=== block 1 ===
File: src/rtl/serializer_pkg.sv
// Shared types and helpers for the bit serializer: FSM state encoding and the
// effective-frame-length rule applied when a word is accepted.
package serializer_pkg;

  typedef enum logic {
    IDLE  = 1'b0,
    SHIFT = 1'b1
  } state_t;

  // Zero or oversize requests mean "send the whole word".
  function automatic int unsigned len_eff(input int unsigned len, input int unsigned width);
    return ((len == 0) || (len > width)) ? width : len;
  endfunction

endpackage

File: src/rtl/bit_serializer.sv
// Parallel-to-serial stimulus stage: accepts words over valid/ready and shifts
// them out MSB-first on x, with a one-entry pending buffer for gap-free frames.
module bit_serializer
  import serializer_pkg::*;
#(
  parameter int WIDTH = 64,
  parameter int LEN_W = $clog2(WIDTH + 1)
) (
  input  logic             clk,
  input  logic             rst,
  input  logic             in_valid,
  output logic             in_ready,
  input  logic [WIDTH-1:0] in_data,
  input  logic [LEN_W-1:0] in_len,
  output logic             x,
  output logic             x_valid,
  output logic             frame_start,
  output logic             frame_last,
  output logic             busy
);

  state_t             r_state;
  logic [WIDTH-1:0]   r_shreg;
  logic [LEN_W-1:0]   r_cnt;
  logic [WIDTH-1:0]   r_pend_data;
  logic [LEN_W-1:0]   r_pend_len;
  logic               r_pend_full;
  logic               r_ready;
  logic               r_x;
  logic               r_x_valid;
  logic               r_frame_start;
  logic               r_frame_last;
  logic               r_busy;

  logic               w_accept;
  logic               w_is_last;
  logic               w_start;
  logic               w_more_bits;
  logic               w_shift_next;
  logic               w_pend_next;
  logic [LEN_W-1:0]   w_len_in;

  // r_cnt counts the bits still to follow the one currently on x.
  always_comb begin
    w_accept     = in_valid && r_ready;
    w_is_last    = (r_state == SHIFT) && (r_cnt == '0);
    w_more_bits  = (r_state == SHIFT) && (r_cnt != '0);
    w_start      = r_pend_full && ((r_state == IDLE) || w_is_last);
    w_shift_next = w_start || w_more_bits;
    w_pend_next  = w_accept || (r_pend_full && !w_start);
    w_len_in     = LEN_W'(len_eff(32'(in_len), WIDTH));
  end

  // NOTE: sequential state uses non-blocking assignments only, so every
  // register sees the pre-edge values of the others regardless of order.
  always_ff @(posedge clk) begin
    if (rst) begin
      r_state       <= IDLE;
      r_cnt         <= '0;
      r_pend_full   <= 1'b0;
      r_ready       <= 1'b0;
      r_x           <= 1'b0;
      r_x_valid     <= 1'b0;
      r_frame_start <= 1'b0;
      r_frame_last  <= 1'b0;
      r_busy        <= 1'b0;
    end else begin
      r_pend_full <= w_pend_next;
      r_ready     <= !w_pend_next;
      r_busy      <= w_shift_next || w_pend_next;

      if (w_start) begin
        r_state       <= SHIFT;
        r_cnt         <= r_pend_len - LEN_W'(1);
        r_x           <= r_pend_data[WIDTH-1];
        r_x_valid     <= 1'b1;
        r_frame_start <= 1'b1;
        r_frame_last  <= (r_pend_len == LEN_W'(1));
      end else if (w_more_bits) begin
        r_cnt         <= r_cnt - LEN_W'(1);
        r_x           <= r_shreg[WIDTH-1];
        r_x_valid     <= 1'b1;
        r_frame_start <= 1'b0;
        r_frame_last  <= (r_cnt == LEN_W'(1));
      end else begin
        r_state       <= IDLE;
        r_x           <= 1'b0;
        r_x_valid     <= 1'b0;
        r_frame_start <= 1'b0;
        r_frame_last  <= 1'b0;
      end
    end
  end

  // NOTE: the data words carry no reset; they are only read after a
  // controlling flag (pend_full / SHIFT) has been set, which is reset above.
  always_ff @(posedge clk) begin
    if (w_accept) begin
      r_pend_data <= in_data;
      r_pend_len  <= w_len_in;
    end
    if (w_start) begin
      r_shreg <= r_pend_data << 1;
    end else if (w_more_bits) begin
      r_shreg <= r_shreg << 1;
    end
  end

  assign in_ready    = r_ready;
  assign x           = r_x;
  assign x_valid     = r_x_valid;
  assign frame_start = r_frame_start;
  assign frame_last  = r_frame_last;
  assign busy        = r_busy;

endmodule

File: config.mk
export PLATFORM = sky130hd
export DESIGN_NAME = bit_serializer
export DESIGN_NICKNAME = d
export VERILOG_FILES = /design/src/rtl/serializer_pkg.sv /design/src/rtl/bit_serializer.sv
export SDC_FILE = /design/constraint.sdc
export NUM_CORES = 1
export LEC_CHECK = 0
export ABC_AREA = 1
export CORE_MARGIN = 4
export CORE_UTILIZATION = 52
export DETAILED_ROUTE_END_ITERATION = 12
export GPL_ROUTABILITY_DRIVEN = 1
export PLACE_DENSITY = 0.76
export RECOVER_POWER = 25
export SYNTH_ARGS = -nofsm -noshare
export SYNTH_HDL_FRONTEND = slang
export SYNTH_SLANG_ARGS = --single-unit
File: constraint.sdc
create_clock -name clk -period 4.5 [get_ports clk]
set_input_delay 0.9 -clock clk [delete_from_list [all_inputs] [get_ports clk]]
set_output_delay 0.9 -clock clk [all_outputs]
set_load 0.005 [all_outputs]
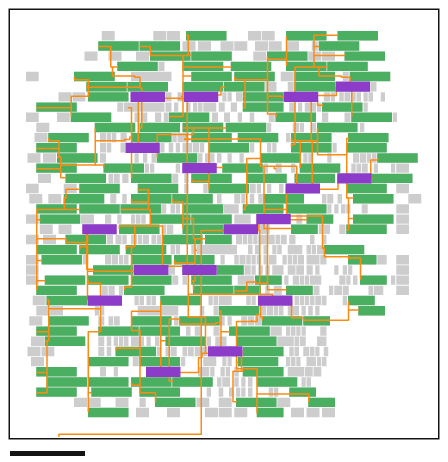
*Clock distribution, block 1*
Bar = 20 um.
[green] flip-flops | count: 149
[purple] clock-net drivers | count: 17
[orange] clock wires | length: 1620 um
flops lie: widely spread
Fin Clk Skew: 6.97 ps
Clk pwr share: 44.1%
clock network power: 1.45 mW
insertion delay to the later sink of the worst-skew pair: 410 ps

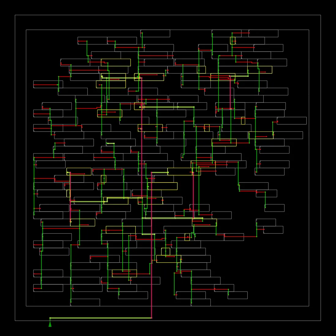
*Clock nets, block 1*
CTS Buf Count: 17
clkbuf count: 18
CTS sink cnt: 149
seq_cells: 149

## critical path: stages (launching register included)
cell and delay [ps]:
dfxtp_1 330, inv_1 130, ha_1 160, inv_1 30, nor2_1 130, nand2_2 100
nand2_4 540, nand2_2 800, buf_4 510
## area by class of cell
cell class / instances / share of cell area, %
flip-flops and latches: 149 / 58.8
multi-input cells: 292 / 18.0
repair buffers: 82 / 11.1
clock buffers: 18 / 5.83
clock inverters: 14 / 2.50
well taps: 140 / 2.38
inverters: 28 / 1.43
## sequential cells by signal, summed over array words and instances (netlist names)
register,count
frame_last,1
r_pend_len,7
frame_start,1
r_pend_full,1
r_pend_data,64
busy,1
in_ready,1
r_state,1
r_shreg,63
x,1
r_cnt,7
x_valid,1
## cells by family after synthesis
kind of cell,after synthesis
xor gates and xnor gates,6
and+or+nand+nor,269
AOI/OAI and AO/OA,12
adders and majority gates,5
DFF,149
buffers and inverters,50
## metal layers
layer  vias up  wire length (um)  track usage, %
li1       1832                 -               -
met1      1706              4340            21.7
met2       113              5160            26.9
met3        14               605            5.97
met4         0               159            5.62
met5         -                 0               0
==> results.ini <==
[status]
outcome=completed

[finish]
nNetsFinal=649
final_cells=723
stdcell_area_um2=7360
post-route-util_pct=67.3
final-comb-area_um2=1320
diodes=0

[critical_path]
rr_endpoint=r_shreg[38]$_DFFE_PP_
cp.arrival_ps=3180
cp_data_required_time_ps=4640
crit_start=r_cnt[0]$_SDFFE_PP0P_
setup.worst_path.end=r_shreg[38]$_DFFE_PP_
rr_worst_depth=8
rrSetupSlack_ps=1450

[sta]
setup_viol=0
drv_slew=0
setup_tns_ps=0

[floorplan]
row_count=38
core_area_um2=10900

[synthesis]
synth.top_cell.area_share_pct=68.4
yosysChipArea_um2=5880
fa_ha_area_share_pct=1.06
aoi_share_pct=1.06
ff_type=edfxtp_1
simple_gate_share_pct=19.5
yosys_cells=491
ys_sh_mux_pct=0

[global_routing]
grt_pass1_wl_mm=17.1
antenna_found_initial=0
globalRouteOverflowTotal=0

[power_and_ir_drop]
p_switching_mw=0.679
comb-power_mw=0.222
leakage_nw=2.95
sw_frac_of_total_pct=20.6
power-top-group=sequential cells

[placed_design]
hpwl_mm=6.36
dp_slack_ps=1430

[flow_run]
warnings=29

[route]
vias_per_cell=5.07

[cts]
cts_max_path_buffers=2
holdBufCountCts=0

[worst_hold_path]
hp-class=flip-flop to flip-flop


=== block 2 ===
`src/rtl/led_seq_if.sv`:
```
// Control/status bundle between board control logic and the LED sequencer.
// LED_DIM_EN adds the 2-bit brightness input.
interface led_seq_if #(
   parameter int DWELL_W = 8
);
   logic               start;
   logic               stop;
   logic [1:0]         mode;
   logic [DWELL_W-1:0] dwell;
`ifdef LED_DIM_EN
   logic [1:0]         bright;
`endif
   logic               busy;
   logic               step_done;
   logic               cycle_done;
   logic [3:0]         led;

`ifdef LED_DIM_EN
   modport master (output start, stop, mode, dwell, bright,
                   input  busy, step_done, cycle_done, led);
   modport slave  (input  start, stop, mode, dwell, bright,
                   output busy, step_done, cycle_done, led);
`else
   modport master (output start, stop, mode, dwell,
                   input  busy, step_done, cycle_done, led);
   modport slave  (input  start, stop, mode, dwell,
                   output busy, step_done, cycle_done, led);
`endif
endinterface

```
`src/rtl/led_seq_scheduler.sv`:
```
// Timed 4-LED pattern sequencer: prescaler tick, per-step dwell, start/stop/drain control.
// Optional LED_DIM_EN: PWM brightness gating of the LED outputs.
module led_seq_scheduler #(
   parameter int CLK_DIV = 4,
   parameter int DWELL_W = 8
) (
   input  logic     clk,
   input  logic     rst,
   led_seq_if.slave bus
);
   localparam int            PW   = (CLK_DIV > 1) ? $clog2(CLK_DIV) : 1;
   localparam logic [PW-1:0] PMAX = PW'(CLK_DIV - 1);

   typedef enum logic [1:0] {IDLE, RUN, DRAIN} state_e;

   state_e             state_q, state_d;
   logic [PW-1:0]      presc_q, presc_d;
   logic [DWELL_W-1:0] dcnt_q, dcnt_d;
   logic [DWELL_W-1:0] dwell_q, dwell_d;
   logic [1:0]         mode_q, mode_d;
   logic [2:0]         step_q, step_d;

   logic               active, tick, step_end, cyc_end, go;
   logic [DWELL_W-1:0] dwell_eff;
   logic [3:0]         pat;

   function automatic logic [2:0] last_idx(input logic [1:0] m);
      logic [2:0] r;
      case (m)
         2'd0:    r = 3'd3;
         2'd1:    r = 3'd5;
         2'd2:    r = 3'd1;
         default: r = 3'd3;
      endcase
      return r;
   endfunction

   function automatic logic [3:0] pattern(input logic [1:0] m, input logic [2:0] s);
      logic [3:0] p;
      case (m)
         2'd0:    p = 4'b0001 << s;
         2'd1:    p = (s <= 3'd3) ? (4'b0001 << s) : (4'b0001 << (3'd6 - s));
         2'd2:    p = (s == 3'd0) ? 4'b1111 : 4'b0000;
         default: p = 4'b1111 >> (3'd3 - s);
      endcase
      return p;
   endfunction

   assign dwell_eff = (bus.dwell == '0) ? DWELL_W'(1) : bus.dwell;
   assign active    = (state_q != IDLE);
   assign tick      = active && (presc_q == PMAX);
   assign step_end  = tick && (dcnt_q == dwell_q - 1'b1);
   assign cyc_end   = step_end && (step_q == last_idx(mode_q));
   assign go        = bus.start && !bus.stop;

   always_ff @(posedge clk) begin
      if (rst) begin
         state_q <= IDLE;
         presc_q <= '0;
         dcnt_q  <= '0;
         dwell_q <= DWELL_W'(1);
         mode_q  <= '0;
         step_q  <= '0;
      end else begin
         state_q <= state_d;
         presc_q <= presc_d;
         dcnt_q  <= dcnt_d;
         dwell_q <= dwell_d;
         mode_q  <= mode_d;
         step_q  <= step_d;
      end
   end

   // A stop coinciding with cycle_done in RUN still lands in DRAIN for one more cycle.
   always_comb begin
      state_d = state_q;
      case (state_q)
         IDLE:    if (go) state_d = RUN;
         RUN:     if (bus.stop) state_d = DRAIN;
         DRAIN:   if (cyc_end) state_d = IDLE;
         default: state_d = IDLE;
      endcase
   end

   always_comb begin
      presc_d = presc_q;
      dcnt_d  = dcnt_q;
      dwell_d = dwell_q;
      mode_d  = mode_q;
      step_d  = step_q;
      if (state_q == IDLE) begin
         if (go) begin
            mode_d  = bus.mode;
            dwell_d = dwell_eff;
            presc_d = '0;
            dcnt_d  = '0;
            step_d  = '0;
         end
      end else begin
         presc_d = tick ? '0 : presc_q + 1'b1;
         if (tick)     dcnt_d = step_end ? '0 : dcnt_q + 1'b1;
         if (step_end) step_d = cyc_end ? '0 : step_q + 1'b1;
         // mode/dwell only change on a cycle boundary, and not when draining out
         if (cyc_end && state_q == RUN) begin
            mode_d  = bus.mode;
            dwell_d = dwell_eff;
         end
      end
   end

   always_comb begin
      bus.busy       = active;
      bus.step_done  = step_end;
      bus.cycle_done = cyc_end;
      pat            = active ? pattern(mode_q, step_q) : 4'b0000;
   end

`ifdef LED_DIM_EN
   logic [1:0] pwm_q;

   always_ff @(posedge clk) begin
      if (rst) pwm_q <= '0;
      else     pwm_q <= pwm_q + 1'b1;
   end

   assign bus.led = (pwm_q <= bus.bright) ? pat : 4'b0000;
`else
   assign bus.led = pat;
`endif
endmodule

```
`src/flat_wrapper.sv`:
```
// flat-port wrapper written by rule: the top's interface ports become plain ports
module led_seq_scheduler_flat 
#(
   parameter int CLK_DIV = 4,
   parameter int DWELL_W = 8
)
  (clk, rst, bus_start, bus_stop, bus_mode, bus_dwell, bus_busy, bus_step_done, bus_cycle_done, bus_led);
  led_seq_if #(.DWELL_W(DWELL_W)) bus_i ();
  input  logic clk;
  input  logic rst;
  input wire logic [$bits(bus_i.start)-1:0] bus_start;
  input wire logic [$bits(bus_i.stop)-1:0] bus_stop;
  input wire logic [$bits(bus_i.mode)-1:0] bus_mode;
  input wire logic [$bits(bus_i.dwell)-1:0] bus_dwell;
  output wire logic [$bits(bus_i.busy)-1:0] bus_busy;
  output wire logic [$bits(bus_i.step_done)-1:0] bus_step_done;
  output wire logic [$bits(bus_i.cycle_done)-1:0] bus_cycle_done;
  output wire logic [$bits(bus_i.led)-1:0] bus_led;
  assign bus_i.start = bus_start;
  assign bus_i.stop = bus_stop;
  assign bus_i.mode = bus_mode;
  assign bus_i.dwell = bus_dwell;
  assign bus_busy = bus_i.busy;
  assign bus_step_done = bus_i.step_done;
  assign bus_cycle_done = bus_i.cycle_done;
  assign bus_led = bus_i.led;
  led_seq_scheduler #(.CLK_DIV(CLK_DIV), .DWELL_W(DWELL_W)) u_core (.clk(clk), .rst(rst), .bus(bus_i));
endmodule
```
`config.mk`:
```
export PLATFORM = sky130hd
export DESIGN_NAME = led_seq_scheduler_flat
export DESIGN_NICKNAME = d
export VERILOG_FILES = /design/src/rtl/led_seq_if.sv /design/src/rtl/led_seq_scheduler.sv /design/src/flat_wrapper.sv
export SDC_FILE = /design/constraint.sdc
export NUM_CORES = 1
export LEC_CHECK = 0
export ABC_AREA = 1
export CORE_UTILIZATION = 56
export CTS_CLUSTER_DIAMETER = 40
export DETAILED_ROUTE_END_ITERATION = 16
export MAX_ROUTING_LAYER = met4
export PLACE_DENSITY = 0.8
export SLEW_MARGIN = 20
export SYNTH_ARGS = -nofsm -noshare
export SYNTH_HDL_FRONTEND = slang
export SYNTH_SLANG_ARGS = --single-unit
export TNS_END_PERCENT = 10
```
`constraint.sdc`:
```
create_clock -name clk -period 2.1 [get_ports clk]
set_clock_uncertainty 0.15 [all_clocks]
set_input_delay 0.42 -clock clk [delete_from_list [all_inputs] [get_ports clk]]
set_output_delay 0.42 -clock clk [all_outputs]
set_load 0.01 [all_outputs]
```
==> results.ini <==
[sta]
worst_slack_ps=-357
setup_viol=15
whs_ps=361

[route]
wl_met2_mm=2.66
drt_wl_total_mm=5.29

[global_routing]
grt_util_met1_pct=42.9

[worst_hold_path]
hold_path.startpoint=u_core.presc_q[1]$_SDFFE_PP0P_

[critical_path]
path_buffers=2
crit_start=u_core.step_q[0]$_SDFFE_PP0P_

[placed_design]
place.gp.congestion=0.897
io_buffers=20

[power_and_ir_drop]
power-top-group=sequential cells
p_clk_share_pct=21.5

[status]
violations=setup timing
outcome=complete, but fails checks

[synthesis]
async_flop_share_pct=0

logic make-up (layout without fill, tap and decap cells):
logic type               Yosys count  after routing  synth area share [%]
flip-flops                        25             25                  28.1
XOR/XNOR                           6              6                  2.95
AND/OR/NAND/NOR                  148            148                  37.0
adder cells (fa/ha/maj)           14             14                  9.84
AND-OR/OR-AND                     40             40                  12.6
buffers and inverters             43            117                  9.49
tightest hold or removal path, cell delays in order (launching register included):
cell and delay, ps:
dfxtp_1 360, nand2_1 70, a21oi_1 50
cell usage after synthesis, drive strengths merged, types with 3 or more instances:
cell	n	area share [%]
nand2	74	16
inv	36	7.6
nor2	31	8.2
nand3	30	8.4
a21oi	25	7.0
dfxtp	25	28
ha	14	9.8
o21ai	6	1.7
buf	4	1.3
nor3	4	1.1
xor2	4	2.0
a31oi	3	1.1
clkbuf	3	0.63
what timing repair did:
item,CTS,global route
pin swaps,6,4
setup endpoints to repair,7,17
gates resized,53,13
buffers inserted,1,0
final cells by class:
class,instances,area (um2),area share [%]
tap,44,55.1,2.13
clock inverter,1,5.00,0.193
timing repair buffer,77,633,24.4
sequential,25,509,19.7
inverter,36,135,5.22
multi-input combinational,208,1230,47.5
clock buffer,3,22.5,0.870
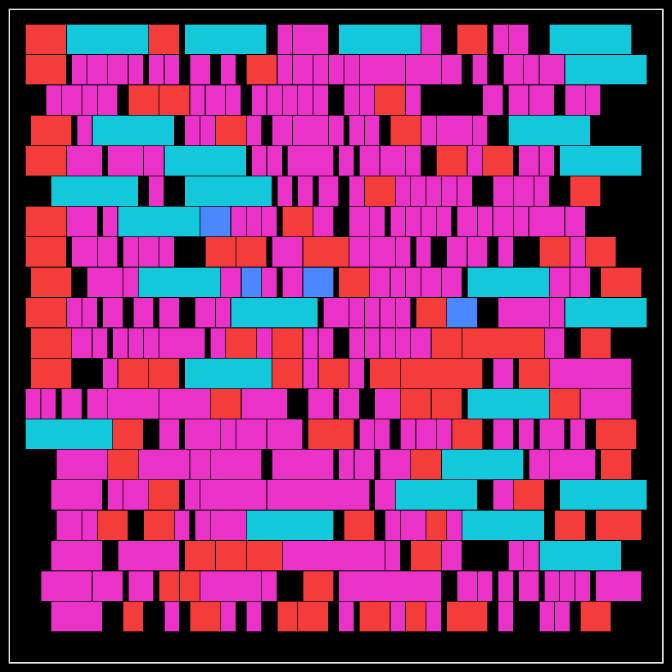
*Placed cells, one colour a class, block 2*
| colour | class | cells |
|---|---|---|
| magenta | remaining logic cells | 244 |
| blue | clock drivers and dummy loads | 4 |
| red | remaining buffers and delay cells | 77 |
| cyan | registers | 25 |
post-route design area: 2590 um2
Site Rows: 20
core area: 3030 um2

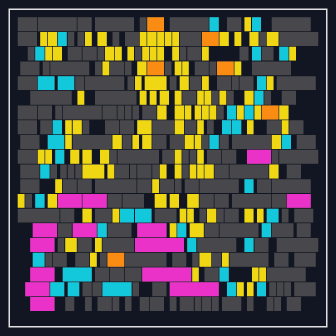
*Selected gate families, block 2*
| colour | family | cells |
|---|---|---|
| magenta | fa/ha/maj cells | 14 |
| yellow | nand cells | 108 |
| cyan | aoi and oai cells | 38 |
| orange | xor and xnor cells | 6 |
Final Non-Filler Cells: 394
Top cell excl fill/tap: nand2_1
combinational share of cell area: 47.5%


=== block 3 ===
### Clock distribution, block 3

Bar = 50 um.
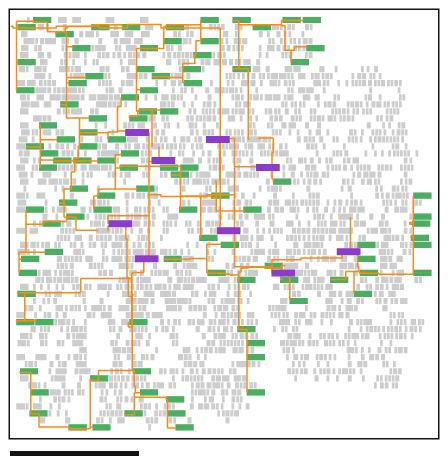
===== src/rtl/stepper_pkg.sv =====
// Shared definitions for the stepper move controller: the move FSM states and
// the eight-entry coil drive table indexed by the 3-bit phase index.
package stepper_pkg;

    typedef enum logic [1:0] {
        ST_IDLE   = 2'd0,
        ST_ACCEL  = 2'd1,
        ST_CRUISE = 2'd2,
        ST_DECEL  = 2'd3
    } state_t;

    // Even indices energise one coil, odd indices two (two-phase-on).
    localparam logic [7:0][3:0] PHASE_TABLE = {
        4'b1001, 4'b0001, 4'b0011, 4'b0010,
        4'b0110, 4'b0100, 4'b1100, 4'b1000
    };

endpackage


===== src/rtl/stepper_phase_seq.sv =====
// Phase index sequencer: advances the coil table index on each step tick and
// reports the signed index delta so the top can keep position in step.
module stepper_phase_seq
    import stepper_pkg::*;
(
    input  logic              clk,
    input  logic              rst,
    input  logic              tick,
    input  logic              dir,
    input  logic              half,
    input  logic              hold_en,
    input  logic              busy,
    output logic [3:0]        pulses_out,
    output logic signed [2:0] delta
);

    logic [2:0] idx_q;
    logic       first_q;
    logic [2:0] mag;

    // NOTE: every always_comb output gets a default before any branch so no latch is inferred.
    always_comb begin
        mag = 3'd2;
        // In full-step mode an even (single-coil) index is pulled onto a two-coil entry first.
        if (half || (first_q && !idx_q[0])) begin
            mag = 3'd1;
        end
        delta = dir ? mag : 3'd0 - mag;
        pulses_out = (busy || hold_en) ? PHASE_TABLE[idx_q] : 4'b0000;
    end

    // NOTE: sequential state uses non-blocking assignments only.
    always_ff @(posedge clk) begin
        if (rst) begin
            idx_q   <= 3'd0;
            first_q <= 1'b1;
        end else begin
            if (!busy) begin
                first_q <= 1'b1;
            end else if (tick) begin
                first_q <= 1'b0;
            end
            if (tick) begin
                idx_q <= idx_q + unsigned'(delta);
            end
        end
    end

endmodule


===== src/rtl/stepper_move_ctrl.sv =====
// Trapezoidal-ramp stepper move controller: accepts a step count, ramps the
// step period from MAX_DIV down to MIN_DIV and back, and supports abort.
module stepper_move_ctrl
    import stepper_pkg::*;
#(
    parameter int POS_W   = 16,
    parameter int DIV_W   = 21,
    parameter int MAX_DIV = 2000000,
    parameter int MIN_DIV = 250000,
    parameter int ACC_DEC = 250000
) (
    input  logic             clk,
    input  logic             rst,
    input  logic             cmd_valid,
    output logic             cmd_ready,
    input  logic [POS_W-1:0] cmd_steps,
    input  logic             cmd_dir,
    input  logic             cmd_half,
    input  logic             abort,
    input  logic             hold_en,
    output logic [3:0]       pulses_out,
    output logic             busy,
    output logic             done,
    output logic [POS_W-1:0] position
);

    localparam logic [DIV_W-1:0] MAX_C = DIV_W'(MAX_DIV);
    localparam logic [DIV_W-1:0] MIN_C = DIV_W'(MIN_DIV);
    localparam logic [DIV_W-1:0] ACC_C = DIV_W'(ACC_DEC);

    state_t            state_q, state_d;
    logic [DIV_W-1:0]  cnt_q, cnt_d;
    logic [DIV_W-1:0]  cur_div_q, cur_div_d;
    logic [POS_W-1:0]  ramp_q, ramp_d;
    logic [POS_W-1:0]  rem_q, rem_d;
    logic [POS_W-1:0]  position_q, position_d;
    logic              dir_q, dir_d;
    logic              half_q, half_d;
    logic              busy_q, busy_d;
    logic              done_q, done_d;
    logic              tick;
    logic              enter_decel;
    logic signed [2:0] delta;

    function automatic logic [DIV_W-1:0] accel_div(input logic [DIV_W-1:0] d);
        return (d - MIN_C <= ACC_C) ? MIN_C : d - ACC_C;
    endfunction

    function automatic logic [DIV_W-1:0] decel_div(input logic [DIV_W-1:0] d);
        return (MAX_C - d <= ACC_C) ? MAX_C : d + ACC_C;
    endfunction

    function automatic logic [POS_W-1:0] ramp_dec(input logic [POS_W-1:0] r);
        return (r == '0) ? '0 : r - POS_W'(1);
    endfunction

    assign tick = busy_q && (rem_q != '0) && (cnt_q == cur_div_q - DIV_W'(1));

    stepper_phase_seq u_phase_seq (
        .clk        (clk),
        .rst        (rst),
        .tick       (tick),
        .dir        (dir_q),
        .half       (half_q),
        .hold_en    (hold_en),
        .busy       (busy_q),
        .pulses_out (pulses_out),
        .delta      (delta)
    );

    always_comb begin
        state_d     = state_q;
        cnt_d       = cnt_q;
        cur_div_d   = cur_div_q;
        ramp_d      = ramp_q;
        rem_d       = rem_q;
        position_d  = position_q;
        dir_d       = dir_q;
        half_d      = half_q;
        busy_d      = busy_q;
        done_d      = 1'b0;
        enter_decel = 1'b0;

        if (state_q == ST_IDLE) begin
            if (cmd_valid) begin
                state_d   = ST_ACCEL;
                cnt_d     = '0;
                cur_div_d = MAX_C;
                ramp_d    = '0;
                rem_d     = cmd_steps;
                dir_d     = cmd_dir;
                half_d    = cmd_half;
                busy_d    = 1'b1;
            end
        end else begin
            if (tick) begin
                cnt_d      = '0;
                rem_d      = rem_q - POS_W'(1);
                position_d = position_q + {{(POS_W-3){delta[2]}}, delta};
                if (state_q == ST_ACCEL) begin
                    cur_div_d = accel_div(cur_div_q);
                    ramp_d    = ramp_q + POS_W'(1);
                    if (cur_div_d == MIN_C) begin
                        state_d = ST_CRUISE;
                    end
                end else if (state_q == ST_DECEL) begin
                    cur_div_d = decel_div(cur_div_q);
                    ramp_d    = ramp_dec(ramp_q);
                end
                if (state_q != ST_DECEL && rem_d <= ramp_d) begin
                    enter_decel = 1'b1;
                end
            end else begin
                cnt_d = cnt_q + DIV_W'(1);
            end

            // Abort sees the post-tick counters; a tick that already chose DECEL wins.
            if (abort && state_q != ST_DECEL && !enter_decel) begin
                rem_d       = (rem_d < ramp_d) ? rem_d : ramp_d;
                enter_decel = 1'b1;
            end

            // Entering DECEL lengthens the period immediately so the ramp-down mirrors the ramp-up.
            if (enter_decel) begin
                state_d   = ST_DECEL;
                cur_div_d = decel_div(cur_div_d);
                ramp_d    = ramp_dec(ramp_d);
            end

            if (rem_d == '0) begin
                state_d = ST_IDLE;
                busy_d  = 1'b0;
                done_d  = 1'b1;
            end
        end
    end

    always_ff @(posedge clk) begin
        if (rst) begin
            state_q    <= ST_IDLE;
            cnt_q      <= '0;
            cur_div_q  <= MAX_C;
            ramp_q     <= '0;
            rem_q      <= '0;
            position_q <= '0;
            dir_q      <= 1'b0;
            half_q     <= 1'b0;
            busy_q     <= 1'b0;
            done_q     <= 1'b0;
        end else begin
            state_q    <= state_d;
            cnt_q      <= cnt_d;
            cur_div_q  <= cur_div_d;
            ramp_q     <= ramp_d;
            rem_q      <= rem_d;
            position_q <= position_d;
            dir_q      <= dir_d;
            half_q     <= half_d;
            busy_q     <= busy_d;
            done_q     <= done_d;
        end
    end

    assign cmd_ready = ~busy_q;
    assign busy      = busy_q;
    assign done      = done_q;
    assign position  = position_q;

endmodule


===== config.mk =====
export PLATFORM = sky130hd
export DESIGN_NAME = stepper_move_ctrl
export DESIGN_NICKNAME = d
export VERILOG_FILES = /design/src/rtl/stepper_pkg.sv /design/src/rtl/stepper_phase_seq.sv /design/src/rtl/stepper_move_ctrl.sv
export SDC_FILE = /design/constraint.sdc
export NUM_CORES = 1
export LEC_CHECK = 0
export ABC_AREA = 1
export ABC_CLOCK_PERIOD_IN_PS = 8500
export CORE_MARGIN = 2
export CORE_UTILIZATION = 45
export DETAILED_ROUTE_END_ITERATION = 10
export PLACE_DENSITY_LB_ADDON = 0.12
export SYNTH_ARGS = -nofsm -noshare
export SYNTH_HDL_FRONTEND = slang
export SYNTH_SLANG_ARGS = --single-unit

===== constraint.sdc =====
create_clock -name clk -period 8.5 [get_ports clk]
set_input_delay 1.275 -clock clk [delete_from_list [all_inputs] [get_ports clk]]
set_output_delay 1.275 -clock clk [all_outputs]
set_load 0.01 [all_outputs]

==> results.ini <==
[finish]
reg_top3=cnt_q: 21 flops, cur_div_q: 21 flops
final_cells=2378

[synthesis]
ys_warn_count=0
ys_types=59
aoi_share_pct=15.5

[power_and_ir_drop]
power_density_nw_per_um2=372
p_int_mw=1.90

[global_routing]
grt.busiest_layer=met2

[cts]
cts-htree-levels=3
cts_max_path_buffers=2
post_cts_resized=0
clockRootBuffer=clkbuf_16

[critical_path]
crit_top_cell=nand2_1

[route]
avgRoutedWirePerCell_um=15.9
top_layer=met4

[floorplan]
core_area_um2=25800

[sta]
tightest_slew_ps=992

[status]
outcome=completed

## Picture notes: 'Clock distribution' of block 3
[orange] clock wires | length: 1750 um
[purple] clock-net drivers | count: 9
[green] flip-flops | count: 104
routed clock nets: 10
Clk pwr share: 9.9%
clock network power: 0.464 mW

## critical path, delay by kind of cell (launching register included)
kind                       cells  cell delay (ps)
AOI/OAI and AO/OA              4             1130
xor gates and xnor gates       1              240
adders and majority gates      1              230
buffers and inverters          3             1250
DFF                            1              490
and+or+nand+nor               18             3150
## layout make-up
| cell class | count | area, um2 |
|---|---|---|
| clock buffer | 9 | 225 |
| clock inverter | 7 | 101 |
| fill | 2785 | 13200 |
| inverter | 236 | 890 |
| multi-input combinational | 1636 | 8400 |
| sequential | 104 | 2080 |
| tap | 335 | 419 |
| timing repair buffer | 51 | 490 |
## worst paths after layout
| path | cells after the start | slack [ps] | from | to |
|---|---|---|---|---|
| worst max register to register | 27 | 1830 | cur_div_q[13]$_SDFFE_PP0N_ | state_q[0]$_SDFFE_PP0P_ |
| worst min-delay path | 2 | 470 | half_q$_SDFFE_PP0P_ | half_q$_SDFFE_PP0P_ |
| worst min register to register | 2 | 470 | half_q$_SDFFE_PP0P_ | half_q$_SDFFE_PP0P_ |
| worst max-delay path | 27 | 1830 | cur_div_q[13]$_SDFFE_PP0N_ | state_q[0]$_SDFFE_PP0P_ |

=== block 4 ===
### config.mk
export PLATFORM = sky130hd
export DESIGN_NAME = serial_subtractor
export DESIGN_NICKNAME = d
export VERILOG_FILES = /design/src/rtl/serial_subtractor.sv
export SDC_FILE = /design/constraint.sdc
export NUM_CORES = 1
export LEC_CHECK = 0
export CAP_MARGIN = 25
export CORE_AREA = 5 5 77 79
export CTS_CLUSTER_DIAMETER = 60
export CTS_CLUSTER_SIZE = 30
export DETAILED_ROUTE_END_ITERATION = 16
export DIE_AREA = 0 0 82 84
export SYNTH_ARGS = -nofsm -noshare
export SYNTH_HDL_FRONTEND = slang
export SYNTH_SLANG_ARGS = --single-unit
### constraint.sdc
create_clock -name clk -period 3.1 [get_ports clk]
set_input_delay 0.31 -clock clk [delete_from_list [all_inputs] [get_ports clk]]
set_output_delay 0.31 -clock clk [all_outputs]
set_load 0.05 [all_outputs]
### src/rtl/serial_subtractor.sv
// Bit-serial subtractor: computes a - b - bin one bit per cycle, LSB first, through a single
// full-subtractor stage, with valid/ready handshakes on both the operand and the result sides.
module serial_subtractor #(
  parameter int unsigned WIDTH = 8
) (
  input  logic             clk,
  input  logic             rst,
  input  logic             in_valid,
  output logic             in_ready,
  input  logic [WIDTH-1:0] a,
  input  logic [WIDTH-1:0] b,
  input  logic             bin,
  output logic             out_valid,
  input  logic             out_ready,
  output logic [WIDTH-1:0] diff,
  output logic             bout,
  output logic             ovf,
  output logic             busy
);

  localparam int unsigned CntW = $clog2(WIDTH);
  localparam logic [CntW-1:0] CntLast = CntW'(WIDTH - 1);

  typedef enum logic [1:0] {StIdle, StRun, StDone} state_e;

  state_e           state_q, state_d;
  logic [CntW-1:0]  cnt_q, cnt_d;
  logic [WIDTH-1:0] a_sh_q, a_sh_d;
  logic [WIDTH-1:0] b_sh_q, b_sh_d;
  logic [WIDTH-1:0] res_q, res_d;
  logic             br_q, br_d;
  logic             a_msb_q, a_msb_d;
  logic             b_msb_q, b_msb_d;
  logic [WIDTH-1:0] diff_q, diff_d;
  logic             bout_q, bout_d;
  logic             ovf_q, ovf_d;

  logic             accept;
  logic             last;
  logic             d_bit;
  logic             br_nxt;
  logic [WIDTH-1:0] res_nxt;

  assign accept  = in_valid & in_ready;
  assign last    = (cnt_q == CntLast);
  assign d_bit   = a_sh_q[0] ^ b_sh_q[0] ^ br_q;
  assign br_nxt  = (~a_sh_q[0] & b_sh_q[0]) | (br_q & ~(a_sh_q[0] ^ b_sh_q[0]));
  assign res_nxt = {d_bit, res_q[WIDTH-1:1]};

  // State register
  always_ff @(posedge clk) begin
    if (rst) begin
      state_q <= StIdle;
    end else begin
      state_q <= state_d;
    end
  end

  // Next-state logic
  always_comb begin
    state_d = state_q;
    unique case (state_q)
      StIdle:  if (accept) state_d = StRun;
      StRun:   if (last) state_d = StDone;
      StDone:  if (out_ready) state_d = StIdle;
      default: state_d = StIdle;
    endcase
  end

  // Output logic
  always_comb begin
    in_ready  = (state_q == StIdle);
    out_valid = (state_q == StDone);
    busy      = (state_q != StIdle);
  end

  assign diff = diff_q;
  assign bout = bout_q;
  assign ovf  = ovf_q;

  // Datapath next-state
  always_comb begin
    cnt_d   = cnt_q;
    a_sh_d  = a_sh_q;
    b_sh_d  = b_sh_q;
    res_d   = res_q;
    br_d    = br_q;
    a_msb_d = a_msb_q;
    b_msb_d = b_msb_q;
    diff_d  = diff_q;
    bout_d  = bout_q;
    ovf_d   = ovf_q;
    unique case (state_q)
      StIdle: begin
        if (accept) begin
          a_sh_d  = a;
          b_sh_d  = b;
          br_d    = bin;
          a_msb_d = a[WIDTH-1];
          b_msb_d = b[WIDTH-1];
          cnt_d   = '0;
        end
      end
      StRun: begin
        a_sh_d = a_sh_q >> 1;
        b_sh_d = b_sh_q >> 1;
        res_d  = res_nxt;
        br_d   = br_nxt;
        // Counter parks on its last value rather than wrapping.
        if (!last) cnt_d = cnt_q + CntW'(1);
        // Visible results change only when a new operation completes.
        if (last) begin
          diff_d = res_nxt;
          bout_d = br_nxt;
          ovf_d  = (a_msb_q != b_msb_q) & (d_bit != a_msb_q);
        end
      end
      default: ;
    endcase
  end

  always_ff @(posedge clk) begin
    if (rst) begin
      cnt_q   <= '0;
      a_sh_q  <= '0;
      b_sh_q  <= '0;
      res_q   <= '0;
      br_q    <= 1'b0;
      a_msb_q <= 1'b0;
      b_msb_q <= 1'b0;
      diff_q  <= '0;
      bout_q  <= 1'b0;
      ovf_q   <= 1'b0;
    end else begin
      cnt_q   <= cnt_d;
      a_sh_q  <= a_sh_d;
      b_sh_q  <= b_sh_d;
      res_q   <= res_d;
      br_q    <= br_d;
      a_msb_q <= a_msb_d;
      b_msb_q <= b_msb_d;
      diff_q  <= diff_d;
      bout_q  <= bout_d;
      ovf_q   <= ovf_d;
    end
  end

endmodule

==> results.ini <==
[synthesis]
syn_inst=190
fa_ha_area_share_pct=2.56
yosys_cells=190
synth-xor-area-share_pct=0
syn_avg_cell_area_um2=9.25
async_flop_share_pct=0
fp_nets=214
ys_sh_mux_pct=12.5
edf_count=0

[floorplan]
ioPinCount=34

[global_routing]
antenna_found_initial=0
grt_usage_pct=11.1
gr-usage-met3_pct=3.46

[placed_design]
dp_slack_ps=1220

[cts]
clkSinkCount=41
post_cts_resized=0

[route]
wl_met2_mm=1.59
vias=1331
antenna_left=0
m1WireLength_mm=1.69
vias_per_cell=4.59
dr.pass1.iters=4

[sta]
max_slew_margin_pct=47.3
drv_slew=0
tightest_slew_ps=789

[critical_path]
critical_path_class=flip-flop to output pin
rr_endpoint=res_q[5]$_SDFFE_PP0N_
worstPathMaxFanout=13

[finish]
nNetsFinal=241

[power_and_ir_drop]
clock_power_mw=0.329
p_comb_share_pct=13.2
pwr-share-seq_pct=54.9

[status]
outcome=completed

per-stage QoR:
stage	total power, mW	std cells	hold slack (ps)	instance area, um2	utilization (%)
6_report	1.03	290	454	2170	41.1
4_1_cts	1.05	290	459	2170	41.1
3_3_place_gp	0.713	282	440	2090	39.6
3_5_place_dp	0.714	282	449	2090	39.6
2_1_floorplan	0.675	190	431	1760	-
5_1_grt	1.08	290	488	2170	41.1
area by class of cell:
cell class	count	area, um2
Timing Repair Buffer	35	345
Sequential cell	41	821
Tap cell	72	90.1
Inverter	4	15.0
Multi-Input combinational cell	130	816
Fill cell	556	3100
Clock buffer	8	80.1
cell usage after synthesis (3+ instances only):
cell type	count
mux2i_1	22
buf_4	4
buf_2	3
dfxtp_1	41
nand3_1	4
a31oi_1	3
clkbuf_1	3
inv_1	4
a21oi_1	16
nor2_1	26
nand2_1	23
nand2b_1	3
a211oi_1	15
flip-flops by register name, summed over array words and instances (netlist names):
name,flops
cnt_q,3
ovf,1
state_q,2
a_msb_q,1
res_q,7
b_msb_q,1
b_sh_q,8
a_sh_q,8
diff,8
bout,1
br_q,1
critical path, cell delays in order, from the launching register on:
cell	delay, ps
dfxtp_1	420
or2_2	330
inv_1	50
clkdlybuf4s50_1	790
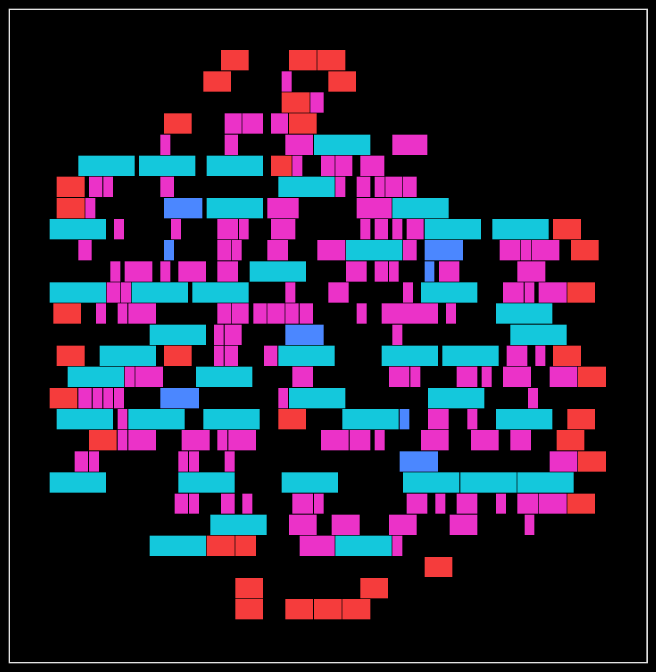
*Placed cells, one colour a class, block 4*
| colour | class | cells |
|---|---|---|
| blue | clock drivers and dummy loads | 8 |
| magenta | remaining logic cells | 134 |
| cyan | registers | 41 |
| red | remaining buffers and delay cells | 35 |
flop share of the area: 37.9%
fin util: 41.1%
core area: 5270 um2


=== block 5 ===
### Register map, names as in the netlist, block 5

Other sequential cells in the stronger grey, the rest of the logic in the fainter grey.
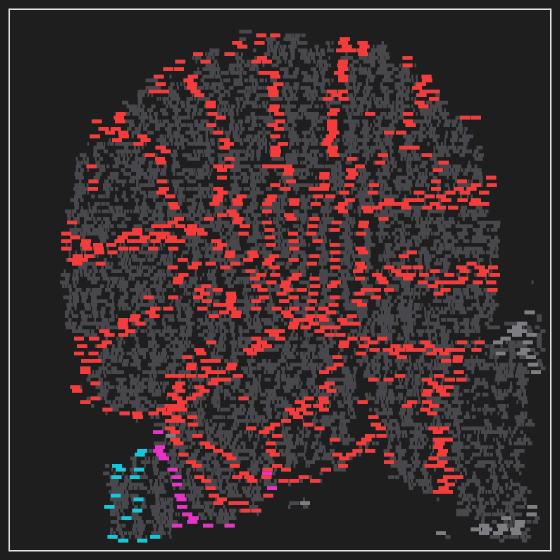
### Clock nets, block 5

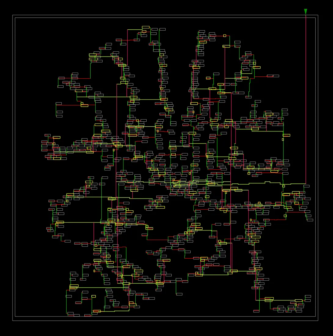
### src/rtl/wave_gen_pkg.sv
// Shared constants, types and helpers for the CORDIC quadrature tone generator.
// Angles are Q13 radians at the accumulator and Q15 radians inside the CORDIC.
package wave_gen_pkg;

  localparam int PHASE_W         = 16;
  localparam int DW              = 18;
  localparam int GUARD           = 2;
  localparam int OUT_W           = 16;
  localparam int N_STAGES        = 14;

  localparam int PI_Q13          = 25736;
  localparam int HALF_PI_Q13     = 12868;
  localparam int TWO_PI_Q13      = 51472;
  localparam int CORDIC_INV_GAIN = 9949;
  localparam int OUT_MAX         = 16384;

  // round(atan(2^-i) * 2^15)
  localparam logic signed [DW-1:0] ATAN_Q15 [N_STAGES] = '{
    18'sd25736, 18'sd15193, 18'sd8027, 18'sd4075, 18'sd2045, 18'sd1024, 18'sd512,
    18'sd256,   18'sd128,   18'sd64,   18'sd32,   18'sd16,   18'sd8,    18'sd4
  };

  typedef enum logic [1:0] {
    QuadNone = 2'd0,
    QuadPos  = 2'd1,
    QuadNeg  = 2'd2
  } quad_e;

  typedef struct packed {
    logic signed [DW-1:0] x;
    logic signed [DW-1:0] y;
    logic signed [DW-1:0] z;
    quad_e                quad;
  } cordic_t;

  localparam logic signed [DW-1:0]    RND_HALF   = 18'sd2;
  localparam logic signed [DW-1:0]    SAT_HI     = 18'sd16384;
  localparam logic signed [DW-1:0]    SAT_LO     = -18'sd16384;
  localparam logic signed [OUT_W-1:0] OUT_HI     = 16'sd16384;
  localparam logic signed [OUT_W-1:0] OUT_LO     = -16'sd16384;

  // Drop the fractional guard bits with round-half-up, then clamp to +/-1.0.
  function automatic logic signed [OUT_W-1:0] sat_out(input logic signed [DW-1:0] v);
    logic signed [DW-1:0] r;
    r = (v + RND_HALF) >>> GUARD;
    if (r > SAT_HI) begin
      return OUT_HI;
    end else if (r < SAT_LO) begin
      return OUT_LO;
    end
    return r[OUT_W-1:0];
  endfunction

endpackage

### src/rtl/cordic_stage.sv
// One registered rotation-mode CORDIC micro-rotation; Stage sets shift and atan constant.
module cordic_stage
  import wave_gen_pkg::*;
#(
  parameter int unsigned Stage = 0
) (
  input  logic    clk,
  input  logic    rst,
  input  cordic_t stage_i,
  output cordic_t stage_o
);

  localparam logic signed [DW-1:0] Atan = ATAN_Q15[Stage];

  cordic_t              stage_d, stage_q;
  logic signed [DW-1:0] x_in, y_in, z_in;
  logic signed [DW-1:0] x_sh, y_sh;

  always_comb begin
    x_in    = stage_i.x;
    y_in    = stage_i.y;
    z_in    = stage_i.z;
    x_sh    = x_in >>> Stage;
    y_sh    = y_in >>> Stage;
    stage_d = stage_i;
    if (z_in[DW-1]) begin
      stage_d.x = x_in + y_sh;
      stage_d.y = y_in - x_sh;
      stage_d.z = z_in + Atan;
    end else begin
      stage_d.x = x_in - y_sh;
      stage_d.y = y_in + x_sh;
      stage_d.z = z_in - Atan;
    end
  end

  always_ff @(posedge clk) begin
    if (rst) begin
      stage_q <= '0;
    end else begin
      stage_q <= stage_d;
    end
  end

  assign stage_o = stage_q;

endmodule

### src/rtl/wave_gen_cordic.sv
// Free-running cos/sin tone source: Q13 phase accumulator, quadrant fold,
// 14-stage pipelined CORDIC and a saturating output register (17-clock latency).
module wave_gen_cordic
  import wave_gen_pkg::*;
#(
  parameter int PHASE_INC = 2145
) (
  input  logic                    clk,
  input  logic                    rst,
  output logic signed [OUT_W-1:0] cos,
  output logic signed [OUT_W-1:0] sin
);

  localparam logic signed [PHASE_W:0]   PiExt  = 17'(PI_Q13);
  localparam logic signed [PHASE_W:0]   IncExt = 17'(PHASE_INC);
  localparam logic [PHASE_W-1:0]        TwoPi  = 16'(TWO_PI_Q13);
  localparam logic signed [PHASE_W-1:0] HalfPi = 16'(HALF_PI_Q13);
  // Start vector carries two fractional guard bits below the output LSB.
  localparam logic signed [DW-1:0]      X0     = 18'(CORDIC_INV_GAIN << GUARD);

  logic signed [PHASE_W-1:0] acc_d, acc_q;
  logic                      acc_vld_d, acc_vld_q;
  logic signed [PHASE_W:0]   acc_sum;

  // acc_vld_q holds the accumulator at 0 for the first edge out of reset, so that
  // phase 0 is the first sample to enter the fold stage.
  always_comb begin
    acc_sum   = {acc_q[PHASE_W-1], acc_q} + IncExt;
    acc_d     = acc_sum[PHASE_W-1:0];
    acc_vld_d = 1'b1;
    if (!acc_vld_q) begin
      acc_d = '0;
    end else if (acc_sum > PiExt) begin
      acc_d = acc_sum[PHASE_W-1:0] - TwoPi;
    end
  end

  cordic_t                   fold_d, fold_q;
  logic signed [PHASE_W-1:0] z_fold;

  always_comb begin
    fold_d = '0;
    z_fold = acc_q;
    if (acc_q > HalfPi) begin
      z_fold      = acc_q - HalfPi;
      fold_d.quad = QuadPos;
    end else if (acc_q < -HalfPi) begin
      z_fold      = acc_q + HalfPi;
      fold_d.quad = QuadNeg;
    end
    // Until the accumulator is live a zero vector is injected; it stays zero.
    if (acc_vld_q) begin
      fold_d.x = X0;
      fold_d.z = {z_fold, 2'b00};
    end else begin
      fold_d.quad = QuadNone;
    end
  end

  always_ff @(posedge clk) begin
    if (rst) begin
      acc_q     <= '0;
      acc_vld_q <= 1'b0;
      fold_q    <= '0;
    end else begin
      acc_q     <= acc_d;
      acc_vld_q <= acc_vld_d;
      fold_q    <= fold_d;
    end
  end

  cordic_t pipe [N_STAGES+1];

  assign pipe[0] = fold_q;

  for (genvar i = 0; i < N_STAGES; i++) begin : g_stage
    cordic_stage #(
      .Stage(i)
    ) u_stage (
      .clk     (clk),
      .rst     (rst),
      .stage_i (pipe[i]),
      .stage_o (pipe[i+1])
    );
  end

  logic signed [DW-1:0]    x_end, y_end, x_rot, y_rot;
  logic signed [OUT_W-1:0] cos_d, cos_q, sin_d, sin_q;

  always_comb begin
    x_end = pipe[N_STAGES].x;
    y_end = pipe[N_STAGES].y;
    x_rot = x_end;
    y_rot = y_end;
    case (pipe[N_STAGES].quad)
      QuadPos: begin
        x_rot = -y_end;
        y_rot = x_end;
      end
      QuadNeg: begin
        x_rot = y_end;
        y_rot = -x_end;
      end
      default: ;
    endcase
    cos_d = sat_out(x_rot);
    sin_d = sat_out(y_rot);
  end

  always_ff @(posedge clk) begin
    if (rst) begin
      cos_q <= '0;
      sin_q <= '0;
    end else begin
      cos_q <= cos_d;
      sin_q <= sin_d;
    end
  end

  assign cos = cos_q;
  assign sin = sin_q;

endmodule

### config.mk
export PLATFORM = sky130hd
export DESIGN_NAME = wave_gen_cordic
export DESIGN_NICKNAME = d
export VERILOG_FILES = /design/src/rtl/wave_gen_pkg.sv /design/src/rtl/cordic_stage.sv /design/src/rtl/wave_gen_cordic.sv
export SDC_FILE = /design/constraint.sdc
export NUM_CORES = 2
export LEC_CHECK = 0
export CORE_MARGIN = 3
export CORE_UTILIZATION = 35
export DETAILED_ROUTE_END_ITERATION = 10
export GPL_TIMING_DRIVEN = 0
export HOLD_SLACK_MARGIN = 0.1
export SYNTH_ARGS = -nofsm -noshare
export SYNTH_HDL_FRONTEND = slang
export SYNTH_SLANG_ARGS = --single-unit
### constraint.sdc
create_clock -name clk -period 7 [get_ports clk]
set_clock_uncertainty 0.15 [all_clocks]
set_input_delay 1.05 -clock clk [delete_from_list [all_inputs] [get_ports clk]]
set_output_delay 1.05 -clock clk [all_outputs]
set_load 0.01 [all_outputs]
==> results.ini <==
[status]
outcome=completed

[route]
avgRoutedWirePerCell_um=17.3
drc=0

[placed_design]
place.gp.congestion=0.902

[critical_path]
slowest_stage=a2111oi_0
rrSetupSlack_ps=1940
path_buffers=2
rr_endpoint=g_stage[4].u_stage.stage_o[19]$_SDFF_PP0_
crit_start=g_stage[3].u_stage.stage_o[19]$_SDFF_PP0_
rr_worst_depth=11
cp_data_required_time_ps=7390
max_stage_delay_ps=780
setup.worst_path.end=g_stage[4].u_stage.stage_o[19]$_SDFF_PP0_
critical_path_class=flip-flop to flip-flop

[synthesis]
yosys_cells=6227
area_leaders=dfxtp_1 (29%), ha_1 (15%), xnor2_1 (7.2%), nor2_1 (6.6%), xor2_1 (5.3%)
synth-xor-area-share_pct=12.5
yosysChipArea_um2=52300
top_area_cell=dfxtp_1
edf_count=0
ys_sh_mux_pct=1.36

[cts]
cts-htree-levels=3
clockRootBuffer=clkbuf_16
post-cts-setup-buffer-count=0

[sta]
period_used_pct=72.3
tightest_slew_ps=1340
fmax_ghz=0.198

[floorplan]
dieWidth_um=392
die_area_um2=154000
ioPinCount=34
core_area_um2=148000

[finish]
area_delta_synth_final_pct=11.1
lay_top_count=nor2_1
clock_buffers=115
final-comb-area_um2=35200

[worst_hold_path]
hp-class=flip-flop to flip-flop
hold_path.startpoint=g_stage[0].u_stage.stage_o[1]$_SDFF_PP0_

[flow_run]
warnings=34

## Picture notes: 'Register map, names as in the netlist' of block 5
| colour | netlist name | sequential cells |
|---|---|---|
| magenta | fold_q | 19 |
| red | g_stage.u_stage.stage_o | 687 |
| cyan | acc_q | 16 |
flop share of the area: 26.0%
fin util: 39.2%
storage element area: 15100 um2

## Picture notes: 'Clock nets' of block 5
insertion delay to the later sink of the worst-skew pair: 690 ps

flip-flops by register name, summed over array words and instances (netlist names):
| register | cells |
|---|---|
| acc_q | 16 |
| acc_vld_q | 1 |
| cos | 16 |
| fold_q | 19 |
| g_stage.u_stage.stage_o | 687 |
| sin | 16 |
worst register-to-register path: cells and delay by family, from the launching register on:
family	cells	cell delay (ps)
fa+ha+maj	1	370
buf+inv	2	870
flops	1	720
compound gates	8	2810
synth_stat cells, types with 40 or more instances:
library cell	number
nand3_1	86
a21o_1	183
a21oi_1	442
o21ai_0	229
xnor2_1	428
clkbuf_1	164
nor3_1	210
dfxtp_1	755
and2_1	40
inv_1	311
nor2b_1	165
ha_1	642
a211oi_1	45
o21bai_1	78
a31oi_1	84
nand2b_1	67
nand2_1	256
or3_1	48
and3_1	53
nor2_1	916
xor2_1	316
layer usage:
metal	share of wire, %	vias up	wire [um]
met2	46	828	67000
met4	3.3	0	4750
met1	47	20300	67300
li1	-	22100	-
met5	0	-	0
met3	3.7	223	5280

=== block 6 ===
### Register map, names as in the netlist, block 6

Other sequential cells in the stronger grey, the rest of the logic in the fainter grey.
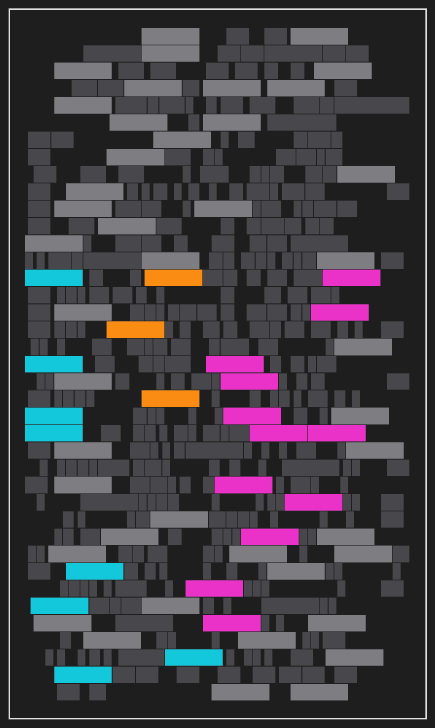
### Placed cells, one colour a class, block 6

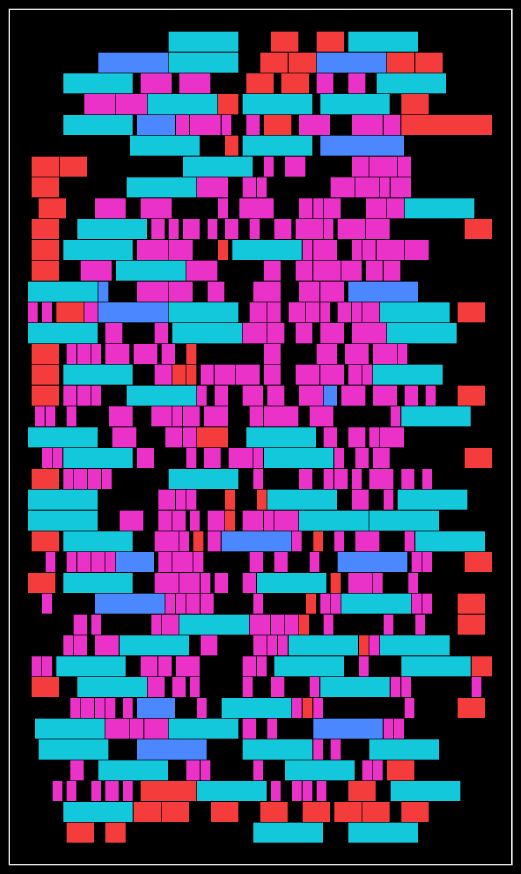
### src/rtl/code_rom_loader.sv
// code_rom_loader: framed byte-stream loader for the debug harness code ROM.
// Frame: SYNC_BYTE, LEN_LO, LEN_HI, LEN payload bytes, CHK (XOR of payload).
// Each accepted payload byte k is presented as one ROM write (addr k, data byte).
// Optional feature macro: CODE_ROM_LOADER_KILL_PAD_EN. When it is defined, a good
// frame is followed by four 0xFF bytes (end meta-instruction) at addresses LEN..LEN+3.
module code_rom_loader #(
    parameter int          ROM_BYTES = 68,
    parameter logic [7:0]  SYNC_BYTE = 8'hA5
) (
    input  logic        hclk,
    input  logic        reset_code_rom_n,
    input  logic [7:0]  in_data,
    input  logic        in_valid,
    output logic        in_ready,
    output logic        program_rom_mode,
    output logic [11:0] code_rom_addr_in,
    output logic [7:0]  code_rom_data_in,
    output logic        load_done,
    output logic        load_error,
    output logic [11:0] load_len
);

`ifdef CODE_ROM_LOADER_KILL_PAD_EN
    // Four bytes of ROM are reserved for the appended end meta-instruction.
    localparam int LEN_MAX = ROM_BYTES - 4;
`else
    localparam int LEN_MAX = ROM_BYTES;
`endif
    localparam logic [11:0] LEN_MAX_W = 12'(LEN_MAX);

    typedef enum logic [2:0] {
        S_IDLE   = 3'd0,
        S_LEN_LO = 3'd1,
        S_LEN_HI = 3'd2,
        S_DATA   = 3'd3,
`ifdef CODE_ROM_LOADER_KILL_PAD_EN
        S_CHK    = 3'd4,
        S_PAD    = 3'd5
`else
        S_CHK    = 3'd4
`endif
    } state_t;

    state_t      state_q;
    logic [7:0]  len_lo_q;
    logic [11:0] load_len_q;
    logic [11:0] byte_cnt_q;
    logic [7:0]  xor_q;
    logic        prog_q;
    logic [11:0] addr_q;
    logic [7:0]  data_q;
    logic        done_q;
    logic        error_q;
`ifdef CODE_ROM_LOADER_KILL_PAD_EN
    logic [1:0]  pad_cnt_q;
`endif

    logic        xfer;
    logic [11:0] len_w;
    logic        len_ok;

    // Host can push a byte in every state except while the kill pad is written.
`ifdef CODE_ROM_LOADER_KILL_PAD_EN
    assign in_ready = (state_q != S_PAD);
`else
    assign in_ready = 1'b1;
`endif

    assign xfer   = in_valid && in_ready;
    assign len_w  = {in_data[3:0], len_lo_q};
    assign len_ok = (in_data[7:4] == 4'h0) && (len_w != 12'd0) && (len_w <= LEN_MAX_W);

    assign program_rom_mode = prog_q;
    assign code_rom_addr_in = addr_q;
    assign code_rom_data_in = data_q;
    assign load_done        = done_q;
    assign load_error       = error_q;
    assign load_len         = load_len_q;

    // Frame parser FSM with registered ROM-write and status outputs.
    always_ff @(posedge hclk or negedge reset_code_rom_n) begin
        if (!reset_code_rom_n) begin
            state_q    <= S_IDLE;
            len_lo_q   <= '0;
            load_len_q <= '0;
            byte_cnt_q <= '0;
            xor_q      <= '0;
            prog_q     <= 1'b0;
            addr_q     <= '0;
            data_q     <= '0;
            done_q     <= 1'b0;
            error_q    <= 1'b0;
`ifdef CODE_ROM_LOADER_KILL_PAD_EN
            pad_cnt_q  <= '0;
`endif
        end else begin
            case (state_q)
                S_IDLE: begin
                    if (xfer && (in_data == SYNC_BYTE)) begin
                        done_q  <= 1'b0;
                        error_q <= 1'b0;
                        xor_q   <= '0;
                        state_q <= S_LEN_LO;
                    end
                end
                S_LEN_LO: begin
                    if (xfer) begin
                        len_lo_q <= in_data;
                        state_q  <= S_LEN_HI;
                    end
                end
                S_LEN_HI: begin
                    if (xfer) begin
                        if (len_ok) begin
                            load_len_q <= len_w;
                            byte_cnt_q <= '0;
                            state_q    <= S_DATA;
                        end else begin
                            error_q <= 1'b1;
                            state_q <= S_IDLE;
                        end
                    end
                end
                S_DATA: begin
                    // Write enable stays high between bytes; addr/data simply hold.
                    if (xfer) begin
                        prog_q     <= 1'b1;
                        addr_q     <= byte_cnt_q;
                        data_q     <= in_data;
                        xor_q      <= xor_q ^ in_data;
                        byte_cnt_q <= byte_cnt_q + 12'd1;
                        if (byte_cnt_q == load_len_q - 12'd1) begin
                            state_q <= S_CHK;
                        end
                    end
                end
                S_CHK: begin
                    if (xfer) begin
                        if (in_data == xor_q) begin
`ifdef CODE_ROM_LOADER_KILL_PAD_EN
                            // First pad write issues on the CHK edge so the
                            // write enable stays high without a bubble.
                            addr_q    <= load_len_q;
                            data_q    <= 8'hFF;
                            pad_cnt_q <= 2'd1;
                            state_q   <= S_PAD;
`else
                            prog_q  <= 1'b0;
                            done_q  <= 1'b1;
                            state_q <= S_IDLE;
`endif
                        end else begin
                            prog_q  <= 1'b0;
                            error_q <= 1'b1;
                            state_q <= S_IDLE;
                        end
                    end
                end
`ifdef CODE_ROM_LOADER_KILL_PAD_EN
                S_PAD: begin
                    // pad_cnt_q wraps 3 -> 0 after the fourth write has been shown.
                    if (pad_cnt_q == 2'd0) begin
                        prog_q  <= 1'b0;
                        done_q  <= 1'b1;
                        state_q <= S_IDLE;
                    end else begin
                        addr_q    <= load_len_q + {10'd0, pad_cnt_q};
                        data_q    <= 8'hFF;
                        pad_cnt_q <= pad_cnt_q + 2'd1;
                    end
                end
`endif
                default: begin
                    state_q <= S_IDLE;
                end
            endcase
        end
    end

endmodule
### config.mk
export PLATFORM = sky130hd
export DESIGN_NAME = code_rom_loader
export DESIGN_NICKNAME = d
export VERILOG_FILES = /design/src/rtl/code_rom_loader.sv
export SDC_FILE = /design/constraint.sdc
export NUM_CORES = 1
export LEC_CHECK = 0
export CAP_MARGIN = 20
export CORE_ASPECT_RATIO = 1.75
export CORE_MARGIN = 2
export CORE_UTILIZATION = 51
export DETAILED_ROUTE_END_ITERATION = 7
export GPL_TIMING_DRIVEN = 0
export PLACE_DENSITY = 0.75
export SLEW_MARGIN = 20
export SYNTH_ARGS = -nofsm -noshare
export SYNTH_HDL_FRONTEND = slang
export SYNTH_SLANG_ARGS = --single-unit
### constraint.sdc
create_clock -name hclk -period 5.65 [get_ports hclk]
set_clock_uncertainty 0.1 [all_clocks]
set_input_delay 0.565 -clock hclk [delete_from_list [all_inputs] [get_ports hclk]]
set_output_delay 0.565 -clock hclk [all_outputs]
set_load 0.02 [all_outputs]
==> results.ini <==
[floorplan]
row_count=39
initCoreUtil_pct=52.4

[cts]
cts_max_path_buffers=2
cts_tree=done
clockRootBuffer=clkbuf_16

[synthesis]
top_cell=nand2_1

[route]
top_layer=met4
wl_met2_mm=4.47
drc=0

[global_routing]
gr-usage-met3_pct=5.86
use_met2_pct=41.9
grt_util_met1_pct=26.0

[sta]
timing.final.hold_violations=0
rsz0062_at_grt=false

[finish]
lay_top_count=nand2_1

[status]
outcome=completed

[flow_run]
max_cap_violations=0

About 'Register map, names as in the netlist' of block 6:
| colour | netlist name | sequential cells |
|---|---|---|
| magenta | byte_cnt_q | 12 |
| orange | state_q | 3 |
| cyan | code_rom_data_in | 8 |
seq pwr: 0.675 mW
flop share of the area: 38.9%
fin util: 66.0%
storage element area: 1650 um2

About 'Placed cells, one colour a class' of block 6:
| colour | class | cells |
|---|---|---|
| blue | clock drivers and dummy loads | 15 |
| cyan | registers | 66 |
| magenta | remaining logic cells | 277 |
| red | remaining buffers and delay cells | 65 |
post-route design area: 4250 um2
core area: 6440 um2

## path summary, 6_finish.rpt
path                                                 start                               to  cells past startpoint
max                                             in_data[3]          load_len[6]$_DFFE_PN0P_                      8
min                                       reset_code_rom_n  code_rom_addr_in[0]$_DFFE_PN0P_                      1
max reg2reg                        load_len[0]$_DFFE_PN0P_           state_q[1]$_DFFE_PN0P_                      8
min reg2reg                code_rom_addr_in[1]$_DFFE_PN0P_  code_rom_addr_in[1]$_DFFE_PN0P_                      2
max in group asynchronous                 reset_code_rom_n          load_len[8]$_DFFE_PN0P_                      2
min in group hclk          code_rom_addr_in[1]$_DFFE_PN0P_  code_rom_addr_in[1]$_DFFE_PN0P_                      2
## worst reg2reg max path, delay by kind of cell, from the launching register on
family / cells / cell delay, ps
compound gates: 3 / 680
fa+ha+maj: 1 / 300
flops: 1 / 470
buf+inv: 1 / 110
simple gates: 3 / 1160
## cell type report
class,instances,share of cell area [%]
buffer,19,2.77
clock buffer,13,6.36
clock inverter,2,0.824
inverter,7,0.618
multi-input combinational,270,37.1
sequential,66,38.9
tap,82,2.41
timing repair buffer,46,11.0

=== block 7 ===
### Clock nets, block 7

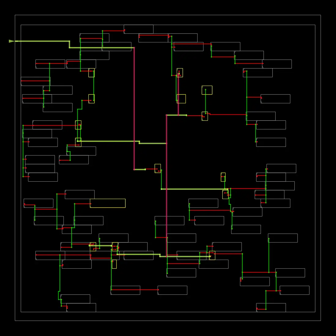
### Placed cells, one colour a class, block 7

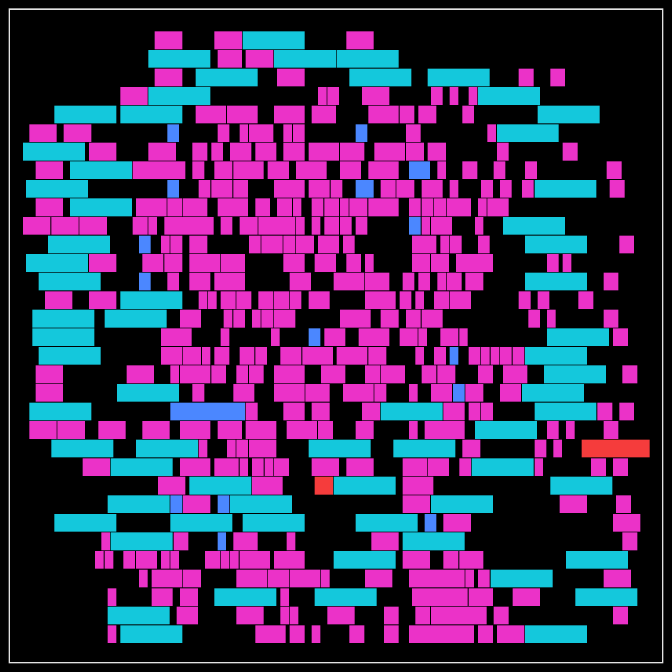
## src/rtl/int_fu_pkg.sv

```systemverilog
// int_fu_pkg -- shared types for the integer functional-unit controller.
//   fu_op_e    : issue op-code (00 ADD, 01 SUB, 10 XOR, 11 AND)
//   fu_state_e : controller FSM states
//   DATA_W_DEF : default operand/result width
//   CNT_W      : execute down-counter width (covers EXEC_CYCLES up to 15)
package int_fu_pkg;

   localparam int unsigned DATA_W_DEF = 16;
   localparam int unsigned CNT_W      = 4;

   typedef enum logic [1:0] {
      OpAdd = 2'b00,
      OpSub = 2'b01,
      OpXor = 2'b10,
      OpAnd = 2'b11
   } fu_op_e;

   typedef enum logic [1:0] {
      StIdle = 2'b00,
      StRead = 2'b01,
      StExec = 2'b10,
      StWb   = 2'b11
   } fu_state_e;

endpackage

```

## src/rtl/int_fu_ctrl_if.sv

```systemverilog
// int_fu_ctrl_if -- bundle of the issue, operand-read and write-back signals
// between the scoreboard/register-file side (master) and the functional unit
// (slave).
//   issue_*     : instruction issue handshake and fields (Fi, Fj, Fk, op)
//   src_ready   : per-register "no pending writer" bitmap
//   rf_rd_*     : register-file read strobe, addresses and same-cycle data
//   wb_*        : result write-back handshake, destination and data
//   busy        : functional-unit Busy flag
interface int_fu_ctrl_if #(
   parameter int unsigned DATA_W = int_fu_pkg::DATA_W_DEF
);

   logic              issue_valid;
   logic              issue_ready;
   logic [1:0]        issue_op;
   logic [2:0]        issue_dst;
   logic [2:0]        issue_src1;
   logic [2:0]        issue_src2;
   logic [7:0]        src_ready;

   logic              rf_rd_en;
   logic [2:0]        rf_rd_addr1;
   logic [2:0]        rf_rd_addr2;
   logic [DATA_W-1:0] rf_rd_data1;
   logic [DATA_W-1:0] rf_rd_data2;

   logic              wb_valid;
   logic              wb_ready;
   logic [2:0]        wb_dst;
   logic [DATA_W-1:0] wb_data;

   logic              busy;

   modport master (
      output issue_valid, issue_op, issue_dst, issue_src1, issue_src2, src_ready,
      output rf_rd_data1, rf_rd_data2, wb_ready,
      input  issue_ready, rf_rd_en, rf_rd_addr1, rf_rd_addr2,
      input  wb_valid, wb_dst, wb_data, busy
   );

   modport slave (
      input  issue_valid, issue_op, issue_dst, issue_src1, issue_src2, src_ready,
      input  rf_rd_data1, rf_rd_data2, wb_ready,
      output issue_ready, rf_rd_en, rf_rd_addr1, rf_rd_addr2,
      output wb_valid, wb_dst, wb_data, busy
   );

endinterface

```

## src/rtl/int_alu16.sv

```systemverilog
// int_alu16 -- combinational integer ALU.
//   a, b   : operands
//   op     : ADD / SUB (modulo 2^DATA_W, carry/borrow dropped), XOR, AND
//   result : operation result
module int_alu16
   import int_fu_pkg::*;
#(
   parameter int unsigned DATA_W = DATA_W_DEF
) (
   input  logic [DATA_W-1:0] a,
   input  logic [DATA_W-1:0] b,
   input  fu_op_e            op,
   output logic [DATA_W-1:0] result
);

   always_comb begin
      result = '0;
      case (op)
         OpAdd:   result = a + b;
         OpSub:   result = a - b;
         OpXor:   result = a ^ b;
         OpAnd:   result = a & b;
         default: result = '0;
      endcase
   end

endmodule

```

## src/rtl/int_fu_ctrl.sv

```systemverilog
// int_fu_ctrl -- scoreboard-style integer functional-unit controller.
// Accepts one instruction in IDLE, waits in READ until both source registers
// have no pending writer, reads them, runs the ALU over EXEC_CYCLES cycles and
// holds the result in WB until the scoreboard grants write-back.
//   clk   : rising-edge clock
//   rst_n : asynchronous active-low reset (discards any in-flight instruction)
//   bus   : int_fu_ctrl_if slave port (issue, operand read, write-back, busy)
// Build option: define INT_FU_B2B_EN to let WB accept the next instruction in
// the cycle its result is taken (WB -> READ, no IDLE bubble).
module int_fu_ctrl
   import int_fu_pkg::*;
#(
   parameter int unsigned DATA_W      = DATA_W_DEF,
   parameter int unsigned EXEC_CYCLES = 2
) (
   input logic          clk,
   input logic          rst_n,
   int_fu_ctrl_if.slave bus
);

   localparam logic [CNT_W-1:0] CntLoad = CNT_W'(EXEC_CYCLES - 1);

   fu_state_e         state_q, state_d;
   fu_op_e            op_q;
   logic [2:0]        dst_q, src1_q, src2_q;
   logic [DATA_W-1:0] opa_q, opb_q, result_q;
   logic [CNT_W-1:0]  cnt_q;
   logic [DATA_W-1:0] alu_result;

   logic              operands_ok, accept, exec_done;
   logic              issue_rdy, rd_en, wb_vld, busy_c;
   logic [2:0]        rd_addr1, rd_addr2, wb_dst_c;
   logic [DATA_W-1:0] wb_data_c;

   assign operands_ok = bus.src_ready[src1_q] & bus.src_ready[src2_q];
   assign accept      = bus.issue_valid & issue_rdy;
   assign exec_done   = (state_q == StExec) && (cnt_q == '0);

   int_alu16 #(
      .DATA_W (DATA_W)
   ) u_alu (
      .a      (opa_q),
      .b      (opb_q),
      .op     (op_q),
      .result (alu_result)
   );

   // State register
   always_ff @(posedge clk or negedge rst_n) begin
      if (!rst_n) begin
         state_q <= StIdle;
      end else begin
         state_q <= state_d;
      end
   end

   // Next-state logic
   always_comb begin
      state_d = state_q;
      unique case (state_q)
         StIdle: if (accept) state_d = StRead;
         StRead: if (operands_ok) state_d = StExec;
         StExec: if (cnt_q == '0) state_d = StWb;
         StWb: begin
            if (bus.wb_ready) begin
`ifdef INT_FU_B2B_EN
               state_d = accept ? StRead : StIdle;
`else
               state_d = StIdle;
`endif
            end
         end
         default: state_d = StIdle;
      endcase
   end

   // Output logic
   always_comb begin
      issue_rdy = 1'b0;
      rd_en     = 1'b0;
      rd_addr1  = '0;
      rd_addr2  = '0;
      wb_vld    = 1'b0;
      wb_dst_c  = '0;
      wb_data_c = '0;
      busy_c    = 1'b1;
      unique case (state_q)
         StIdle: begin
            // Held low while reset is asserted so every output reads 0.
            issue_rdy = rst_n;
            busy_c    = 1'b0;
         end
         StRead: begin
            rd_en    = operands_ok;
            rd_addr1 = src1_q;
            rd_addr2 = src2_q;
         end
         StExec: busy_c = 1'b1;
         StWb: begin
            wb_vld    = 1'b1;
            wb_dst_c  = dst_q;
            wb_data_c = result_q;
`ifdef INT_FU_B2B_EN
            issue_rdy = bus.wb_ready;
`endif
         end
         default: busy_c = 1'b0;
      endcase
   end

   assign bus.issue_ready = issue_rdy;
   assign bus.rf_rd_en    = rd_en;
   assign bus.rf_rd_addr1 = rd_addr1;
   assign bus.rf_rd_addr2 = rd_addr2;
   assign bus.wb_valid    = wb_vld;
   assign bus.wb_dst      = wb_dst_c;
   assign bus.wb_data     = wb_data_c;
   assign bus.busy        = busy_c;

   // Datapath: instruction fields, operands, execute counter, result
   always_ff @(posedge clk or negedge rst_n) begin
      if (!rst_n) begin
         op_q     <= OpAdd;
         dst_q    <= '0;
         src1_q   <= '0;
         src2_q   <= '0;
         opa_q    <= '0;
         opb_q    <= '0;
         cnt_q    <= '0;
         result_q <= '0;
      end else begin
         if (accept) begin
            op_q   <= fu_op_e'(bus.issue_op);
            dst_q  <= bus.issue_dst;
            src1_q <= bus.issue_src1;
            src2_q <= bus.issue_src2;
         end
         if (rd_en) begin
            opa_q <= bus.rf_rd_data1;
            opb_q <= bus.rf_rd_data2;
            cnt_q <= CntLoad;
         end else if ((state_q == StExec) && (cnt_q != '0)) begin
            cnt_q <= cnt_q - CNT_W'(1);
         end
         // Result registered once, on the last execute cycle.
         if (exec_done) begin
            result_q <= alu_result;
         end
      end
   end

endmodule

```

## src/flat_wrapper.sv

```systemverilog
// flat-port wrapper written by rule: the top's interface ports become plain ports
module int_fu_ctrl_flat import int_fu_pkg::*;
#(
   parameter int unsigned DATA_W      = DATA_W_DEF,
   parameter int unsigned EXEC_CYCLES = 2
)
  (clk, rst_n, bus_issue_valid, bus_issue_op, bus_issue_dst, bus_issue_src1, bus_issue_src2, bus_src_ready, bus_rf_rd_data1, bus_rf_rd_data2, bus_wb_ready, bus_issue_ready, bus_rf_rd_en, bus_rf_rd_addr1, bus_rf_rd_addr2, bus_wb_valid, bus_wb_dst, bus_wb_data, bus_busy);
  int_fu_ctrl_if #(.DATA_W(DATA_W)) bus_i ();
  input logic clk;
  input logic rst_n;
  input wire logic [$bits(bus_i.issue_valid)-1:0] bus_issue_valid;
  input wire logic [$bits(bus_i.issue_op)-1:0] bus_issue_op;
  input wire logic [$bits(bus_i.issue_dst)-1:0] bus_issue_dst;
  input wire logic [$bits(bus_i.issue_src1)-1:0] bus_issue_src1;
  input wire logic [$bits(bus_i.issue_src2)-1:0] bus_issue_src2;
  input wire logic [$bits(bus_i.src_ready)-1:0] bus_src_ready;
  input wire logic [$bits(bus_i.rf_rd_data1)-1:0] bus_rf_rd_data1;
  input wire logic [$bits(bus_i.rf_rd_data2)-1:0] bus_rf_rd_data2;
  input wire logic [$bits(bus_i.wb_ready)-1:0] bus_wb_ready;
  output wire logic [$bits(bus_i.issue_ready)-1:0] bus_issue_ready;
  output wire logic [$bits(bus_i.rf_rd_en)-1:0] bus_rf_rd_en;
  output wire logic [$bits(bus_i.rf_rd_addr1)-1:0] bus_rf_rd_addr1;
  output wire logic [$bits(bus_i.rf_rd_addr2)-1:0] bus_rf_rd_addr2;
  output wire logic [$bits(bus_i.wb_valid)-1:0] bus_wb_valid;
  output wire logic [$bits(bus_i.wb_dst)-1:0] bus_wb_dst;
  output wire logic [$bits(bus_i.wb_data)-1:0] bus_wb_data;
  output wire logic [$bits(bus_i.busy)-1:0] bus_busy;
  assign bus_i.issue_valid = bus_issue_valid;
  assign bus_i.issue_op = bus_issue_op;
  assign bus_i.issue_dst = bus_issue_dst;
  assign bus_i.issue_src1 = bus_issue_src1;
  assign bus_i.issue_src2 = bus_issue_src2;
  assign bus_i.src_ready = bus_src_ready;
  assign bus_i.rf_rd_data1 = bus_rf_rd_data1;
  assign bus_i.rf_rd_data2 = bus_rf_rd_data2;
  assign bus_i.wb_ready = bus_wb_ready;
  assign bus_issue_ready = bus_i.issue_ready;
  assign bus_rf_rd_en = bus_i.rf_rd_en;
  assign bus_rf_rd_addr1 = bus_i.rf_rd_addr1;
  assign bus_rf_rd_addr2 = bus_i.rf_rd_addr2;
  assign bus_wb_valid = bus_i.wb_valid;
  assign bus_wb_dst = bus_i.wb_dst;
  assign bus_wb_data = bus_i.wb_data;
  assign bus_busy = bus_i.busy;
  int_fu_ctrl #(.DATA_W(DATA_W), .EXEC_CYCLES(EXEC_CYCLES)) u_core (.clk(clk), .rst_n(rst_n), .bus(bus_i));
endmodule
```

## config.mk

```make
export PLATFORM = sky130hd
export DESIGN_NAME = int_fu_ctrl_flat
export DESIGN_NICKNAME = d
export VERILOG_FILES = /design/src/rtl/int_fu_pkg.sv /design/src/rtl/int_fu_ctrl_if.sv /design/src/rtl/int_alu16.sv /design/src/rtl/int_fu_ctrl.sv /design/src/flat_wrapper.sv
export SDC_FILE = /design/constraint.sdc
export NUM_CORES = 1
export LEC_CHECK = 0
export CORE_MARGIN = 1.5
export CORE_UTILIZATION = 52
export CTS_BUF_LIST = sky130_fd_sc_hd__clkbuf_2
export DETAILED_ROUTE_END_ITERATION = 10
export DONT_BUFFER_PORTS = 1
export PLACE_DENSITY = 0.67
export SETUP_SLACK_MARGIN = 0.05
export SLEW_MARGIN = 20
export SYNTH_ARGS = -nofsm -noshare
export SYNTH_HDL_FRONTEND = slang
export SYNTH_SLANG_ARGS = --single-unit
```

## constraint.sdc

```tcl
create_clock -name clk -period 7.75 [get_ports clk]
set_input_delay 0.775 -clock clk [delete_from_list [all_inputs] [get_ports clk]]
set_output_delay 0.775 -clock clk [all_outputs]
set_load 0.05 [all_outputs]
```

==> results.ini <==
[critical_path]
cp_data_required_time_ps=6970
start_kind=flip-flop
cp.arrival_ps=2860
rr_endpoint=u_core.result_q[13]$_DFFE_PN0P_

[synthesis]
simple_gate_share_pct=14.7
ys_warn_count=0
synth-xor-area-share_pct=5.87
area_leaders=dfrtp_1 (37%), mux2_2 (11%), ha_1 (11%), mux2i_1 (4.0%), and2_1 (3.8%)

[floorplan]
nWellTaps=105

[status]
outcome=completed

[sta]
period_used_pct=46.9
drv_slew=0

[route]
drc=0

[cts]
clk-insertion-delay-late_ps=520
cts_max_path_buffers=2

[flow_run]
max_cap_violations=0

## Picture notes: 'Clock nets' of block 7
Fin Clk Skew: 28.0 ps
seq_cells: 65
clkbuf count: 10

## Picture notes: 'Placed cells, one colour a class' of block 7
| colour | class | cells |
|---|---|---|
| cyan | registers | 65 |
| magenta | remaining logic cells | 349 |
| blue | clock drivers and dummy loads | 16 |
| red | remaining buffers and delay cells | 2 |
core area: 8260 um2
Site Rows: 33
fin util: 56.2%
post-route design area: 4640 um2
flop share of the area: 35.1%

-- layout by cell type, fill, tap and decap left out, types with 9 or more instances in the layout --
cell type	Yosys	final
clkbuf_2	0	10
and2_1	27	27
nor3b_1	9	9
nand2_1	26	26
dfrtp_1	65	65
mux2i_1	18	18
xor2_1	10	10
mux2_2	44	44
inv_1	14	14
nand2b_1	11	11
ha_1	38	38
a21oi_1	24	24
o21ai_0	25	25
nor2_1	22	22
xnor2_1	18	18
-- cells in the mapped netlist (all sizes together), types with 2 or more instances --
| cell type | instances |
|---|---|
| and2 | 27 |
| nor2 | 22 |
| ha | 38 |
| nand2b | 11 |
| a21oi | 24 |
| o211ai | 8 |
| or3 | 3 |
| nor3b | 9 |
| o31ai | 2 |
| buf | 5 |
| mux2i | 18 |
| mux4 | 4 |
| nand2 | 27 |
| mux2 | 44 |
| nand3 | 2 |
| nor3 | 5 |
| a221oi | 4 |
| xor2 | 10 |
| a21o | 4 |
| inv | 14 |
| nor4 | 5 |
| xnor2 | 19 |
| a31oi | 8 |
| o21ai | 26 |
| nand4 | 2 |
| dfrtp | 65 |
| clkbuf | 13 |

=== block 8 ===
### Register map, names as in the netlist, block 8

Other sequential cells in the stronger grey, the rest of the logic in the fainter grey.
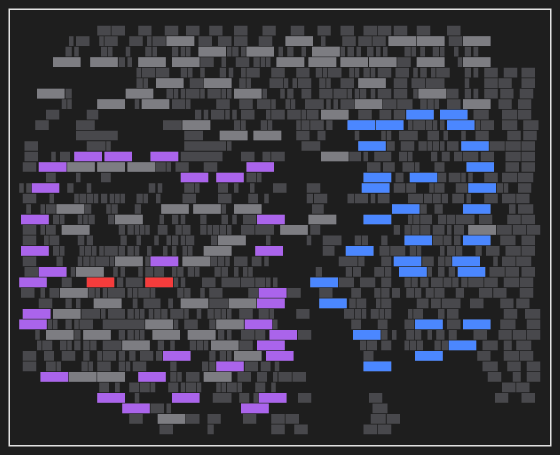
### Placed cells, one colour a class, block 8

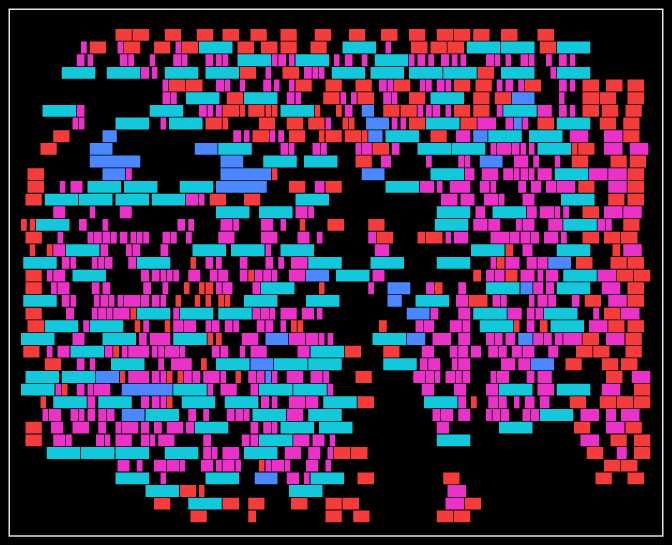
==> src/rtl/imem_pkg.sv <==
// Shared definitions for the instruction memory controller: FSM encoding and address width.
package imem_pkg;

    localparam int ADDR_W = 32;

    localparam logic [0:0] LOAD = 1'b0;
    localparam logic [0:0] RUN  = 1'b1;

    typedef logic [ADDR_W-1:0] addr_t;

endpackage

==> src/rtl/imem_word_asm.sv <==
// Byte-to-word assembler: packs loader bytes little-endian into a 4-lane word and
// flags word_done on the fourth byte or on a last byte (remaining lanes read as zero).
module imem_word_asm
    import imem_pkg::*;
#(
    parameter int WIDTH = 8
) (
    input  logic               clk,
    input  logic               rst,
    input  logic               clear,
    input  logic               byte_valid,
    input  logic [WIDTH-1:0]   byte_data,
    input  logic               byte_last,
    output logic               word_done,
    output logic [4*WIDTH-1:0] word
);

    logic [1:0] byte_cnt_reg;

    assign word_done = byte_valid && ((byte_cnt_reg == 2'd3) || byte_last);

    always_ff @(posedge clk) begin
        if (rst || clear || word_done) begin
            byte_cnt_reg <= 2'd0;
        end else if (byte_valid) begin
            byte_cnt_reg <= byte_cnt_reg + 2'd1;
        end
    end

    // Lanes are cleared after every word, so lanes above the last byte read as zero.
    genvar gi;
    generate
        for (gi = 0; gi < 4; gi++) begin : g_lane
            logic [WIDTH-1:0] lane_reg;
            logic             hit;

            assign hit = byte_valid && (byte_cnt_reg == 2'(gi));

            always_ff @(posedge clk) begin
                if (rst || clear || word_done) begin
                    lane_reg <= '0;
                end else if (hit) begin
                    lane_reg <= byte_data;
                end
            end

            assign word[gi*WIDTH +: WIDTH] = hit ? byte_data : lane_reg;
        end
    endgenerate

endmodule

==> src/rtl/inst_mem_ctrl.sv <==
// Instruction memory controller: LOAD fills memory from a byte loader, RUN serves fetches.
// Optional macro IMEM_ALIGN_CHECK_EN adds the fetch_err output for misaligned/out-of-range fetches.
module inst_mem_ctrl
    import imem_pkg::*;
#(
    parameter int WIDTH = 8,
    parameter int DEPTH = 32
) (
    input  logic              clk,
    input  logic              rst,
    input  logic              load_valid,
    input  logic [WIDTH-1:0]  load_data,
    input  logic              load_last,
    output logic              load_ready,
    input  logic              reload,
    input  logic              fetch_req,
    input  logic [ADDR_W-1:0] fetch_addr,
    output logic              fetch_ready,
    output logic              fetch_valid,
    output logic [31:0]       fetch_data,
    output logic              mem_we,
    output logic [ADDR_W-1:0] mem_addr,
    output logic [31:0]       mem_wdata,
    input  logic [31:0]       mem_rdata,
    output logic              running,
    output logic              load_ovf
`ifdef IMEM_ALIGN_CHECK_EN
    ,
    output logic              fetch_err
`endif
);

    logic [0:0]        state_reg;
    logic [ADDR_W-1:0] load_addr_reg;
    logic              load_ovf_reg;
    logic              last_pend_reg;
    logic              mem_we_reg;
    logic [31:0]       mem_wdata_reg;
    logic              fetch_valid_reg;
    logic [31:0]       fetch_data_reg;

    logic              in_load;
    logic              in_run;
    logic              byte_acc;
    logic              fetch_acc;
    logic              word_done;
    logic [4*WIDTH-1:0] asm_word;
    logic              addr_wrap;
    logic [31:0]       fetch_word;

    assign in_load = (state_reg == LOAD);
    assign in_run  = (state_reg == RUN);

    // No bytes are taken while the final word is being written out.
    assign load_ready  = in_load && !reload && !last_pend_reg;
    assign byte_acc    = load_ready && load_valid;
    assign fetch_ready = in_run && !reload;
    assign fetch_acc   = fetch_ready && fetch_req;
    assign addr_wrap   = (load_addr_reg == ADDR_W'(DEPTH - 4));

    imem_word_asm #(
        .WIDTH(WIDTH)
    ) u_word_asm (
        .clk        (clk),
        .rst        (rst),
        .clear      (reload),
        .byte_valid (byte_acc),
        .byte_data  (load_data),
        .byte_last  (load_last),
        .word_done  (word_done),
        .word       (asm_word)
    );

`ifdef IMEM_ALIGN_CHECK_EN
    logic fetch_bad;
    logic fetch_err_reg;

    assign fetch_bad  = (fetch_addr[1:0] != 2'b00) || (fetch_addr > ADDR_W'(DEPTH - 4));
    assign fetch_word = fetch_bad ? 32'd0 : mem_rdata;
    assign fetch_err  = fetch_err_reg;

    always_ff @(posedge clk) begin
        if (rst) begin
            fetch_err_reg <= 1'b0;
        end else begin
            fetch_err_reg <= fetch_acc && fetch_bad;
        end
    end
`else
    assign fetch_word = mem_rdata;
`endif

    always_ff @(posedge clk) begin
        if (rst) begin
            state_reg       <= LOAD;
            load_addr_reg   <= '0;
            load_ovf_reg    <= 1'b0;
            last_pend_reg   <= 1'b0;
            mem_we_reg      <= 1'b0;
            mem_wdata_reg   <= 32'd0;
            fetch_valid_reg <= 1'b0;
            fetch_data_reg  <= 32'd0;
        end else begin
            mem_we_reg      <= word_done;
            last_pend_reg   <= word_done && load_last;
            fetch_valid_reg <= fetch_acc;
            if (word_done) begin
                mem_wdata_reg <= 32'(asm_word);
            end
            if (fetch_acc) begin
                fetch_data_reg <= fetch_word;
            end

            if (reload) begin
                state_reg     <= LOAD;
                load_addr_reg <= '0;
                load_ovf_reg  <= 1'b0;
                last_pend_reg <= 1'b0;
            end else begin
                if (last_pend_reg) begin
                    state_reg <= RUN;
                end
                // Address advances once the word on the bus has been written.
                if (mem_we_reg) begin
                    if (addr_wrap) begin
                        load_addr_reg <= '0;
                        load_ovf_reg  <= 1'b1;
                    end else begin
                        load_addr_reg <= load_addr_reg + ADDR_W'(4);
                    end
                end
            end
        end
    end

    assign mem_we      = mem_we_reg;
    assign mem_wdata   = mem_wdata_reg;
    assign mem_addr    = in_run ? fetch_addr : load_addr_reg;
    assign fetch_valid = fetch_valid_reg;
    assign fetch_data  = fetch_data_reg;
    assign running     = in_run;
    assign load_ovf    = load_ovf_reg;

endmodule

==> config.mk <==
export PLATFORM = sky130hd
export DESIGN_NAME = inst_mem_ctrl
export DESIGN_NICKNAME = d
export VERILOG_FILES = /design/src/rtl/imem_pkg.sv /design/src/rtl/imem_word_asm.sv /design/src/rtl/inst_mem_ctrl.sv
export SDC_FILE = /design/constraint.sdc
export NUM_CORES = 1
export LEC_CHECK = 0
export CAP_MARGIN = 30
export CORE_ASPECT_RATIO = 0.8
export CORE_MARGIN = 2
export CORE_UTILIZATION = 39
export CTS_BUF_LIST = sky130_fd_sc_hd__clkbuf_8
export CTS_CLUSTER_DIAMETER = 30
export DETAILED_ROUTE_END_ITERATION = 10
export GPL_TIMING_DRIVEN = 0
export PLACE_DENSITY = 0.77
export SLEW_MARGIN = 20
export SYNTH_ARGS = -nofsm -noshare
export SYNTH_HDL_FRONTEND = slang
export SYNTH_SLANG_ARGS = --single-unit
==> constraint.sdc <==
create_clock -name clk -period 3.4 [get_ports clk]
set_input_delay 0.68 -clock clk [delete_from_list [all_inputs] [get_ports clk]]
set_output_delay 0.68 -clock clk [all_outputs]
set_load 0.05 [all_outputs]
==> results.ini <==
[critical_path]
max_stage_delay_ps=710
path_buffers=3

[sta]
whs_ps=455
timing.final.hold_violations=0
rsz0062_at_grt=false

[route]
drc=0
vias_per_cell=5.17
wl_met2_mm=7.72
top_layer=met4

[power_and_ir_drop]
peakVddDrop_mv=0.401

[cts]
post_cts_resized=3
clockRootBuffer=clkbuf_8
holdBufCountCts=0

[global_routing]
globalRouteOverflowTotal=0

[status]
outcome=completed

[synthesis]
top_cell=dfxtp_1

[finish]
n_sequential_cell=133

About 'Register map, names as in the netlist' of block 8:
| colour | netlist name | sequential cells |
|---|---|---|
| blue | load_addr_reg | 30 |
| red | u_word_asm.byte_cnt_reg | 2 |
| purple | mem_wdata | 32 |
not coloured: 69
flop share of the area: 32.7%
seq pwr: 1.59 mW
fin util: 56.8%
storage element area: 2660 um2

About 'Placed cells, one colour a class' of block 8:
| colour | class | cells |
|---|---|---|
| magenta | remaining logic cells | 497 |
| red | remaining buffers and delay cells | 229 |
| cyan | registers | 133 |
| blue | clock drivers and dummy loads | 32 |
core area: 14300 um2
post-route design area: 8150 um2
Site Rows: 39

[path summary, 6_finish.rpt]
path | slack (ps) | startpoint | to | cells past startpoint
max | 210 | running$_SDFFE_PP0P_ | mem_addr[29] | 4
min | 460 | fetch_data[26]$_SDFFE_PP0P_ | fetch_data[26]$_SDFFE_PP0P_ | 2
max reg2reg | 990 | running$_SDFFE_PP0P_ | u_word_asm.g_lane[3].lane_reg[4]$_SDFF_PP0_ | 6
min reg2reg | 460 | fetch_data[26]$_SDFFE_PP0P_ | fetch_data[26]$_SDFFE_PP0P_ | 2
[power groups by stage]
stage / sequential, mW / clock [mW] / combinational [mW]
6_report: 1.59 / 1.50 / 0.344
3_3_place_gp: 1.63 / 0 / 0.342
3_5_place_dp: 1.63 / 0 / 0.344
2_1_floorplan: 1.70 / 0 / 0.112
5_1_grt: 1.59 / 1.61 / 0.366
4_1_cts: 1.59 / 1.53 / 0.346
[cells by family after synthesis]
kind of cell / synth area share [%]
AND/OR/NAND/NOR: 21.8
adder cells (fa/ha/maj): 1.08
multiplexers: 9.80
buffers and inverters: 4.56
XOR/XNOR: 2.13
flip-flops: 46.2
AND-OR/OR-AND: 14.5

=== block 9 ===
### Register map, names as in the netlist, block 9

Other sequential cells in the stronger grey, the rest of the logic in the fainter grey.
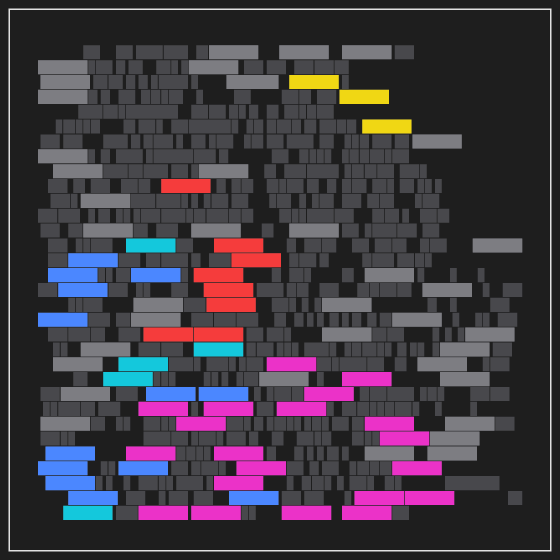
### Placed cells, one colour a class, block 9

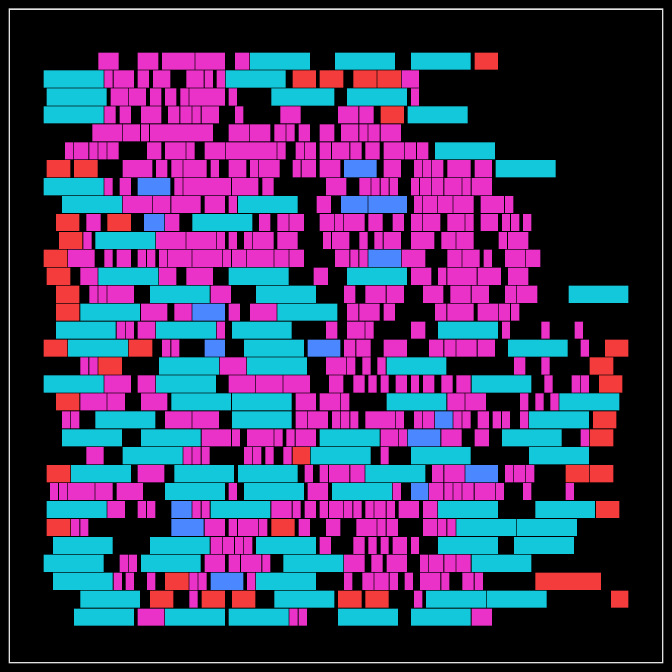
$ cat config.mk
export PLATFORM = sky130hd
export DESIGN_NAME = servo_seq_loader_flat
export DESIGN_NICKNAME = d
export VERILOG_FILES = /design/src/rtl/servo_seq_loader_if.sv /design/src/rtl/servo_seq_loader.sv /design/src/flat_wrapper.sv
export SDC_FILE = /design/constraint.sdc
export NUM_CORES = 1
export LEC_CHECK = 0
export CAP_MARGIN = 15
export CORE_MARGIN = 5
export CORE_UTILIZATION = 60
export CTS_CLUSTER_DIAMETER = 50
export DETAILED_ROUTE_END_ITERATION = 7
export PLACE_DENSITY = 0.88
export SKIP_CTS_REPAIR_TIMING = 1
export SYNTH_ARGS = -nofsm -noshare
export SYNTH_HDL_FRONTEND = slang
export SYNTH_SLANG_ARGS = --single-unit
$ cat constraint.sdc
create_clock -name clk -period 6.91 [get_ports clk]
set_input_delay 1.382 -clock clk [delete_from_list [all_inputs] [get_ports clk]]
set_output_delay 1.382 -clock clk [all_outputs]
set_load 0.1 [all_outputs]
$ cat src/rtl/servo_seq_loader_if.sv
// Byte-stream handshake between the host/UART side and the sequence loader.
//   rx_data  : incoming byte
//   rx_valid : rx_data is valid
//   rx_ready : loader can accept a byte this cycle
// A byte transfers on a rising clock edge with rx_valid & rx_ready.
// master = byte source, slave = loader.
interface servo_seq_loader_if;
    logic [7:0] rx_data;
    logic       rx_valid;
    logic       rx_ready;

    modport master (
        output rx_data,
        output rx_valid,
        input  rx_ready
    );

    modport slave (
        input  rx_data,
        input  rx_valid,
        output rx_ready
    );
endinterface

$ cat src/rtl/servo_seq_loader.sv
// Upstream feeder for the servo sequencer RAM. Parses a framed byte stream
//   SYNC, N, {HI, LO} x (N+1), CHK
// validates it (HI upper bits zero, 8-bit sum of N..CHK == 0, inter-byte timeout)
// and writes {speed, pos} words into the position/speed RAM. Addresses above N are
// padded with the last entry so the servo holds its final position. The servo stage
// is held in reset from SYNC until a frame is fully accepted.
// Ports:
//   clk, rst            : clock, asynchronous active-low reset
//   rx                  : byte-stream handshake (slave side)
//   wr_en/wr_addr/wr_data : RAM write port, registered
//   servo_rst           : active-high reset to the servo stage
//   load_busy           : frame in progress
//   load_done/load_err  : one-cycle pulses, frame accepted / rejected
module servo_seq_loader #(
    parameter int unsigned ADDR_LEN          = 8,
    parameter int unsigned POSITION_DATA_LEN = 8,
    parameter int unsigned SPEED_DATA_LEN    = 5,
    parameter int unsigned DATA_LEN          = SPEED_DATA_LEN + POSITION_DATA_LEN,
    parameter int unsigned MAX_RAM_POS       = 256,
    parameter logic [7:0]  SYNC_BYTE         = 8'hA5,
    parameter int unsigned TIMEOUT_CYCLES    = 1000000
) (
    input  logic                 clk,
    input  logic                 rst,
    servo_seq_loader_if.slave    rx,
    output logic                 wr_en,
    output logic [ADDR_LEN-1:0]  wr_addr,
    output logic [DATA_LEN-1:0]  wr_data,
    output logic                 servo_rst,
    output logic                 load_busy,
    output logic                 load_done,
    output logic                 load_err
);
    localparam int unsigned TmoW = $clog2(TIMEOUT_CYCLES + 1);
    localparam logic [TmoW-1:0] TmoLast = TmoW'(TIMEOUT_CYCLES - 1);
    localparam logic [ADDR_LEN-1:0] LastAddr = ADDR_LEN'(MAX_RAM_POS - 1);

    typedef enum logic [2:0] {
        StIdle, StCount, StHi, StLo, StChk, StPad, StDone, StErr
    } state_e;

    state_e                       state_q;
    logic [ADDR_LEN-1:0]          n_q;
    logic [ADDR_LEN-1:0]          idx_q;
    logic [7:0]                   sum_q;
    logic [SPEED_DATA_LEN-1:0]    speed_q;
    logic [POSITION_DATA_LEN-1:0] pos_q;
    logic [TmoW-1:0]              tmo_q;

    logic       accept;
    logic       counting;
    logic [7:0] sum_next;

    always_comb begin
        rx.rx_ready = 1'b0;
        counting    = 1'b0;
        unique case (state_q)
            StIdle:                     rx.rx_ready = 1'b1;
            StCount, StHi, StLo, StChk: begin
                rx.rx_ready = 1'b1;
                counting    = 1'b1;
            end
            default:                    rx.rx_ready = 1'b0;
        endcase
    end

    assign accept   = rx.rx_valid & rx.rx_ready;
    assign sum_next = sum_q + rx.rx_data;

    always_ff @(posedge clk or negedge rst) begin
        if (!rst) begin
            state_q   <= StIdle;
            n_q       <= '0;
            idx_q     <= '0;
            sum_q     <= '0;
            speed_q   <= '0;
            pos_q     <= '0;
            tmo_q     <= '0;
            wr_en     <= 1'b0;
            wr_addr   <= '0;
            wr_data   <= '0;
            servo_rst <= 1'b1;
            load_busy <= 1'b0;
            load_done <= 1'b0;
            load_err  <= 1'b0;
        end else begin
            wr_en     <= 1'b0;
            load_done <= 1'b0;
            load_err  <= 1'b0;

            // Idle-gap counter: only runs while waiting for bytes inside a frame.
            if (accept || !counting) begin
                tmo_q <= '0;
            end else begin
                tmo_q <= tmo_q + TmoW'(1);
            end

            unique case (state_q)
                StIdle: begin
                    if (accept && rx.rx_data == SYNC_BYTE) begin
                        state_q   <= StCount;
                        servo_rst <= 1'b1;
                        load_busy <= 1'b1;
                    end
                end
                StCount: begin
                    if (accept) begin
                        n_q     <= ADDR_LEN'(rx.rx_data);
                        idx_q   <= '0;
                        sum_q   <= rx.rx_data;
                        state_q <= StHi;
                    end
                end
                StHi: begin
                    if (accept) begin
                        if (rx.rx_data[7:SPEED_DATA_LEN] != '0) begin
                            state_q  <= StErr;
                            load_err <= 1'b1;
                        end else begin
                            speed_q <= rx.rx_data[SPEED_DATA_LEN-1:0];
                            sum_q   <= sum_next;
                            state_q <= StLo;
                        end
                    end
                end
                StLo: begin
                    if (accept) begin
                        pos_q   <= rx.rx_data[POSITION_DATA_LEN-1:0];
                        sum_q   <= sum_next;
                        wr_en   <= 1'b1;
                        wr_addr <= idx_q;
                        wr_data <= {speed_q, rx.rx_data[POSITION_DATA_LEN-1:0]};
                        if (idx_q == n_q) begin
                            state_q <= StChk;
                        end else begin
                            idx_q   <= idx_q + ADDR_LEN'(1);
                            state_q <= StHi;
                        end
                    end
                end
                StChk: begin
                    if (accept) begin
                        if (sum_next != 8'h00) begin
                            state_q  <= StErr;
                            load_err <= 1'b1;
                        end else if (n_q == LastAddr) begin
                            state_q   <= StDone;
                            load_done <= 1'b1;
                        end else begin
                            // N < LastAddr here, so N+1 cannot wrap.
                            idx_q   <= n_q + ADDR_LEN'(1);
                            state_q <= StPad;
                        end
                    end
                end
                StPad: begin
                    wr_en   <= 1'b1;
                    wr_addr <= idx_q;
                    wr_data <= {speed_q, pos_q};
                    if (idx_q == LastAddr) begin
                        state_q   <= StDone;
                        load_done <= 1'b1;
                    end else begin
                        idx_q <= idx_q + ADDR_LEN'(1);
                    end
                end
                StDone: begin
                    servo_rst <= 1'b0;
                    load_busy <= 1'b0;
                    state_q   <= StIdle;
                end
                StErr: begin
                    // servo_rst stays asserted until a later good frame.
                    load_busy <= 1'b0;
                    state_q   <= StIdle;
                end
                default: state_q <= StIdle;
            endcase

            if (counting && !accept && tmo_q == TmoLast) begin
                state_q  <= StErr;
                load_err <= 1'b1;
            end
        end
    end
endmodule

$ cat src/flat_wrapper.sv
// flat-port wrapper written by rule: the top's interface ports become plain ports
module servo_seq_loader_flat 
#(
    parameter int unsigned ADDR_LEN          = 8,
    parameter int unsigned POSITION_DATA_LEN = 8,
    parameter int unsigned SPEED_DATA_LEN    = 5,
    parameter int unsigned DATA_LEN          = SPEED_DATA_LEN + POSITION_DATA_LEN,
    parameter int unsigned MAX_RAM_POS       = 256,
    parameter logic [7:0]  SYNC_BYTE         = 8'hA5,
    parameter int unsigned TIMEOUT_CYCLES    = 1000000
)
  (clk, rst, wr_en, wr_addr, wr_data, servo_rst, load_busy, load_done, load_err, rx_rx_data, rx_rx_valid, rx_rx_ready);
  servo_seq_loader_if rx_i ();
  input  logic clk;
  input  logic rst;
  output logic wr_en;
  output logic [ADDR_LEN-1:0] wr_addr;
  output logic [DATA_LEN-1:0] wr_data;
  output logic servo_rst;
  output logic load_busy;
  output logic load_done;
  output logic load_err;
  input wire logic [$bits(rx_i.rx_data)-1:0] rx_rx_data;
  input wire logic [$bits(rx_i.rx_valid)-1:0] rx_rx_valid;
  output wire logic [$bits(rx_i.rx_ready)-1:0] rx_rx_ready;
  assign rx_i.rx_data = rx_rx_data;
  assign rx_i.rx_valid = rx_rx_valid;
  assign rx_rx_ready = rx_i.rx_ready;
  servo_seq_loader #(.ADDR_LEN(ADDR_LEN), .POSITION_DATA_LEN(POSITION_DATA_LEN), .SPEED_DATA_LEN(SPEED_DATA_LEN), .DATA_LEN(DATA_LEN), .MAX_RAM_POS(MAX_RAM_POS), .SYNC_BYTE(SYNC_BYTE), .TIMEOUT_CYCLES(TIMEOUT_CYCLES)) u_core (.clk(clk), .rst(rst), .rx(rx_i), .wr_en(wr_en), .wr_addr(wr_addr), .wr_data(wr_data), .servo_rst(servo_rst), .load_busy(load_busy), .load_done(load_done), .load_err(load_err));
endmodule
==> results.ini <==
[status]
outcome=completed

[power_and_ir_drop]
finalPower_mw=2.80

[worst_hold_path]
hold_end=u_core.wr_addr[6]$_DFFE_PN0P_
hold_path.startpoint=u_core.wr_addr[6]$_DFFE_PN0P_
hold-path-cell-count=2

[route]
m1WireLength_mm=4.78

[synthesis]
async_flop_share_pct=100
synth.top_cell.area_share_pct=44.9
ys_types=65
synth_flop_count=86

[sta]
setup_tns_ps=0
whs_ps=472

[global_routing]
grt_util_met1_pct=33.2
grt_usage_pct=24.4
grt_pass1_wl_mm=19.3
grt.busiest_layer=met2
grt_max_degree=87

[cts]
path_clk_slew_ps=100
clk-insertion-delay-late_ps=370
clkSinkCount=86

[placed_design]
place.gp.congestion=0.921
io_buffers=37
dp_slack_ps=2150

[finish]
mostFrequentLayoutCells=nand2_1 (109), dfrtp_1 (85), nor2_1 (44)
largest_reg_flops=20

[critical_path]
end_kind=flip-flop

[floorplan]
die_area_um2=9770

[flow_run]
warnings=26

Notes on 'Register map, names as in the netlist' of block 9 above:
| colour | netlist name | sequential cells |
|---|---|---|
| red | u_core.n_q | 8 |
| yellow | u_core.state_q | 3 |
| magenta | u_core.tmo_q | 20 |
| cyan | u_core.speed_q | 5 |
| blue | u_core.wr_data | 13 |
not coloured: 37
fin util: 69.3%
seq pwr: 0.887 mW
flop share of the area: 40.2%
storage element area: 2150 um2

Notes on 'Placed cells, one colour a class' of block 9 above:
| colour | class | cells |
|---|---|---|
| magenta | remaining logic cells | 401 |
| blue | clock drivers and dummy loads | 16 |
| red | remaining buffers and delay cells | 39 |
| cyan | registers | 86 |
post-route design area: 5360 um2
core area: 7730 um2
Site Rows: 32

[logic make-up after synthesis]
logic type | after synthesis | share of synthesized area [%]
AND-OR/OR-AND | 107 | 16.6
XOR/XNOR | 29 | 5.36
adder cells (fa/ha/maj) | 10 | 2.80
buffers and inverters | 35 | 2.88
flip-flops | 86 | 45.4
multiplexers | 22 | 5.20
AND/OR/NAND/NOR | 224 | 21.7
[where the power goes]
part	switching (mW)	internal, mW	total, mW
Sequential	0.207	0.680	0.887
Clock	0.211	0.139	0.350
Combinational	1.07	0.499	1.56
Total	1.48	1.32	2.80
[area by class of cell]
cell class,instances,area [um2]
Clock inverter,7,68.8
Fill cell,571,2370
Multi-Input combinational cell,392,2450
Timing Repair Buffer,39,403
Inverter,9,33.8
Tap cell,102,128
Sequential cell,86,2150
Clock buffer,9,124
[cells in the mapped netlist, drive strengths merged (10+ instances only)]
cell type / n
o21ai: 21
clkbuf: 21
dfrtp: 85
nor2: 44
nor3: 10
mux2: 21
a22oi: 11
a21oi: 14
nand2: 109
xnor2: 15
and3: 10
nand3: 18
xor2: 14

=== block 10 ===
### Clock distribution, block 10

Bar = 20 um.
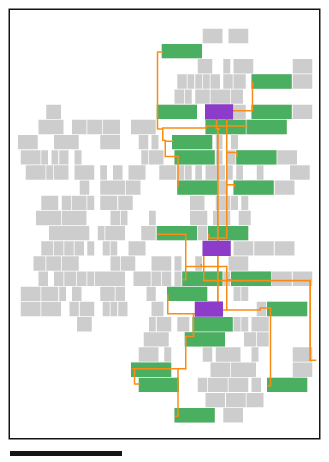
### Placed cells, one colour a class, block 10

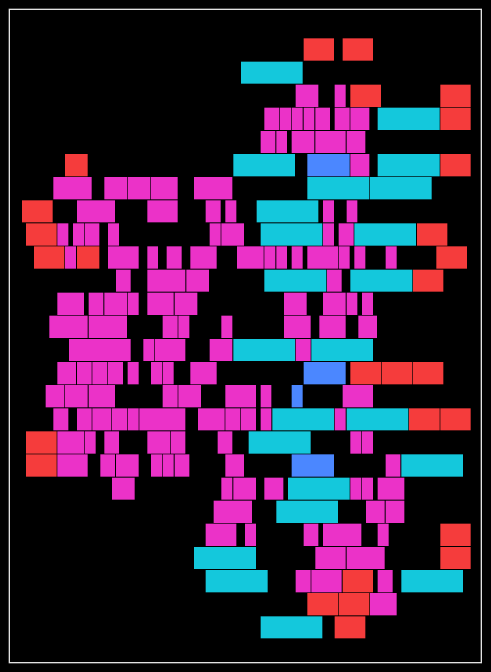
## src/rtl/draw_arb_pkg.sv

```systemverilog
// -----------------------------------------------------------------------------
// draw_arb_pkg
//   Shared definitions for the draw arbiter: FSM state encoding, default
//   sizing of the random value path, and requester index assignments.
//   Optional feature macro used by the arbiter: DRAW_ARB_RR_EN.
// -----------------------------------------------------------------------------
package draw_arb_pkg;

  typedef enum logic [2:0] {
    IDLE    = 3'd0,
    LOAD    = 3'd1,
    SAMPLE  = 3'd2,
    GRANT   = 3'd3,
    RELEASE = 3'd4
  } arb_state_e;

  localparam int NUM_REQ_DEF   = 3;
  localparam int VAL_W_DEF     = 5;
  localparam int MAX_VAL_DEF   = 13;
  localparam int RETRY_MAX_DEF = 3;

  // Requester slots on the req/ack buses
  localparam int REQ_PLAYER = 0;
  localparam int REQ_DEALER = 1;
  localparam int REQ_SPIN   = 2;

  // total_draws is a 5-bit saturating counter
  localparam int         TOTAL_W   = 5;
  localparam logic [4:0] TOTAL_MAX = 5'd31;

endpackage

```

## src/rtl/draw_arb_pick.sv

```systemverilog
// -----------------------------------------------------------------------------
// draw_arb_pick
//   Combinational rotating-priority picker. Starting at index 'start' and
//   wrapping past NUM_REQ-1 back to 0, the first set req bit wins.
//   Ports:
//     req    in   NUM_REQ  request vector
//     start  in   PTR_W    index searched first (tie to 0 for fixed priority)
//     grant  out  NUM_REQ  one-hot winner (all zero when no request)
//     any    out  1        at least one request present
// -----------------------------------------------------------------------------
module draw_arb_pick
  import draw_arb_pkg::*;
#(
  parameter int NUM_REQ = NUM_REQ_DEF,
  parameter int PTR_W   = 2
) (
  input  logic [NUM_REQ-1:0] req,
  input  logic [PTR_W-1:0]   start,
  output logic [NUM_REQ-1:0] grant,
  output logic               any
);

  logic found_s;

  assign any = |req;

  // First requester found in search order (start, start+1, ...) wins
  always_comb begin
    grant   = '0;
    found_s = 1'b0;
    for (int i = 0; i < NUM_REQ; i++) begin
      for (int j = 0; j < NUM_REQ; j++) begin
        grant[j] = grant[j] |
                   (!found_s && req[j] && (j == ((int'(start) + i) % NUM_REQ)));
      end
      found_s = |grant;
    end
  end

endmodule

```

## src/rtl/draw_arbiter.sv

```systemverilog
// -----------------------------------------------------------------------------
// draw_arbiter
//   Shares one free-running random-number source among the player draw,
//   dealer draw and roulette spin requesters. One request is served at a
//   time: the source is advanced with rng_load, the sample is range-checked
//   (1..MAX_VAL), resampled up to RETRY_MAX times, then folded into range
//   if still illegal, and returned with a one-cycle one-hot ack.
//   Configuration macro: DRAW_ARB_RR_EN (defined = round-robin arbitration,
//   undefined = fixed priority with req[0] highest).
//   Ports:
//     CLOCK_50     in   1        system clock, rising edge
//     reset        in   1        synchronous reset, active-high
//     req          in   NUM_REQ  level requests, held until ack
//     rng_q        in   VAL_W    current random source output
//     rng_load     out  1        one-cycle pulse advancing the source
//     ack          out  NUM_REQ  one-hot one-cycle completion pulse
//     draw_val     out  VAL_W    drawn value, held between grants
//     busy         out  1        high whenever the FSM is not IDLE
//     round_clr    in   1        clears total_draws
//     total_draws  out  5        saturating count of successful draws
// -----------------------------------------------------------------------------
module draw_arbiter
  import draw_arb_pkg::*;
#(
  parameter int NUM_REQ   = NUM_REQ_DEF,
  parameter int VAL_W     = VAL_W_DEF,
  parameter int MAX_VAL   = MAX_VAL_DEF,
  parameter int RETRY_MAX = RETRY_MAX_DEF
) (
  input  logic                 CLOCK_50,
  input  logic                 reset,
  input  logic [NUM_REQ-1:0]   req,
  input  logic [VAL_W-1:0]     rng_q,
  output logic                 rng_load,
  output logic [NUM_REQ-1:0]   ack,
  output logic [VAL_W-1:0]     draw_val,
  output logic                 busy,
  input  logic                 round_clr,
  output logic [TOTAL_W-1:0]   total_draws
);

  localparam int PTR_W = (NUM_REQ > 1) ? $clog2(NUM_REQ) : 1;
  localparam int RT_W  = (RETRY_MAX > 0) ? $clog2(RETRY_MAX + 1) : 1;
  localparam logic [VAL_W-1:0] MAX_V  = VAL_W'(MAX_VAL);
  localparam logic [RT_W-1:0]  RT_MAX = RT_W'(RETRY_MAX);

  arb_state_e           state_r, state_s;
  logic [NUM_REQ-1:0]   winner_r;
  logic [RT_W-1:0]      retries_r;
  logic [NUM_REQ-1:0]   pick_grant_s;
  logic                 pick_any_s;
  logic [PTR_W-1:0]     ptr_s;
  logic                 win_live_s;
  logic                 in_range_s;

  // Out-of-range samples are folded into 1..MAX_VAL once retries run out
  function automatic logic [VAL_W-1:0] fold_val(input logic [VAL_W-1:0] v);
    return (v % MAX_V) + VAL_W'(1);
  endfunction

`ifdef DRAW_ARB_RR_EN
  logic [PTR_W-1:0] ptr_r;

  // Index following the one-hot winner, wrapping NUM_REQ-1 -> 0
  function automatic logic [PTR_W-1:0] next_ptr(input logic [NUM_REQ-1:0] oh);
    logic [PTR_W-1:0] r;
    r = '0;
    for (int j = 0; j < NUM_REQ; j++) begin
      r = oh[j] ? ((j == NUM_REQ - 1) ? PTR_W'(0) : PTR_W'(j + 1)) : r;
    end
    return r;
  endfunction

  // Round-robin pointer moves past each completed grant
  always_ff @(posedge CLOCK_50) begin
    if (reset) begin
      ptr_r <= '0;
    end else if (state_r == GRANT) begin
      ptr_r <= next_ptr(winner_r);
    end
  end

  assign ptr_s = ptr_r;
`else
  assign ptr_s = '0;
`endif

  draw_arb_pick #(
    .NUM_REQ (NUM_REQ),
    .PTR_W   (PTR_W)
  ) u_pick (
    .req   (req),
    .start (ptr_s),
    .grant (pick_grant_s),
    .any   (pick_any_s)
  );

  // The served requester is still asking; dropping it aborts or releases
  assign win_live_s = |(req & winner_r);
  assign in_range_s = (rng_q != '0) && (rng_q <= MAX_V);

  // State register
  always_ff @(posedge CLOCK_50) begin
    if (reset) begin
      state_r <= IDLE;
    end else begin
      state_r <= state_s;
    end
  end

  // Next-state logic; abort has priority over sample evaluation
  always_comb begin
    state_s = state_r;
    case (state_r)
      IDLE: begin
        if (pick_any_s) state_s = LOAD;
        else            state_s = IDLE;
      end
      LOAD: begin
        if (win_live_s) state_s = SAMPLE;
        else            state_s = IDLE;
      end
      SAMPLE: begin
        if (!win_live_s)            state_s = IDLE;
        else if (in_range_s)        state_s = GRANT;
        else if (retries_r < RT_MAX) state_s = LOAD;
        else                        state_s = GRANT;
      end
      GRANT: begin
        state_s = RELEASE;
      end
      RELEASE: begin
        if (win_live_s) state_s = RELEASE;
        else            state_s = IDLE;
      end
      default: begin
        state_s = IDLE;
      end
    endcase
  end

  // Registered outputs decoded from the state being entered, plus datapath
  always_ff @(posedge CLOCK_50) begin
    if (reset) begin
      rng_load    <= 1'b0;
      ack         <= '0;
      busy        <= 1'b0;
      draw_val    <= '0;
      total_draws <= '0;
      winner_r    <= '0;
      retries_r   <= '0;
    end else begin
      rng_load <= (state_s == LOAD);
      ack      <= (state_s == GRANT) ? winner_r : '0;
      busy     <= (state_s != IDLE);

      if (state_r == IDLE) begin
        winner_r <= pick_grant_s;
      end

      if (state_r == SAMPLE && state_s == LOAD) begin
        retries_r <= retries_r + RT_W'(1);
      end else if (state_s == IDLE || state_r == GRANT) begin
        retries_r <= '0;
      end

      if (state_r == SAMPLE && state_s == GRANT) begin
        draw_val <= in_range_s ? rng_q : fold_val(rng_q);
      end

      // A clear coinciding with GRANT still counts that grant
      if (round_clr) begin
        total_draws <= (state_r == GRANT) ? TOTAL_W'(1) : TOTAL_W'(0);
      end else if (state_r == GRANT && total_draws != TOTAL_MAX) begin
        total_draws <= total_draws + TOTAL_W'(1);
      end
    end
  end

endmodule
```

## config.mk

```make
export PLATFORM = sky130hd
export DESIGN_NAME = draw_arbiter
export DESIGN_NICKNAME = d
export VERILOG_FILES = /design/src/rtl/draw_arb_pkg.sv /design/src/rtl/draw_arb_pick.sv /design/src/rtl/draw_arbiter.sv
export SDC_FILE = /design/constraint.sdc
export NUM_CORES = 1
export LEC_CHECK = 0
export CORE_ASPECT_RATIO = 1.4
export CORE_UTILIZATION = 35
export DETAILED_ROUTE_END_ITERATION = 8
export SETUP_SLACK_MARGIN = 0.02
export SLEW_MARGIN = 20
export SYNTH_ARGS = -nofsm -noshare
export SYNTH_HDL_FRONTEND = slang
export SYNTH_SLANG_ARGS = --single-unit
```

## constraint.sdc

```tcl
create_clock -name CLOCK_50 -period 4.36 [get_ports CLOCK_50]
set_input_delay 0.654 -clock CLOCK_50 [delete_from_list [all_inputs] [get_ports CLOCK_50]]
set_output_delay 0.654 -clock CLOCK_50 [all_outputs]
set_load 0.005 [all_outputs]
```

==> results.ini <==
[critical_path]
cp.arrival_ps=3370
critical_path_class=input pin to flip-flop
cp_cell_sequence=clkdlybuf4s50_1 > and3b_1 > a21oi_1 > o22ai_4 > a32o_1 > a21oi_1 > ha_1 > nand2_1 > o21a_1 > a32oi_1 > a211oi_1
start_kind=input pin
cp_data_required_time_ps=4480
slowest_stage=clkdlybuf4s50_1
end_kind=flip-flop

[status]
outcome=completed

[sta]
whs_ps=472
drv_slew=0
period_needed_ps=3250
worst_slack_ps=1110
rsz0062_at_grt=false
setup_viol=0
max_slew_margin_pct=50.9
setup_tns_ps=0

[floorplan]
fp.dieH_um=76.7

[flow_run]
warnings=28

[cts]
cts_max_path_buffers=2
numCtsBuffers=3
post_cts_resized=0
cts_tree=done

[global_routing]
grt.busiest_layer=met2
grt_pass1_wl_mm=5.34

[finish]
mostFrequentLayoutCells=clkdlybuf4s50_1 (25), dfxtp_1 (23), nor2_1 (19)
drive_above_1_share_pct=6.25

[route]
top_layer=met4

[power_and_ir_drop]
power_density_nw_per_um2=254

[synthesis]
syn_area_um2=1400
top_cell=dfxtp_1

[placed_design]
dp_slack_ps=858

## Picture notes: 'Clock distribution' of block 10
[orange] clock wires | length: 268 um
[purple] clock-net drivers | count: 3
[green] flip-flops | count: 23
routed clock nets: 4
clock network power: 0.129 mW
Fin Clk Skew: 3.18 ps

## Picture notes: 'Placed cells, one colour a class' of block 10
| colour | class | cells |
|---|---|---|
| cyan | registers | 23 |
| blue | clock drivers and dummy loads | 4 |
| magenta | remaining logic cells | 138 |
| red | remaining buffers and delay cells | 27 |
fin util: 45.8%
core area: 3740 um2
Site Rows: 26
post-route design area: 1710 um2
flop share of the area: 26.9%

[report_power, final]
group | switching [mW] | total (mW) | internal (mW)
Combinational | 0.0500 | 0.0889 | 0.0389
Sequential | 0.00280 | 0.217 | 0.215
Clock | 0.0639 | 0.129 | 0.0652
[flip-flops by register name (all words and copies together), names as in the netlist]
signal,flops
busy,1
ack,3
total_draws,5
state_r,3
rng_load,1
retries_r,2
winner_r,3
draw_val,5
[worst paths after layout]
kind | to | start | slack (ps) | cells after the start
max | draw_val[2]$_SDFFE_PP0P_ | rng_q[4] | 1110 | 11
min | winner_r[0]$_SDFFE_PP0P_ | winner_r[0]$_SDFFE_PP0P_ | 470 | 2
max reg2reg | retries_r[1]$_SDFFE_PP0P_ | state_r[1]$_SDFF_PP0_ | 2450 | 5
min reg2reg | winner_r[0]$_SDFFE_PP0P_ | winner_r[0]$_SDFFE_PP0P_ | 470 | 2
[final cells by class]
cell class	instances	area, um2
clock buffer	4	45.0
sequential	23	460
tap	42	52.6
inverter	10	37.5
timing repair buffer	27	265
fill	354	2030
multi-input combinational	128	851

=== block 11 ===
$ cat src/rtl/seg_pkg.sv
// Shared types and constants for the multiplexed 4-digit seven-segment driver.
package seg_pkg;

  typedef enum logic {
    GAP  = 1'b0,
    SHOW = 1'b1
  } scan_state_e;

  localparam int unsigned NUM_DIGITS = 4;

  // Active-low {g,f,e,d,c,b,a}
  localparam logic [6:0] SEG_DASH = 7'h3F;

  // Entry k holds the pattern for BCD value k (entry 0 is the rightmost slice).
  localparam logic [9:0][6:0] SEG_TABLE = {
    7'h10, 7'h00, 7'h78, 7'h02, 7'h12,
    7'h19, 7'h30, 7'h24, 7'h79, 7'h40
  };

endpackage

$ cat src/rtl/bcd_to_seg7.sv
// Combinational BCD to active-low seven-segment decoder; non-BCD codes show a dash.
module bcd_to_seg7
  import seg_pkg::*;
(
  input  logic [3:0] i_bcd,
  output logic [6:0] o_seg
);

  always_comb begin
    o_seg = SEG_DASH;
    if (i_bcd < 4'd10) o_seg = SEG_TABLE[i_bcd];
  end

endmodule

$ cat src/rtl/seg_display_mux.sv
// Time-multiplexed 4-digit display driver with blanking gap, snapshotting,
// leading-zero blanking and a global blank.
module seg_display_mux
  import seg_pkg::*;
#(
  parameter int unsigned REFRESH_DIV = 100000,
  parameter int unsigned BLANK_CYC   = 2000
) (
  input  logic       clk,
  input  logic       reset_n,
  input  logic [3:0] d0,
  input  logic [3:0] d1,
  input  logic [3:0] d2,
  input  logic [3:0] d3,
  input  logic [3:0] dp_sel,
  input  logic       lzb,
  input  logic       blank,
  output logic [7:0] seg,
  output logic       decimal,
  output logic [3:0] an
);

  localparam int unsigned   CW       = (REFRESH_DIV > 1) ? $clog2(REFRESH_DIV) : 1;
  localparam logic [CW-1:0] CNT_LAST = CW'(REFRESH_DIV - 1);
  localparam logic [CW-1:0] CNT_SHOW = CW'(BLANK_CYC);

  logic [CW-1:0]                 r_cnt, w_cnt_nxt;
  logic [1:0]                    r_idx, w_idx_nxt;
  scan_state_e                   r_state, w_state_nxt;
  logic [NUM_DIGITS-1:0][3:0]    r_snap_d, w_snap_d_nxt;
  logic [NUM_DIGITS-1:0]         r_snap_dp, w_snap_dp_nxt;
  logic                          w_wrap;
  logic [3:0]                    w_digit;
  logic [6:0]                    w_seg7;
  logic [NUM_DIGITS-1:0]         w_zero_hi;
  logic                          w_dark;
  logic [7:0]                    w_seg_nxt;
  logic                          w_dec_nxt;
  logic [3:0]                    w_an_nxt;

  always_comb begin
    w_wrap    = (r_cnt == CNT_LAST);
    w_cnt_nxt = w_wrap ? '0 : r_cnt + CW'(1);
    w_idx_nxt = w_wrap ? r_idx + 2'd1 : r_idx;

    w_state_nxt = r_state;
    case (r_state)
      GAP:  if (w_cnt_nxt == CNT_SHOW) w_state_nxt = SHOW;
      SHOW: if (w_wrap) w_state_nxt = GAP;
    endcase

    w_snap_d_nxt  = r_snap_d;
    w_snap_dp_nxt = r_snap_dp;
    if (r_cnt == '0 && r_idx == 2'd0) begin
      w_snap_d_nxt  = {d3, d2, d1, d0};
      w_snap_dp_nxt = dp_sel;
    end
  end

  // Outputs are computed from the next-cycle values so every registered
  // output lines up with the prescaler/index it appears alongside.
  assign w_digit = w_snap_d_nxt[w_idx_nxt];

  bcd_to_seg7 u_dec (
    .i_bcd (w_digit),
    .o_seg (w_seg7)
  );

  always_comb begin
    w_zero_hi[3] = (w_snap_d_nxt[3] == 4'd0) && !w_snap_dp_nxt[3];
    w_zero_hi[2] = w_zero_hi[3] && (w_snap_d_nxt[2] == 4'd0) && !w_snap_dp_nxt[2];
    w_zero_hi[1] = w_zero_hi[2] && (w_snap_d_nxt[1] == 4'd0) && !w_snap_dp_nxt[1];
    w_zero_hi[0] = w_zero_hi[1] && (w_snap_d_nxt[0] == 4'd0) && !w_snap_dp_nxt[0];
    w_dark       = lzb && (w_idx_nxt != 2'd0) && w_zero_hi[w_idx_nxt];

    w_an_nxt  = '1;
    w_seg_nxt = '1;
    w_dec_nxt = 1'b1;
    if (w_state_nxt == SHOW && !blank && !w_dark) begin
      w_an_nxt  = ~(4'b0001 << w_idx_nxt);
      w_seg_nxt = {1'b1, w_seg7};
      w_dec_nxt = ~w_snap_dp_nxt[w_idx_nxt];
    end
  end

  always_ff @(posedge clk) begin
    if (!reset_n) begin
      r_cnt     <= '0;
      r_idx     <= '0;
      r_state   <= GAP;
      r_snap_d  <= '0;
      r_snap_dp <= '0;
      an        <= '1;
      seg       <= '1;
      decimal   <= 1'b1;
    end else begin
      r_cnt     <= w_cnt_nxt;
      r_idx     <= w_idx_nxt;
      r_state   <= w_state_nxt;
      r_snap_d  <= w_snap_d_nxt;
      r_snap_dp <= w_snap_dp_nxt;
      an        <= w_an_nxt;
      seg       <= w_seg_nxt;
      decimal   <= w_dec_nxt;
    end
  end

endmodule

$ cat config.mk
export PLATFORM = sky130hd
export DESIGN_NAME = seg_display_mux
export DESIGN_NICKNAME = d
export VERILOG_FILES = /design/src/rtl/seg_pkg.sv /design/src/rtl/bcd_to_seg7.sv /design/src/rtl/seg_display_mux.sv
export SDC_FILE = /design/constraint.sdc
export NUM_CORES = 1
export LEC_CHECK = 0
export CORE_UTILIZATION = 45
export DETAILED_ROUTE_END_ITERATION = 8
export PLACE_DENSITY = 0.69
export RECOVER_POWER = 100
export SLEW_MARGIN = 10
export SYNTH_ARGS = -nofsm -noshare
export SYNTH_HDL_FRONTEND = slang
export SYNTH_SLANG_ARGS = --single-unit
$ cat constraint.sdc
create_clock -name clk -period 4.5 [get_ports clk]
set_input_delay 0.9 -clock clk [delete_from_list [all_inputs] [get_ports clk]]
set_output_delay 0.9 -clock clk [all_outputs]
set_load 0.005 [all_outputs]
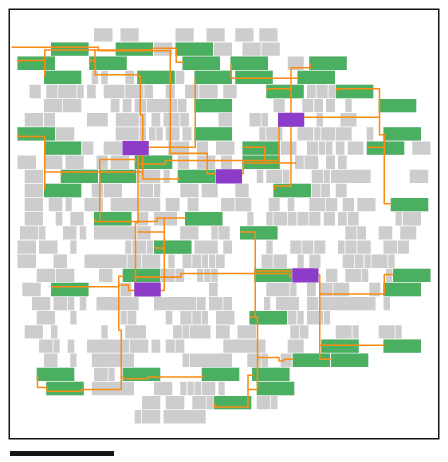
*Clock distribution, block 11*
Bar = 20 um.
[purple] clock-net drivers | count: 5
[orange] clock wires | length: 691 um
[green] flip-flops | count: 52
routed clock nets: 6
flops lie: widely spread
clock network power: 0.329 mW
Clk pwr share: 32.9%
Fin Clk Skew: 8.50 ps
insertion delay to the later sink of the worst-skew pair: 310 ps

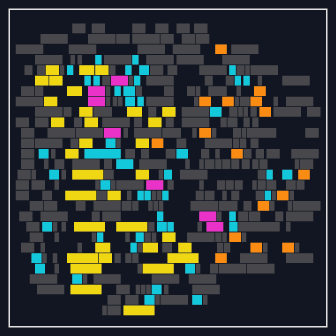
*Selected gate families, block 11*
| colour | family | cells |
|---|---|---|
| cyan | aoi and oai cells | 46 |
| orange | xor and xnor cells | 16 |
| yellow | mux cells | 33 |
| magenta | fa/ha/maj cells | 7 |
Final Non-Filler Cells: 427
combinational share of cell area: 50.2%
Top cell excl fill/tap: dfxtp_1

==> results.ini <==
[finish]
area_delta_synth_final_pct=17.1
n_fill_cell=584
comb_cells=234
final-comb-area_um2=1710
inverters=15

[global_routing]
grt.busiest_layer=met2
grt_util_met1_pct=26.0
gr-usage-met3_pct=4.51
globalRouteOverflowTotal=0
grt_max_degree=26
grt_pass1_wl_mm=10.7

[power_and_ir_drop]
peakVddDrop_mv=0.169
sw_frac_of_total_pct=27.3

[placed_design]
place.gp.congestion=0.837
dpl-instance-area_um2=3320

[critical_path]
path_buffers=2
cp_data_required_time_ps=4760
critical_path_class=flip-flop to flip-flop
end_kind=flip-flop
rr_worst_depth=11
rr_startpoint=r_cnt[0]$_SDFF_PN0_
rr_endpoint=seg[3]$_SDFF_PN1_

[synthesis]
syn_avg_cell_area_um2=9.04
synth-xor-area-share_pct=5.09
fa_ha_area_share_pct=3.02
ys_warn_count=0

[floorplan]
dieWidth_um=82.3
nWellTaps=75

[status]
outcome=completed

[route]
m1WireLength_mm=2.90
drtIter0Drc=94

[cts]
holdBufCountCts=0
numCtsBuffers=5

[sta]
whs_ps=482
rsz0062_at_grt=false

-- sequential cells by signal (all words and copies together) (netlist names) --
register	cells
decimal	1
an	4
r_snap_d	16
seg	7
r_state	1
r_idx	2
r_snap_dp	4
r_cnt	17
-- synthesized netlist by cell type, drive strengths merged, types with 4 or more instances --
cell | number | area (um2)
o21ai | 15 | 75.1
nor4 | 7 | 58.8
mux2 | 5 | 56.3
buf | 7 | 38.8
and2 | 4 | 25.0
a211oi | 4 | 35.0
mux2i | 18 | 180
nor3 | 13 | 65.1
or4 | 8 | 63.8
a21oi | 7 | 35.0
nor2b | 11 | 68.8
nor2 | 19 | 71.3
nand3 | 6 | 30.0
ha | 7 | 87.6
inv | 15 | 56.3
a21boi | 12 | 90.1
mux4 | 10 | 225
nand2b | 4 | 25.0
clkbuf | 13 | 50.0
nand2 | 36 | 135
dfxtp | 52 | 1040
xnor2 | 13 | 121
nand4 | 7 | 43.8
-- power groups by stage --
stage / sequential (mW) / combinational (mW) / clock (mW)
after floorplan: 0.499 / 0.123 / 0
after global placement: 0.506 / 0.174 / 0
final: 0.496 / 0.173 / 0.329
after detailed placement: 0.506 / 0.177 / 0
after global routing: 0.499 / 0.193 / 0.353
after CTS: 0.496 / 0.177 / 0.335


## Gallery

Clock distribution.
picture 1
Bar = 20 um.
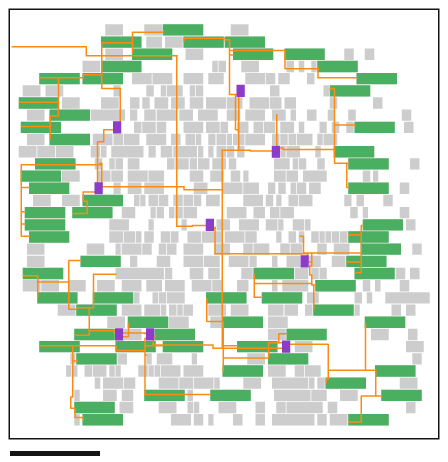
picture 2
Bar = 100 um.
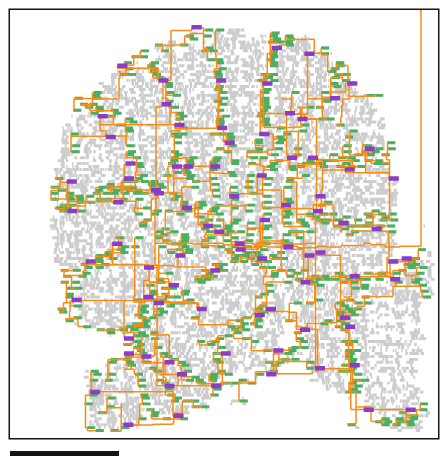
picture 3
Bar = 20 um.
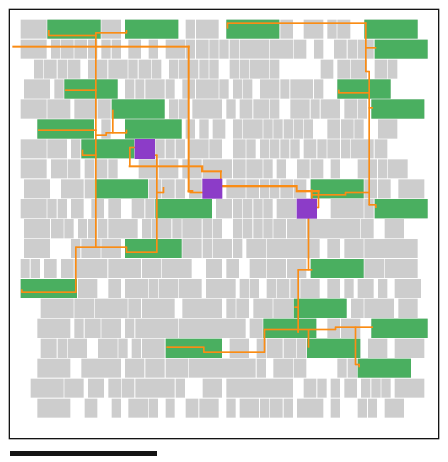
picture 4
Bar = 20 um.
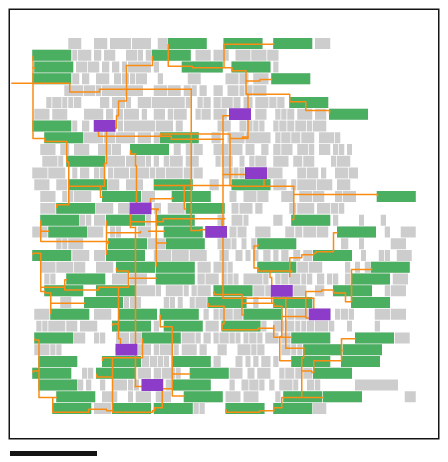
picture 5
Bar = 20 um.
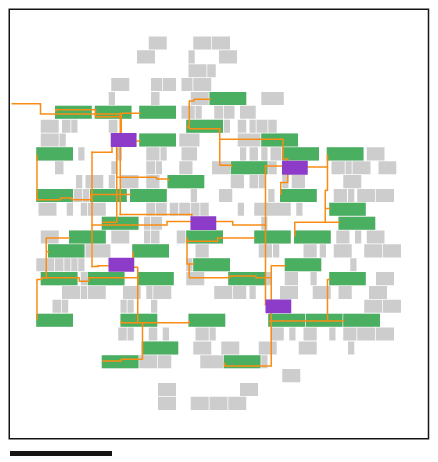
picture 6
Bar = 20 um.
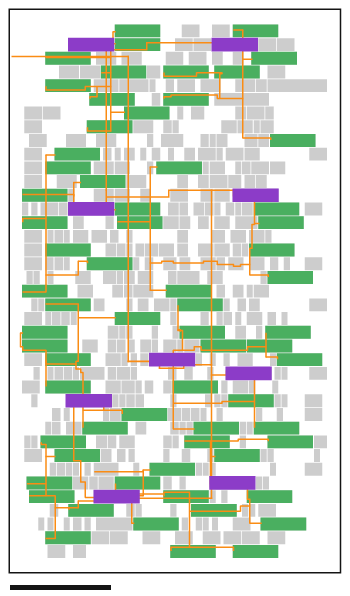
- picture 2 = block 5
- picture 4 = block 9
- picture 6 = block 6
- picture 1 = block 7
- picture 3 = block 2
- picture 5 = block 4
Of these, most sequential cells: picture 2
Of these, largest die: picture 2


==> layout pictures side by side <==
Placed cells, one colour a class.
(a)
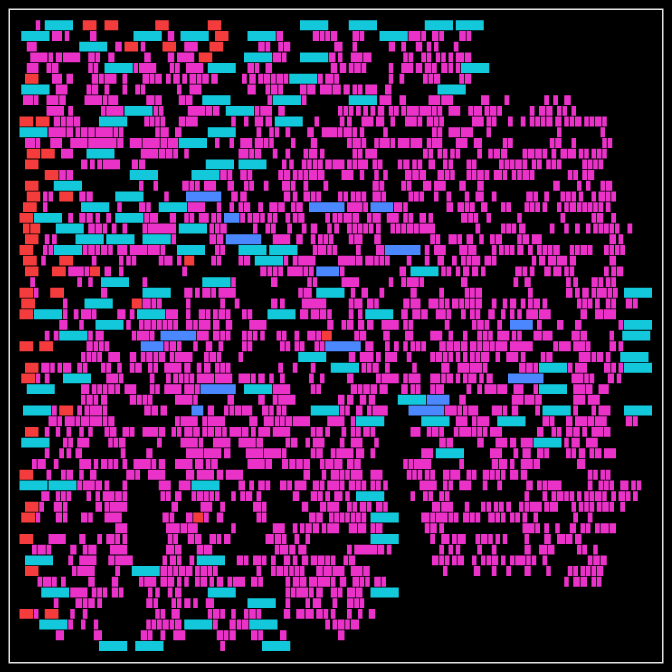
(b)
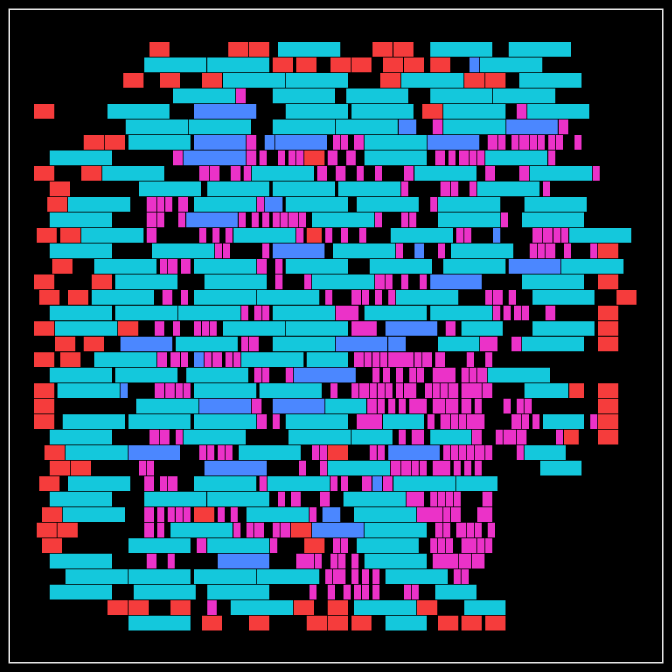
(c)
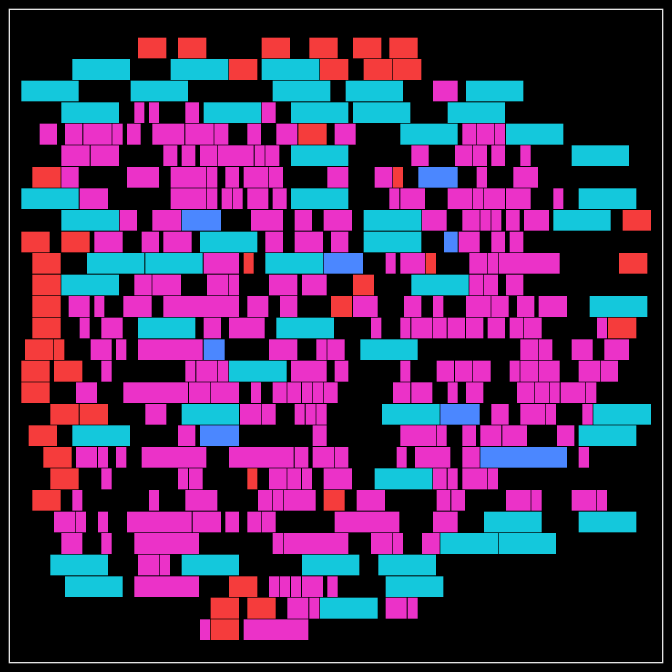
| picture | from |
|---|---|
| (b) | block 1 |
| (a) | block 3 |
| (c) | block 11 |
- fewest sequential cells: (c)

Key to (a):
| colour | class | cells |
|---|---|---|
| magenta | remaining logic cells | 1872 |
| blue | clock drivers and dummy loads | 16 |
| cyan | registers | 104 |
| red | remaining buffers and delay cells | 51 |

Power is estimated from default activity; no workload was simulated.
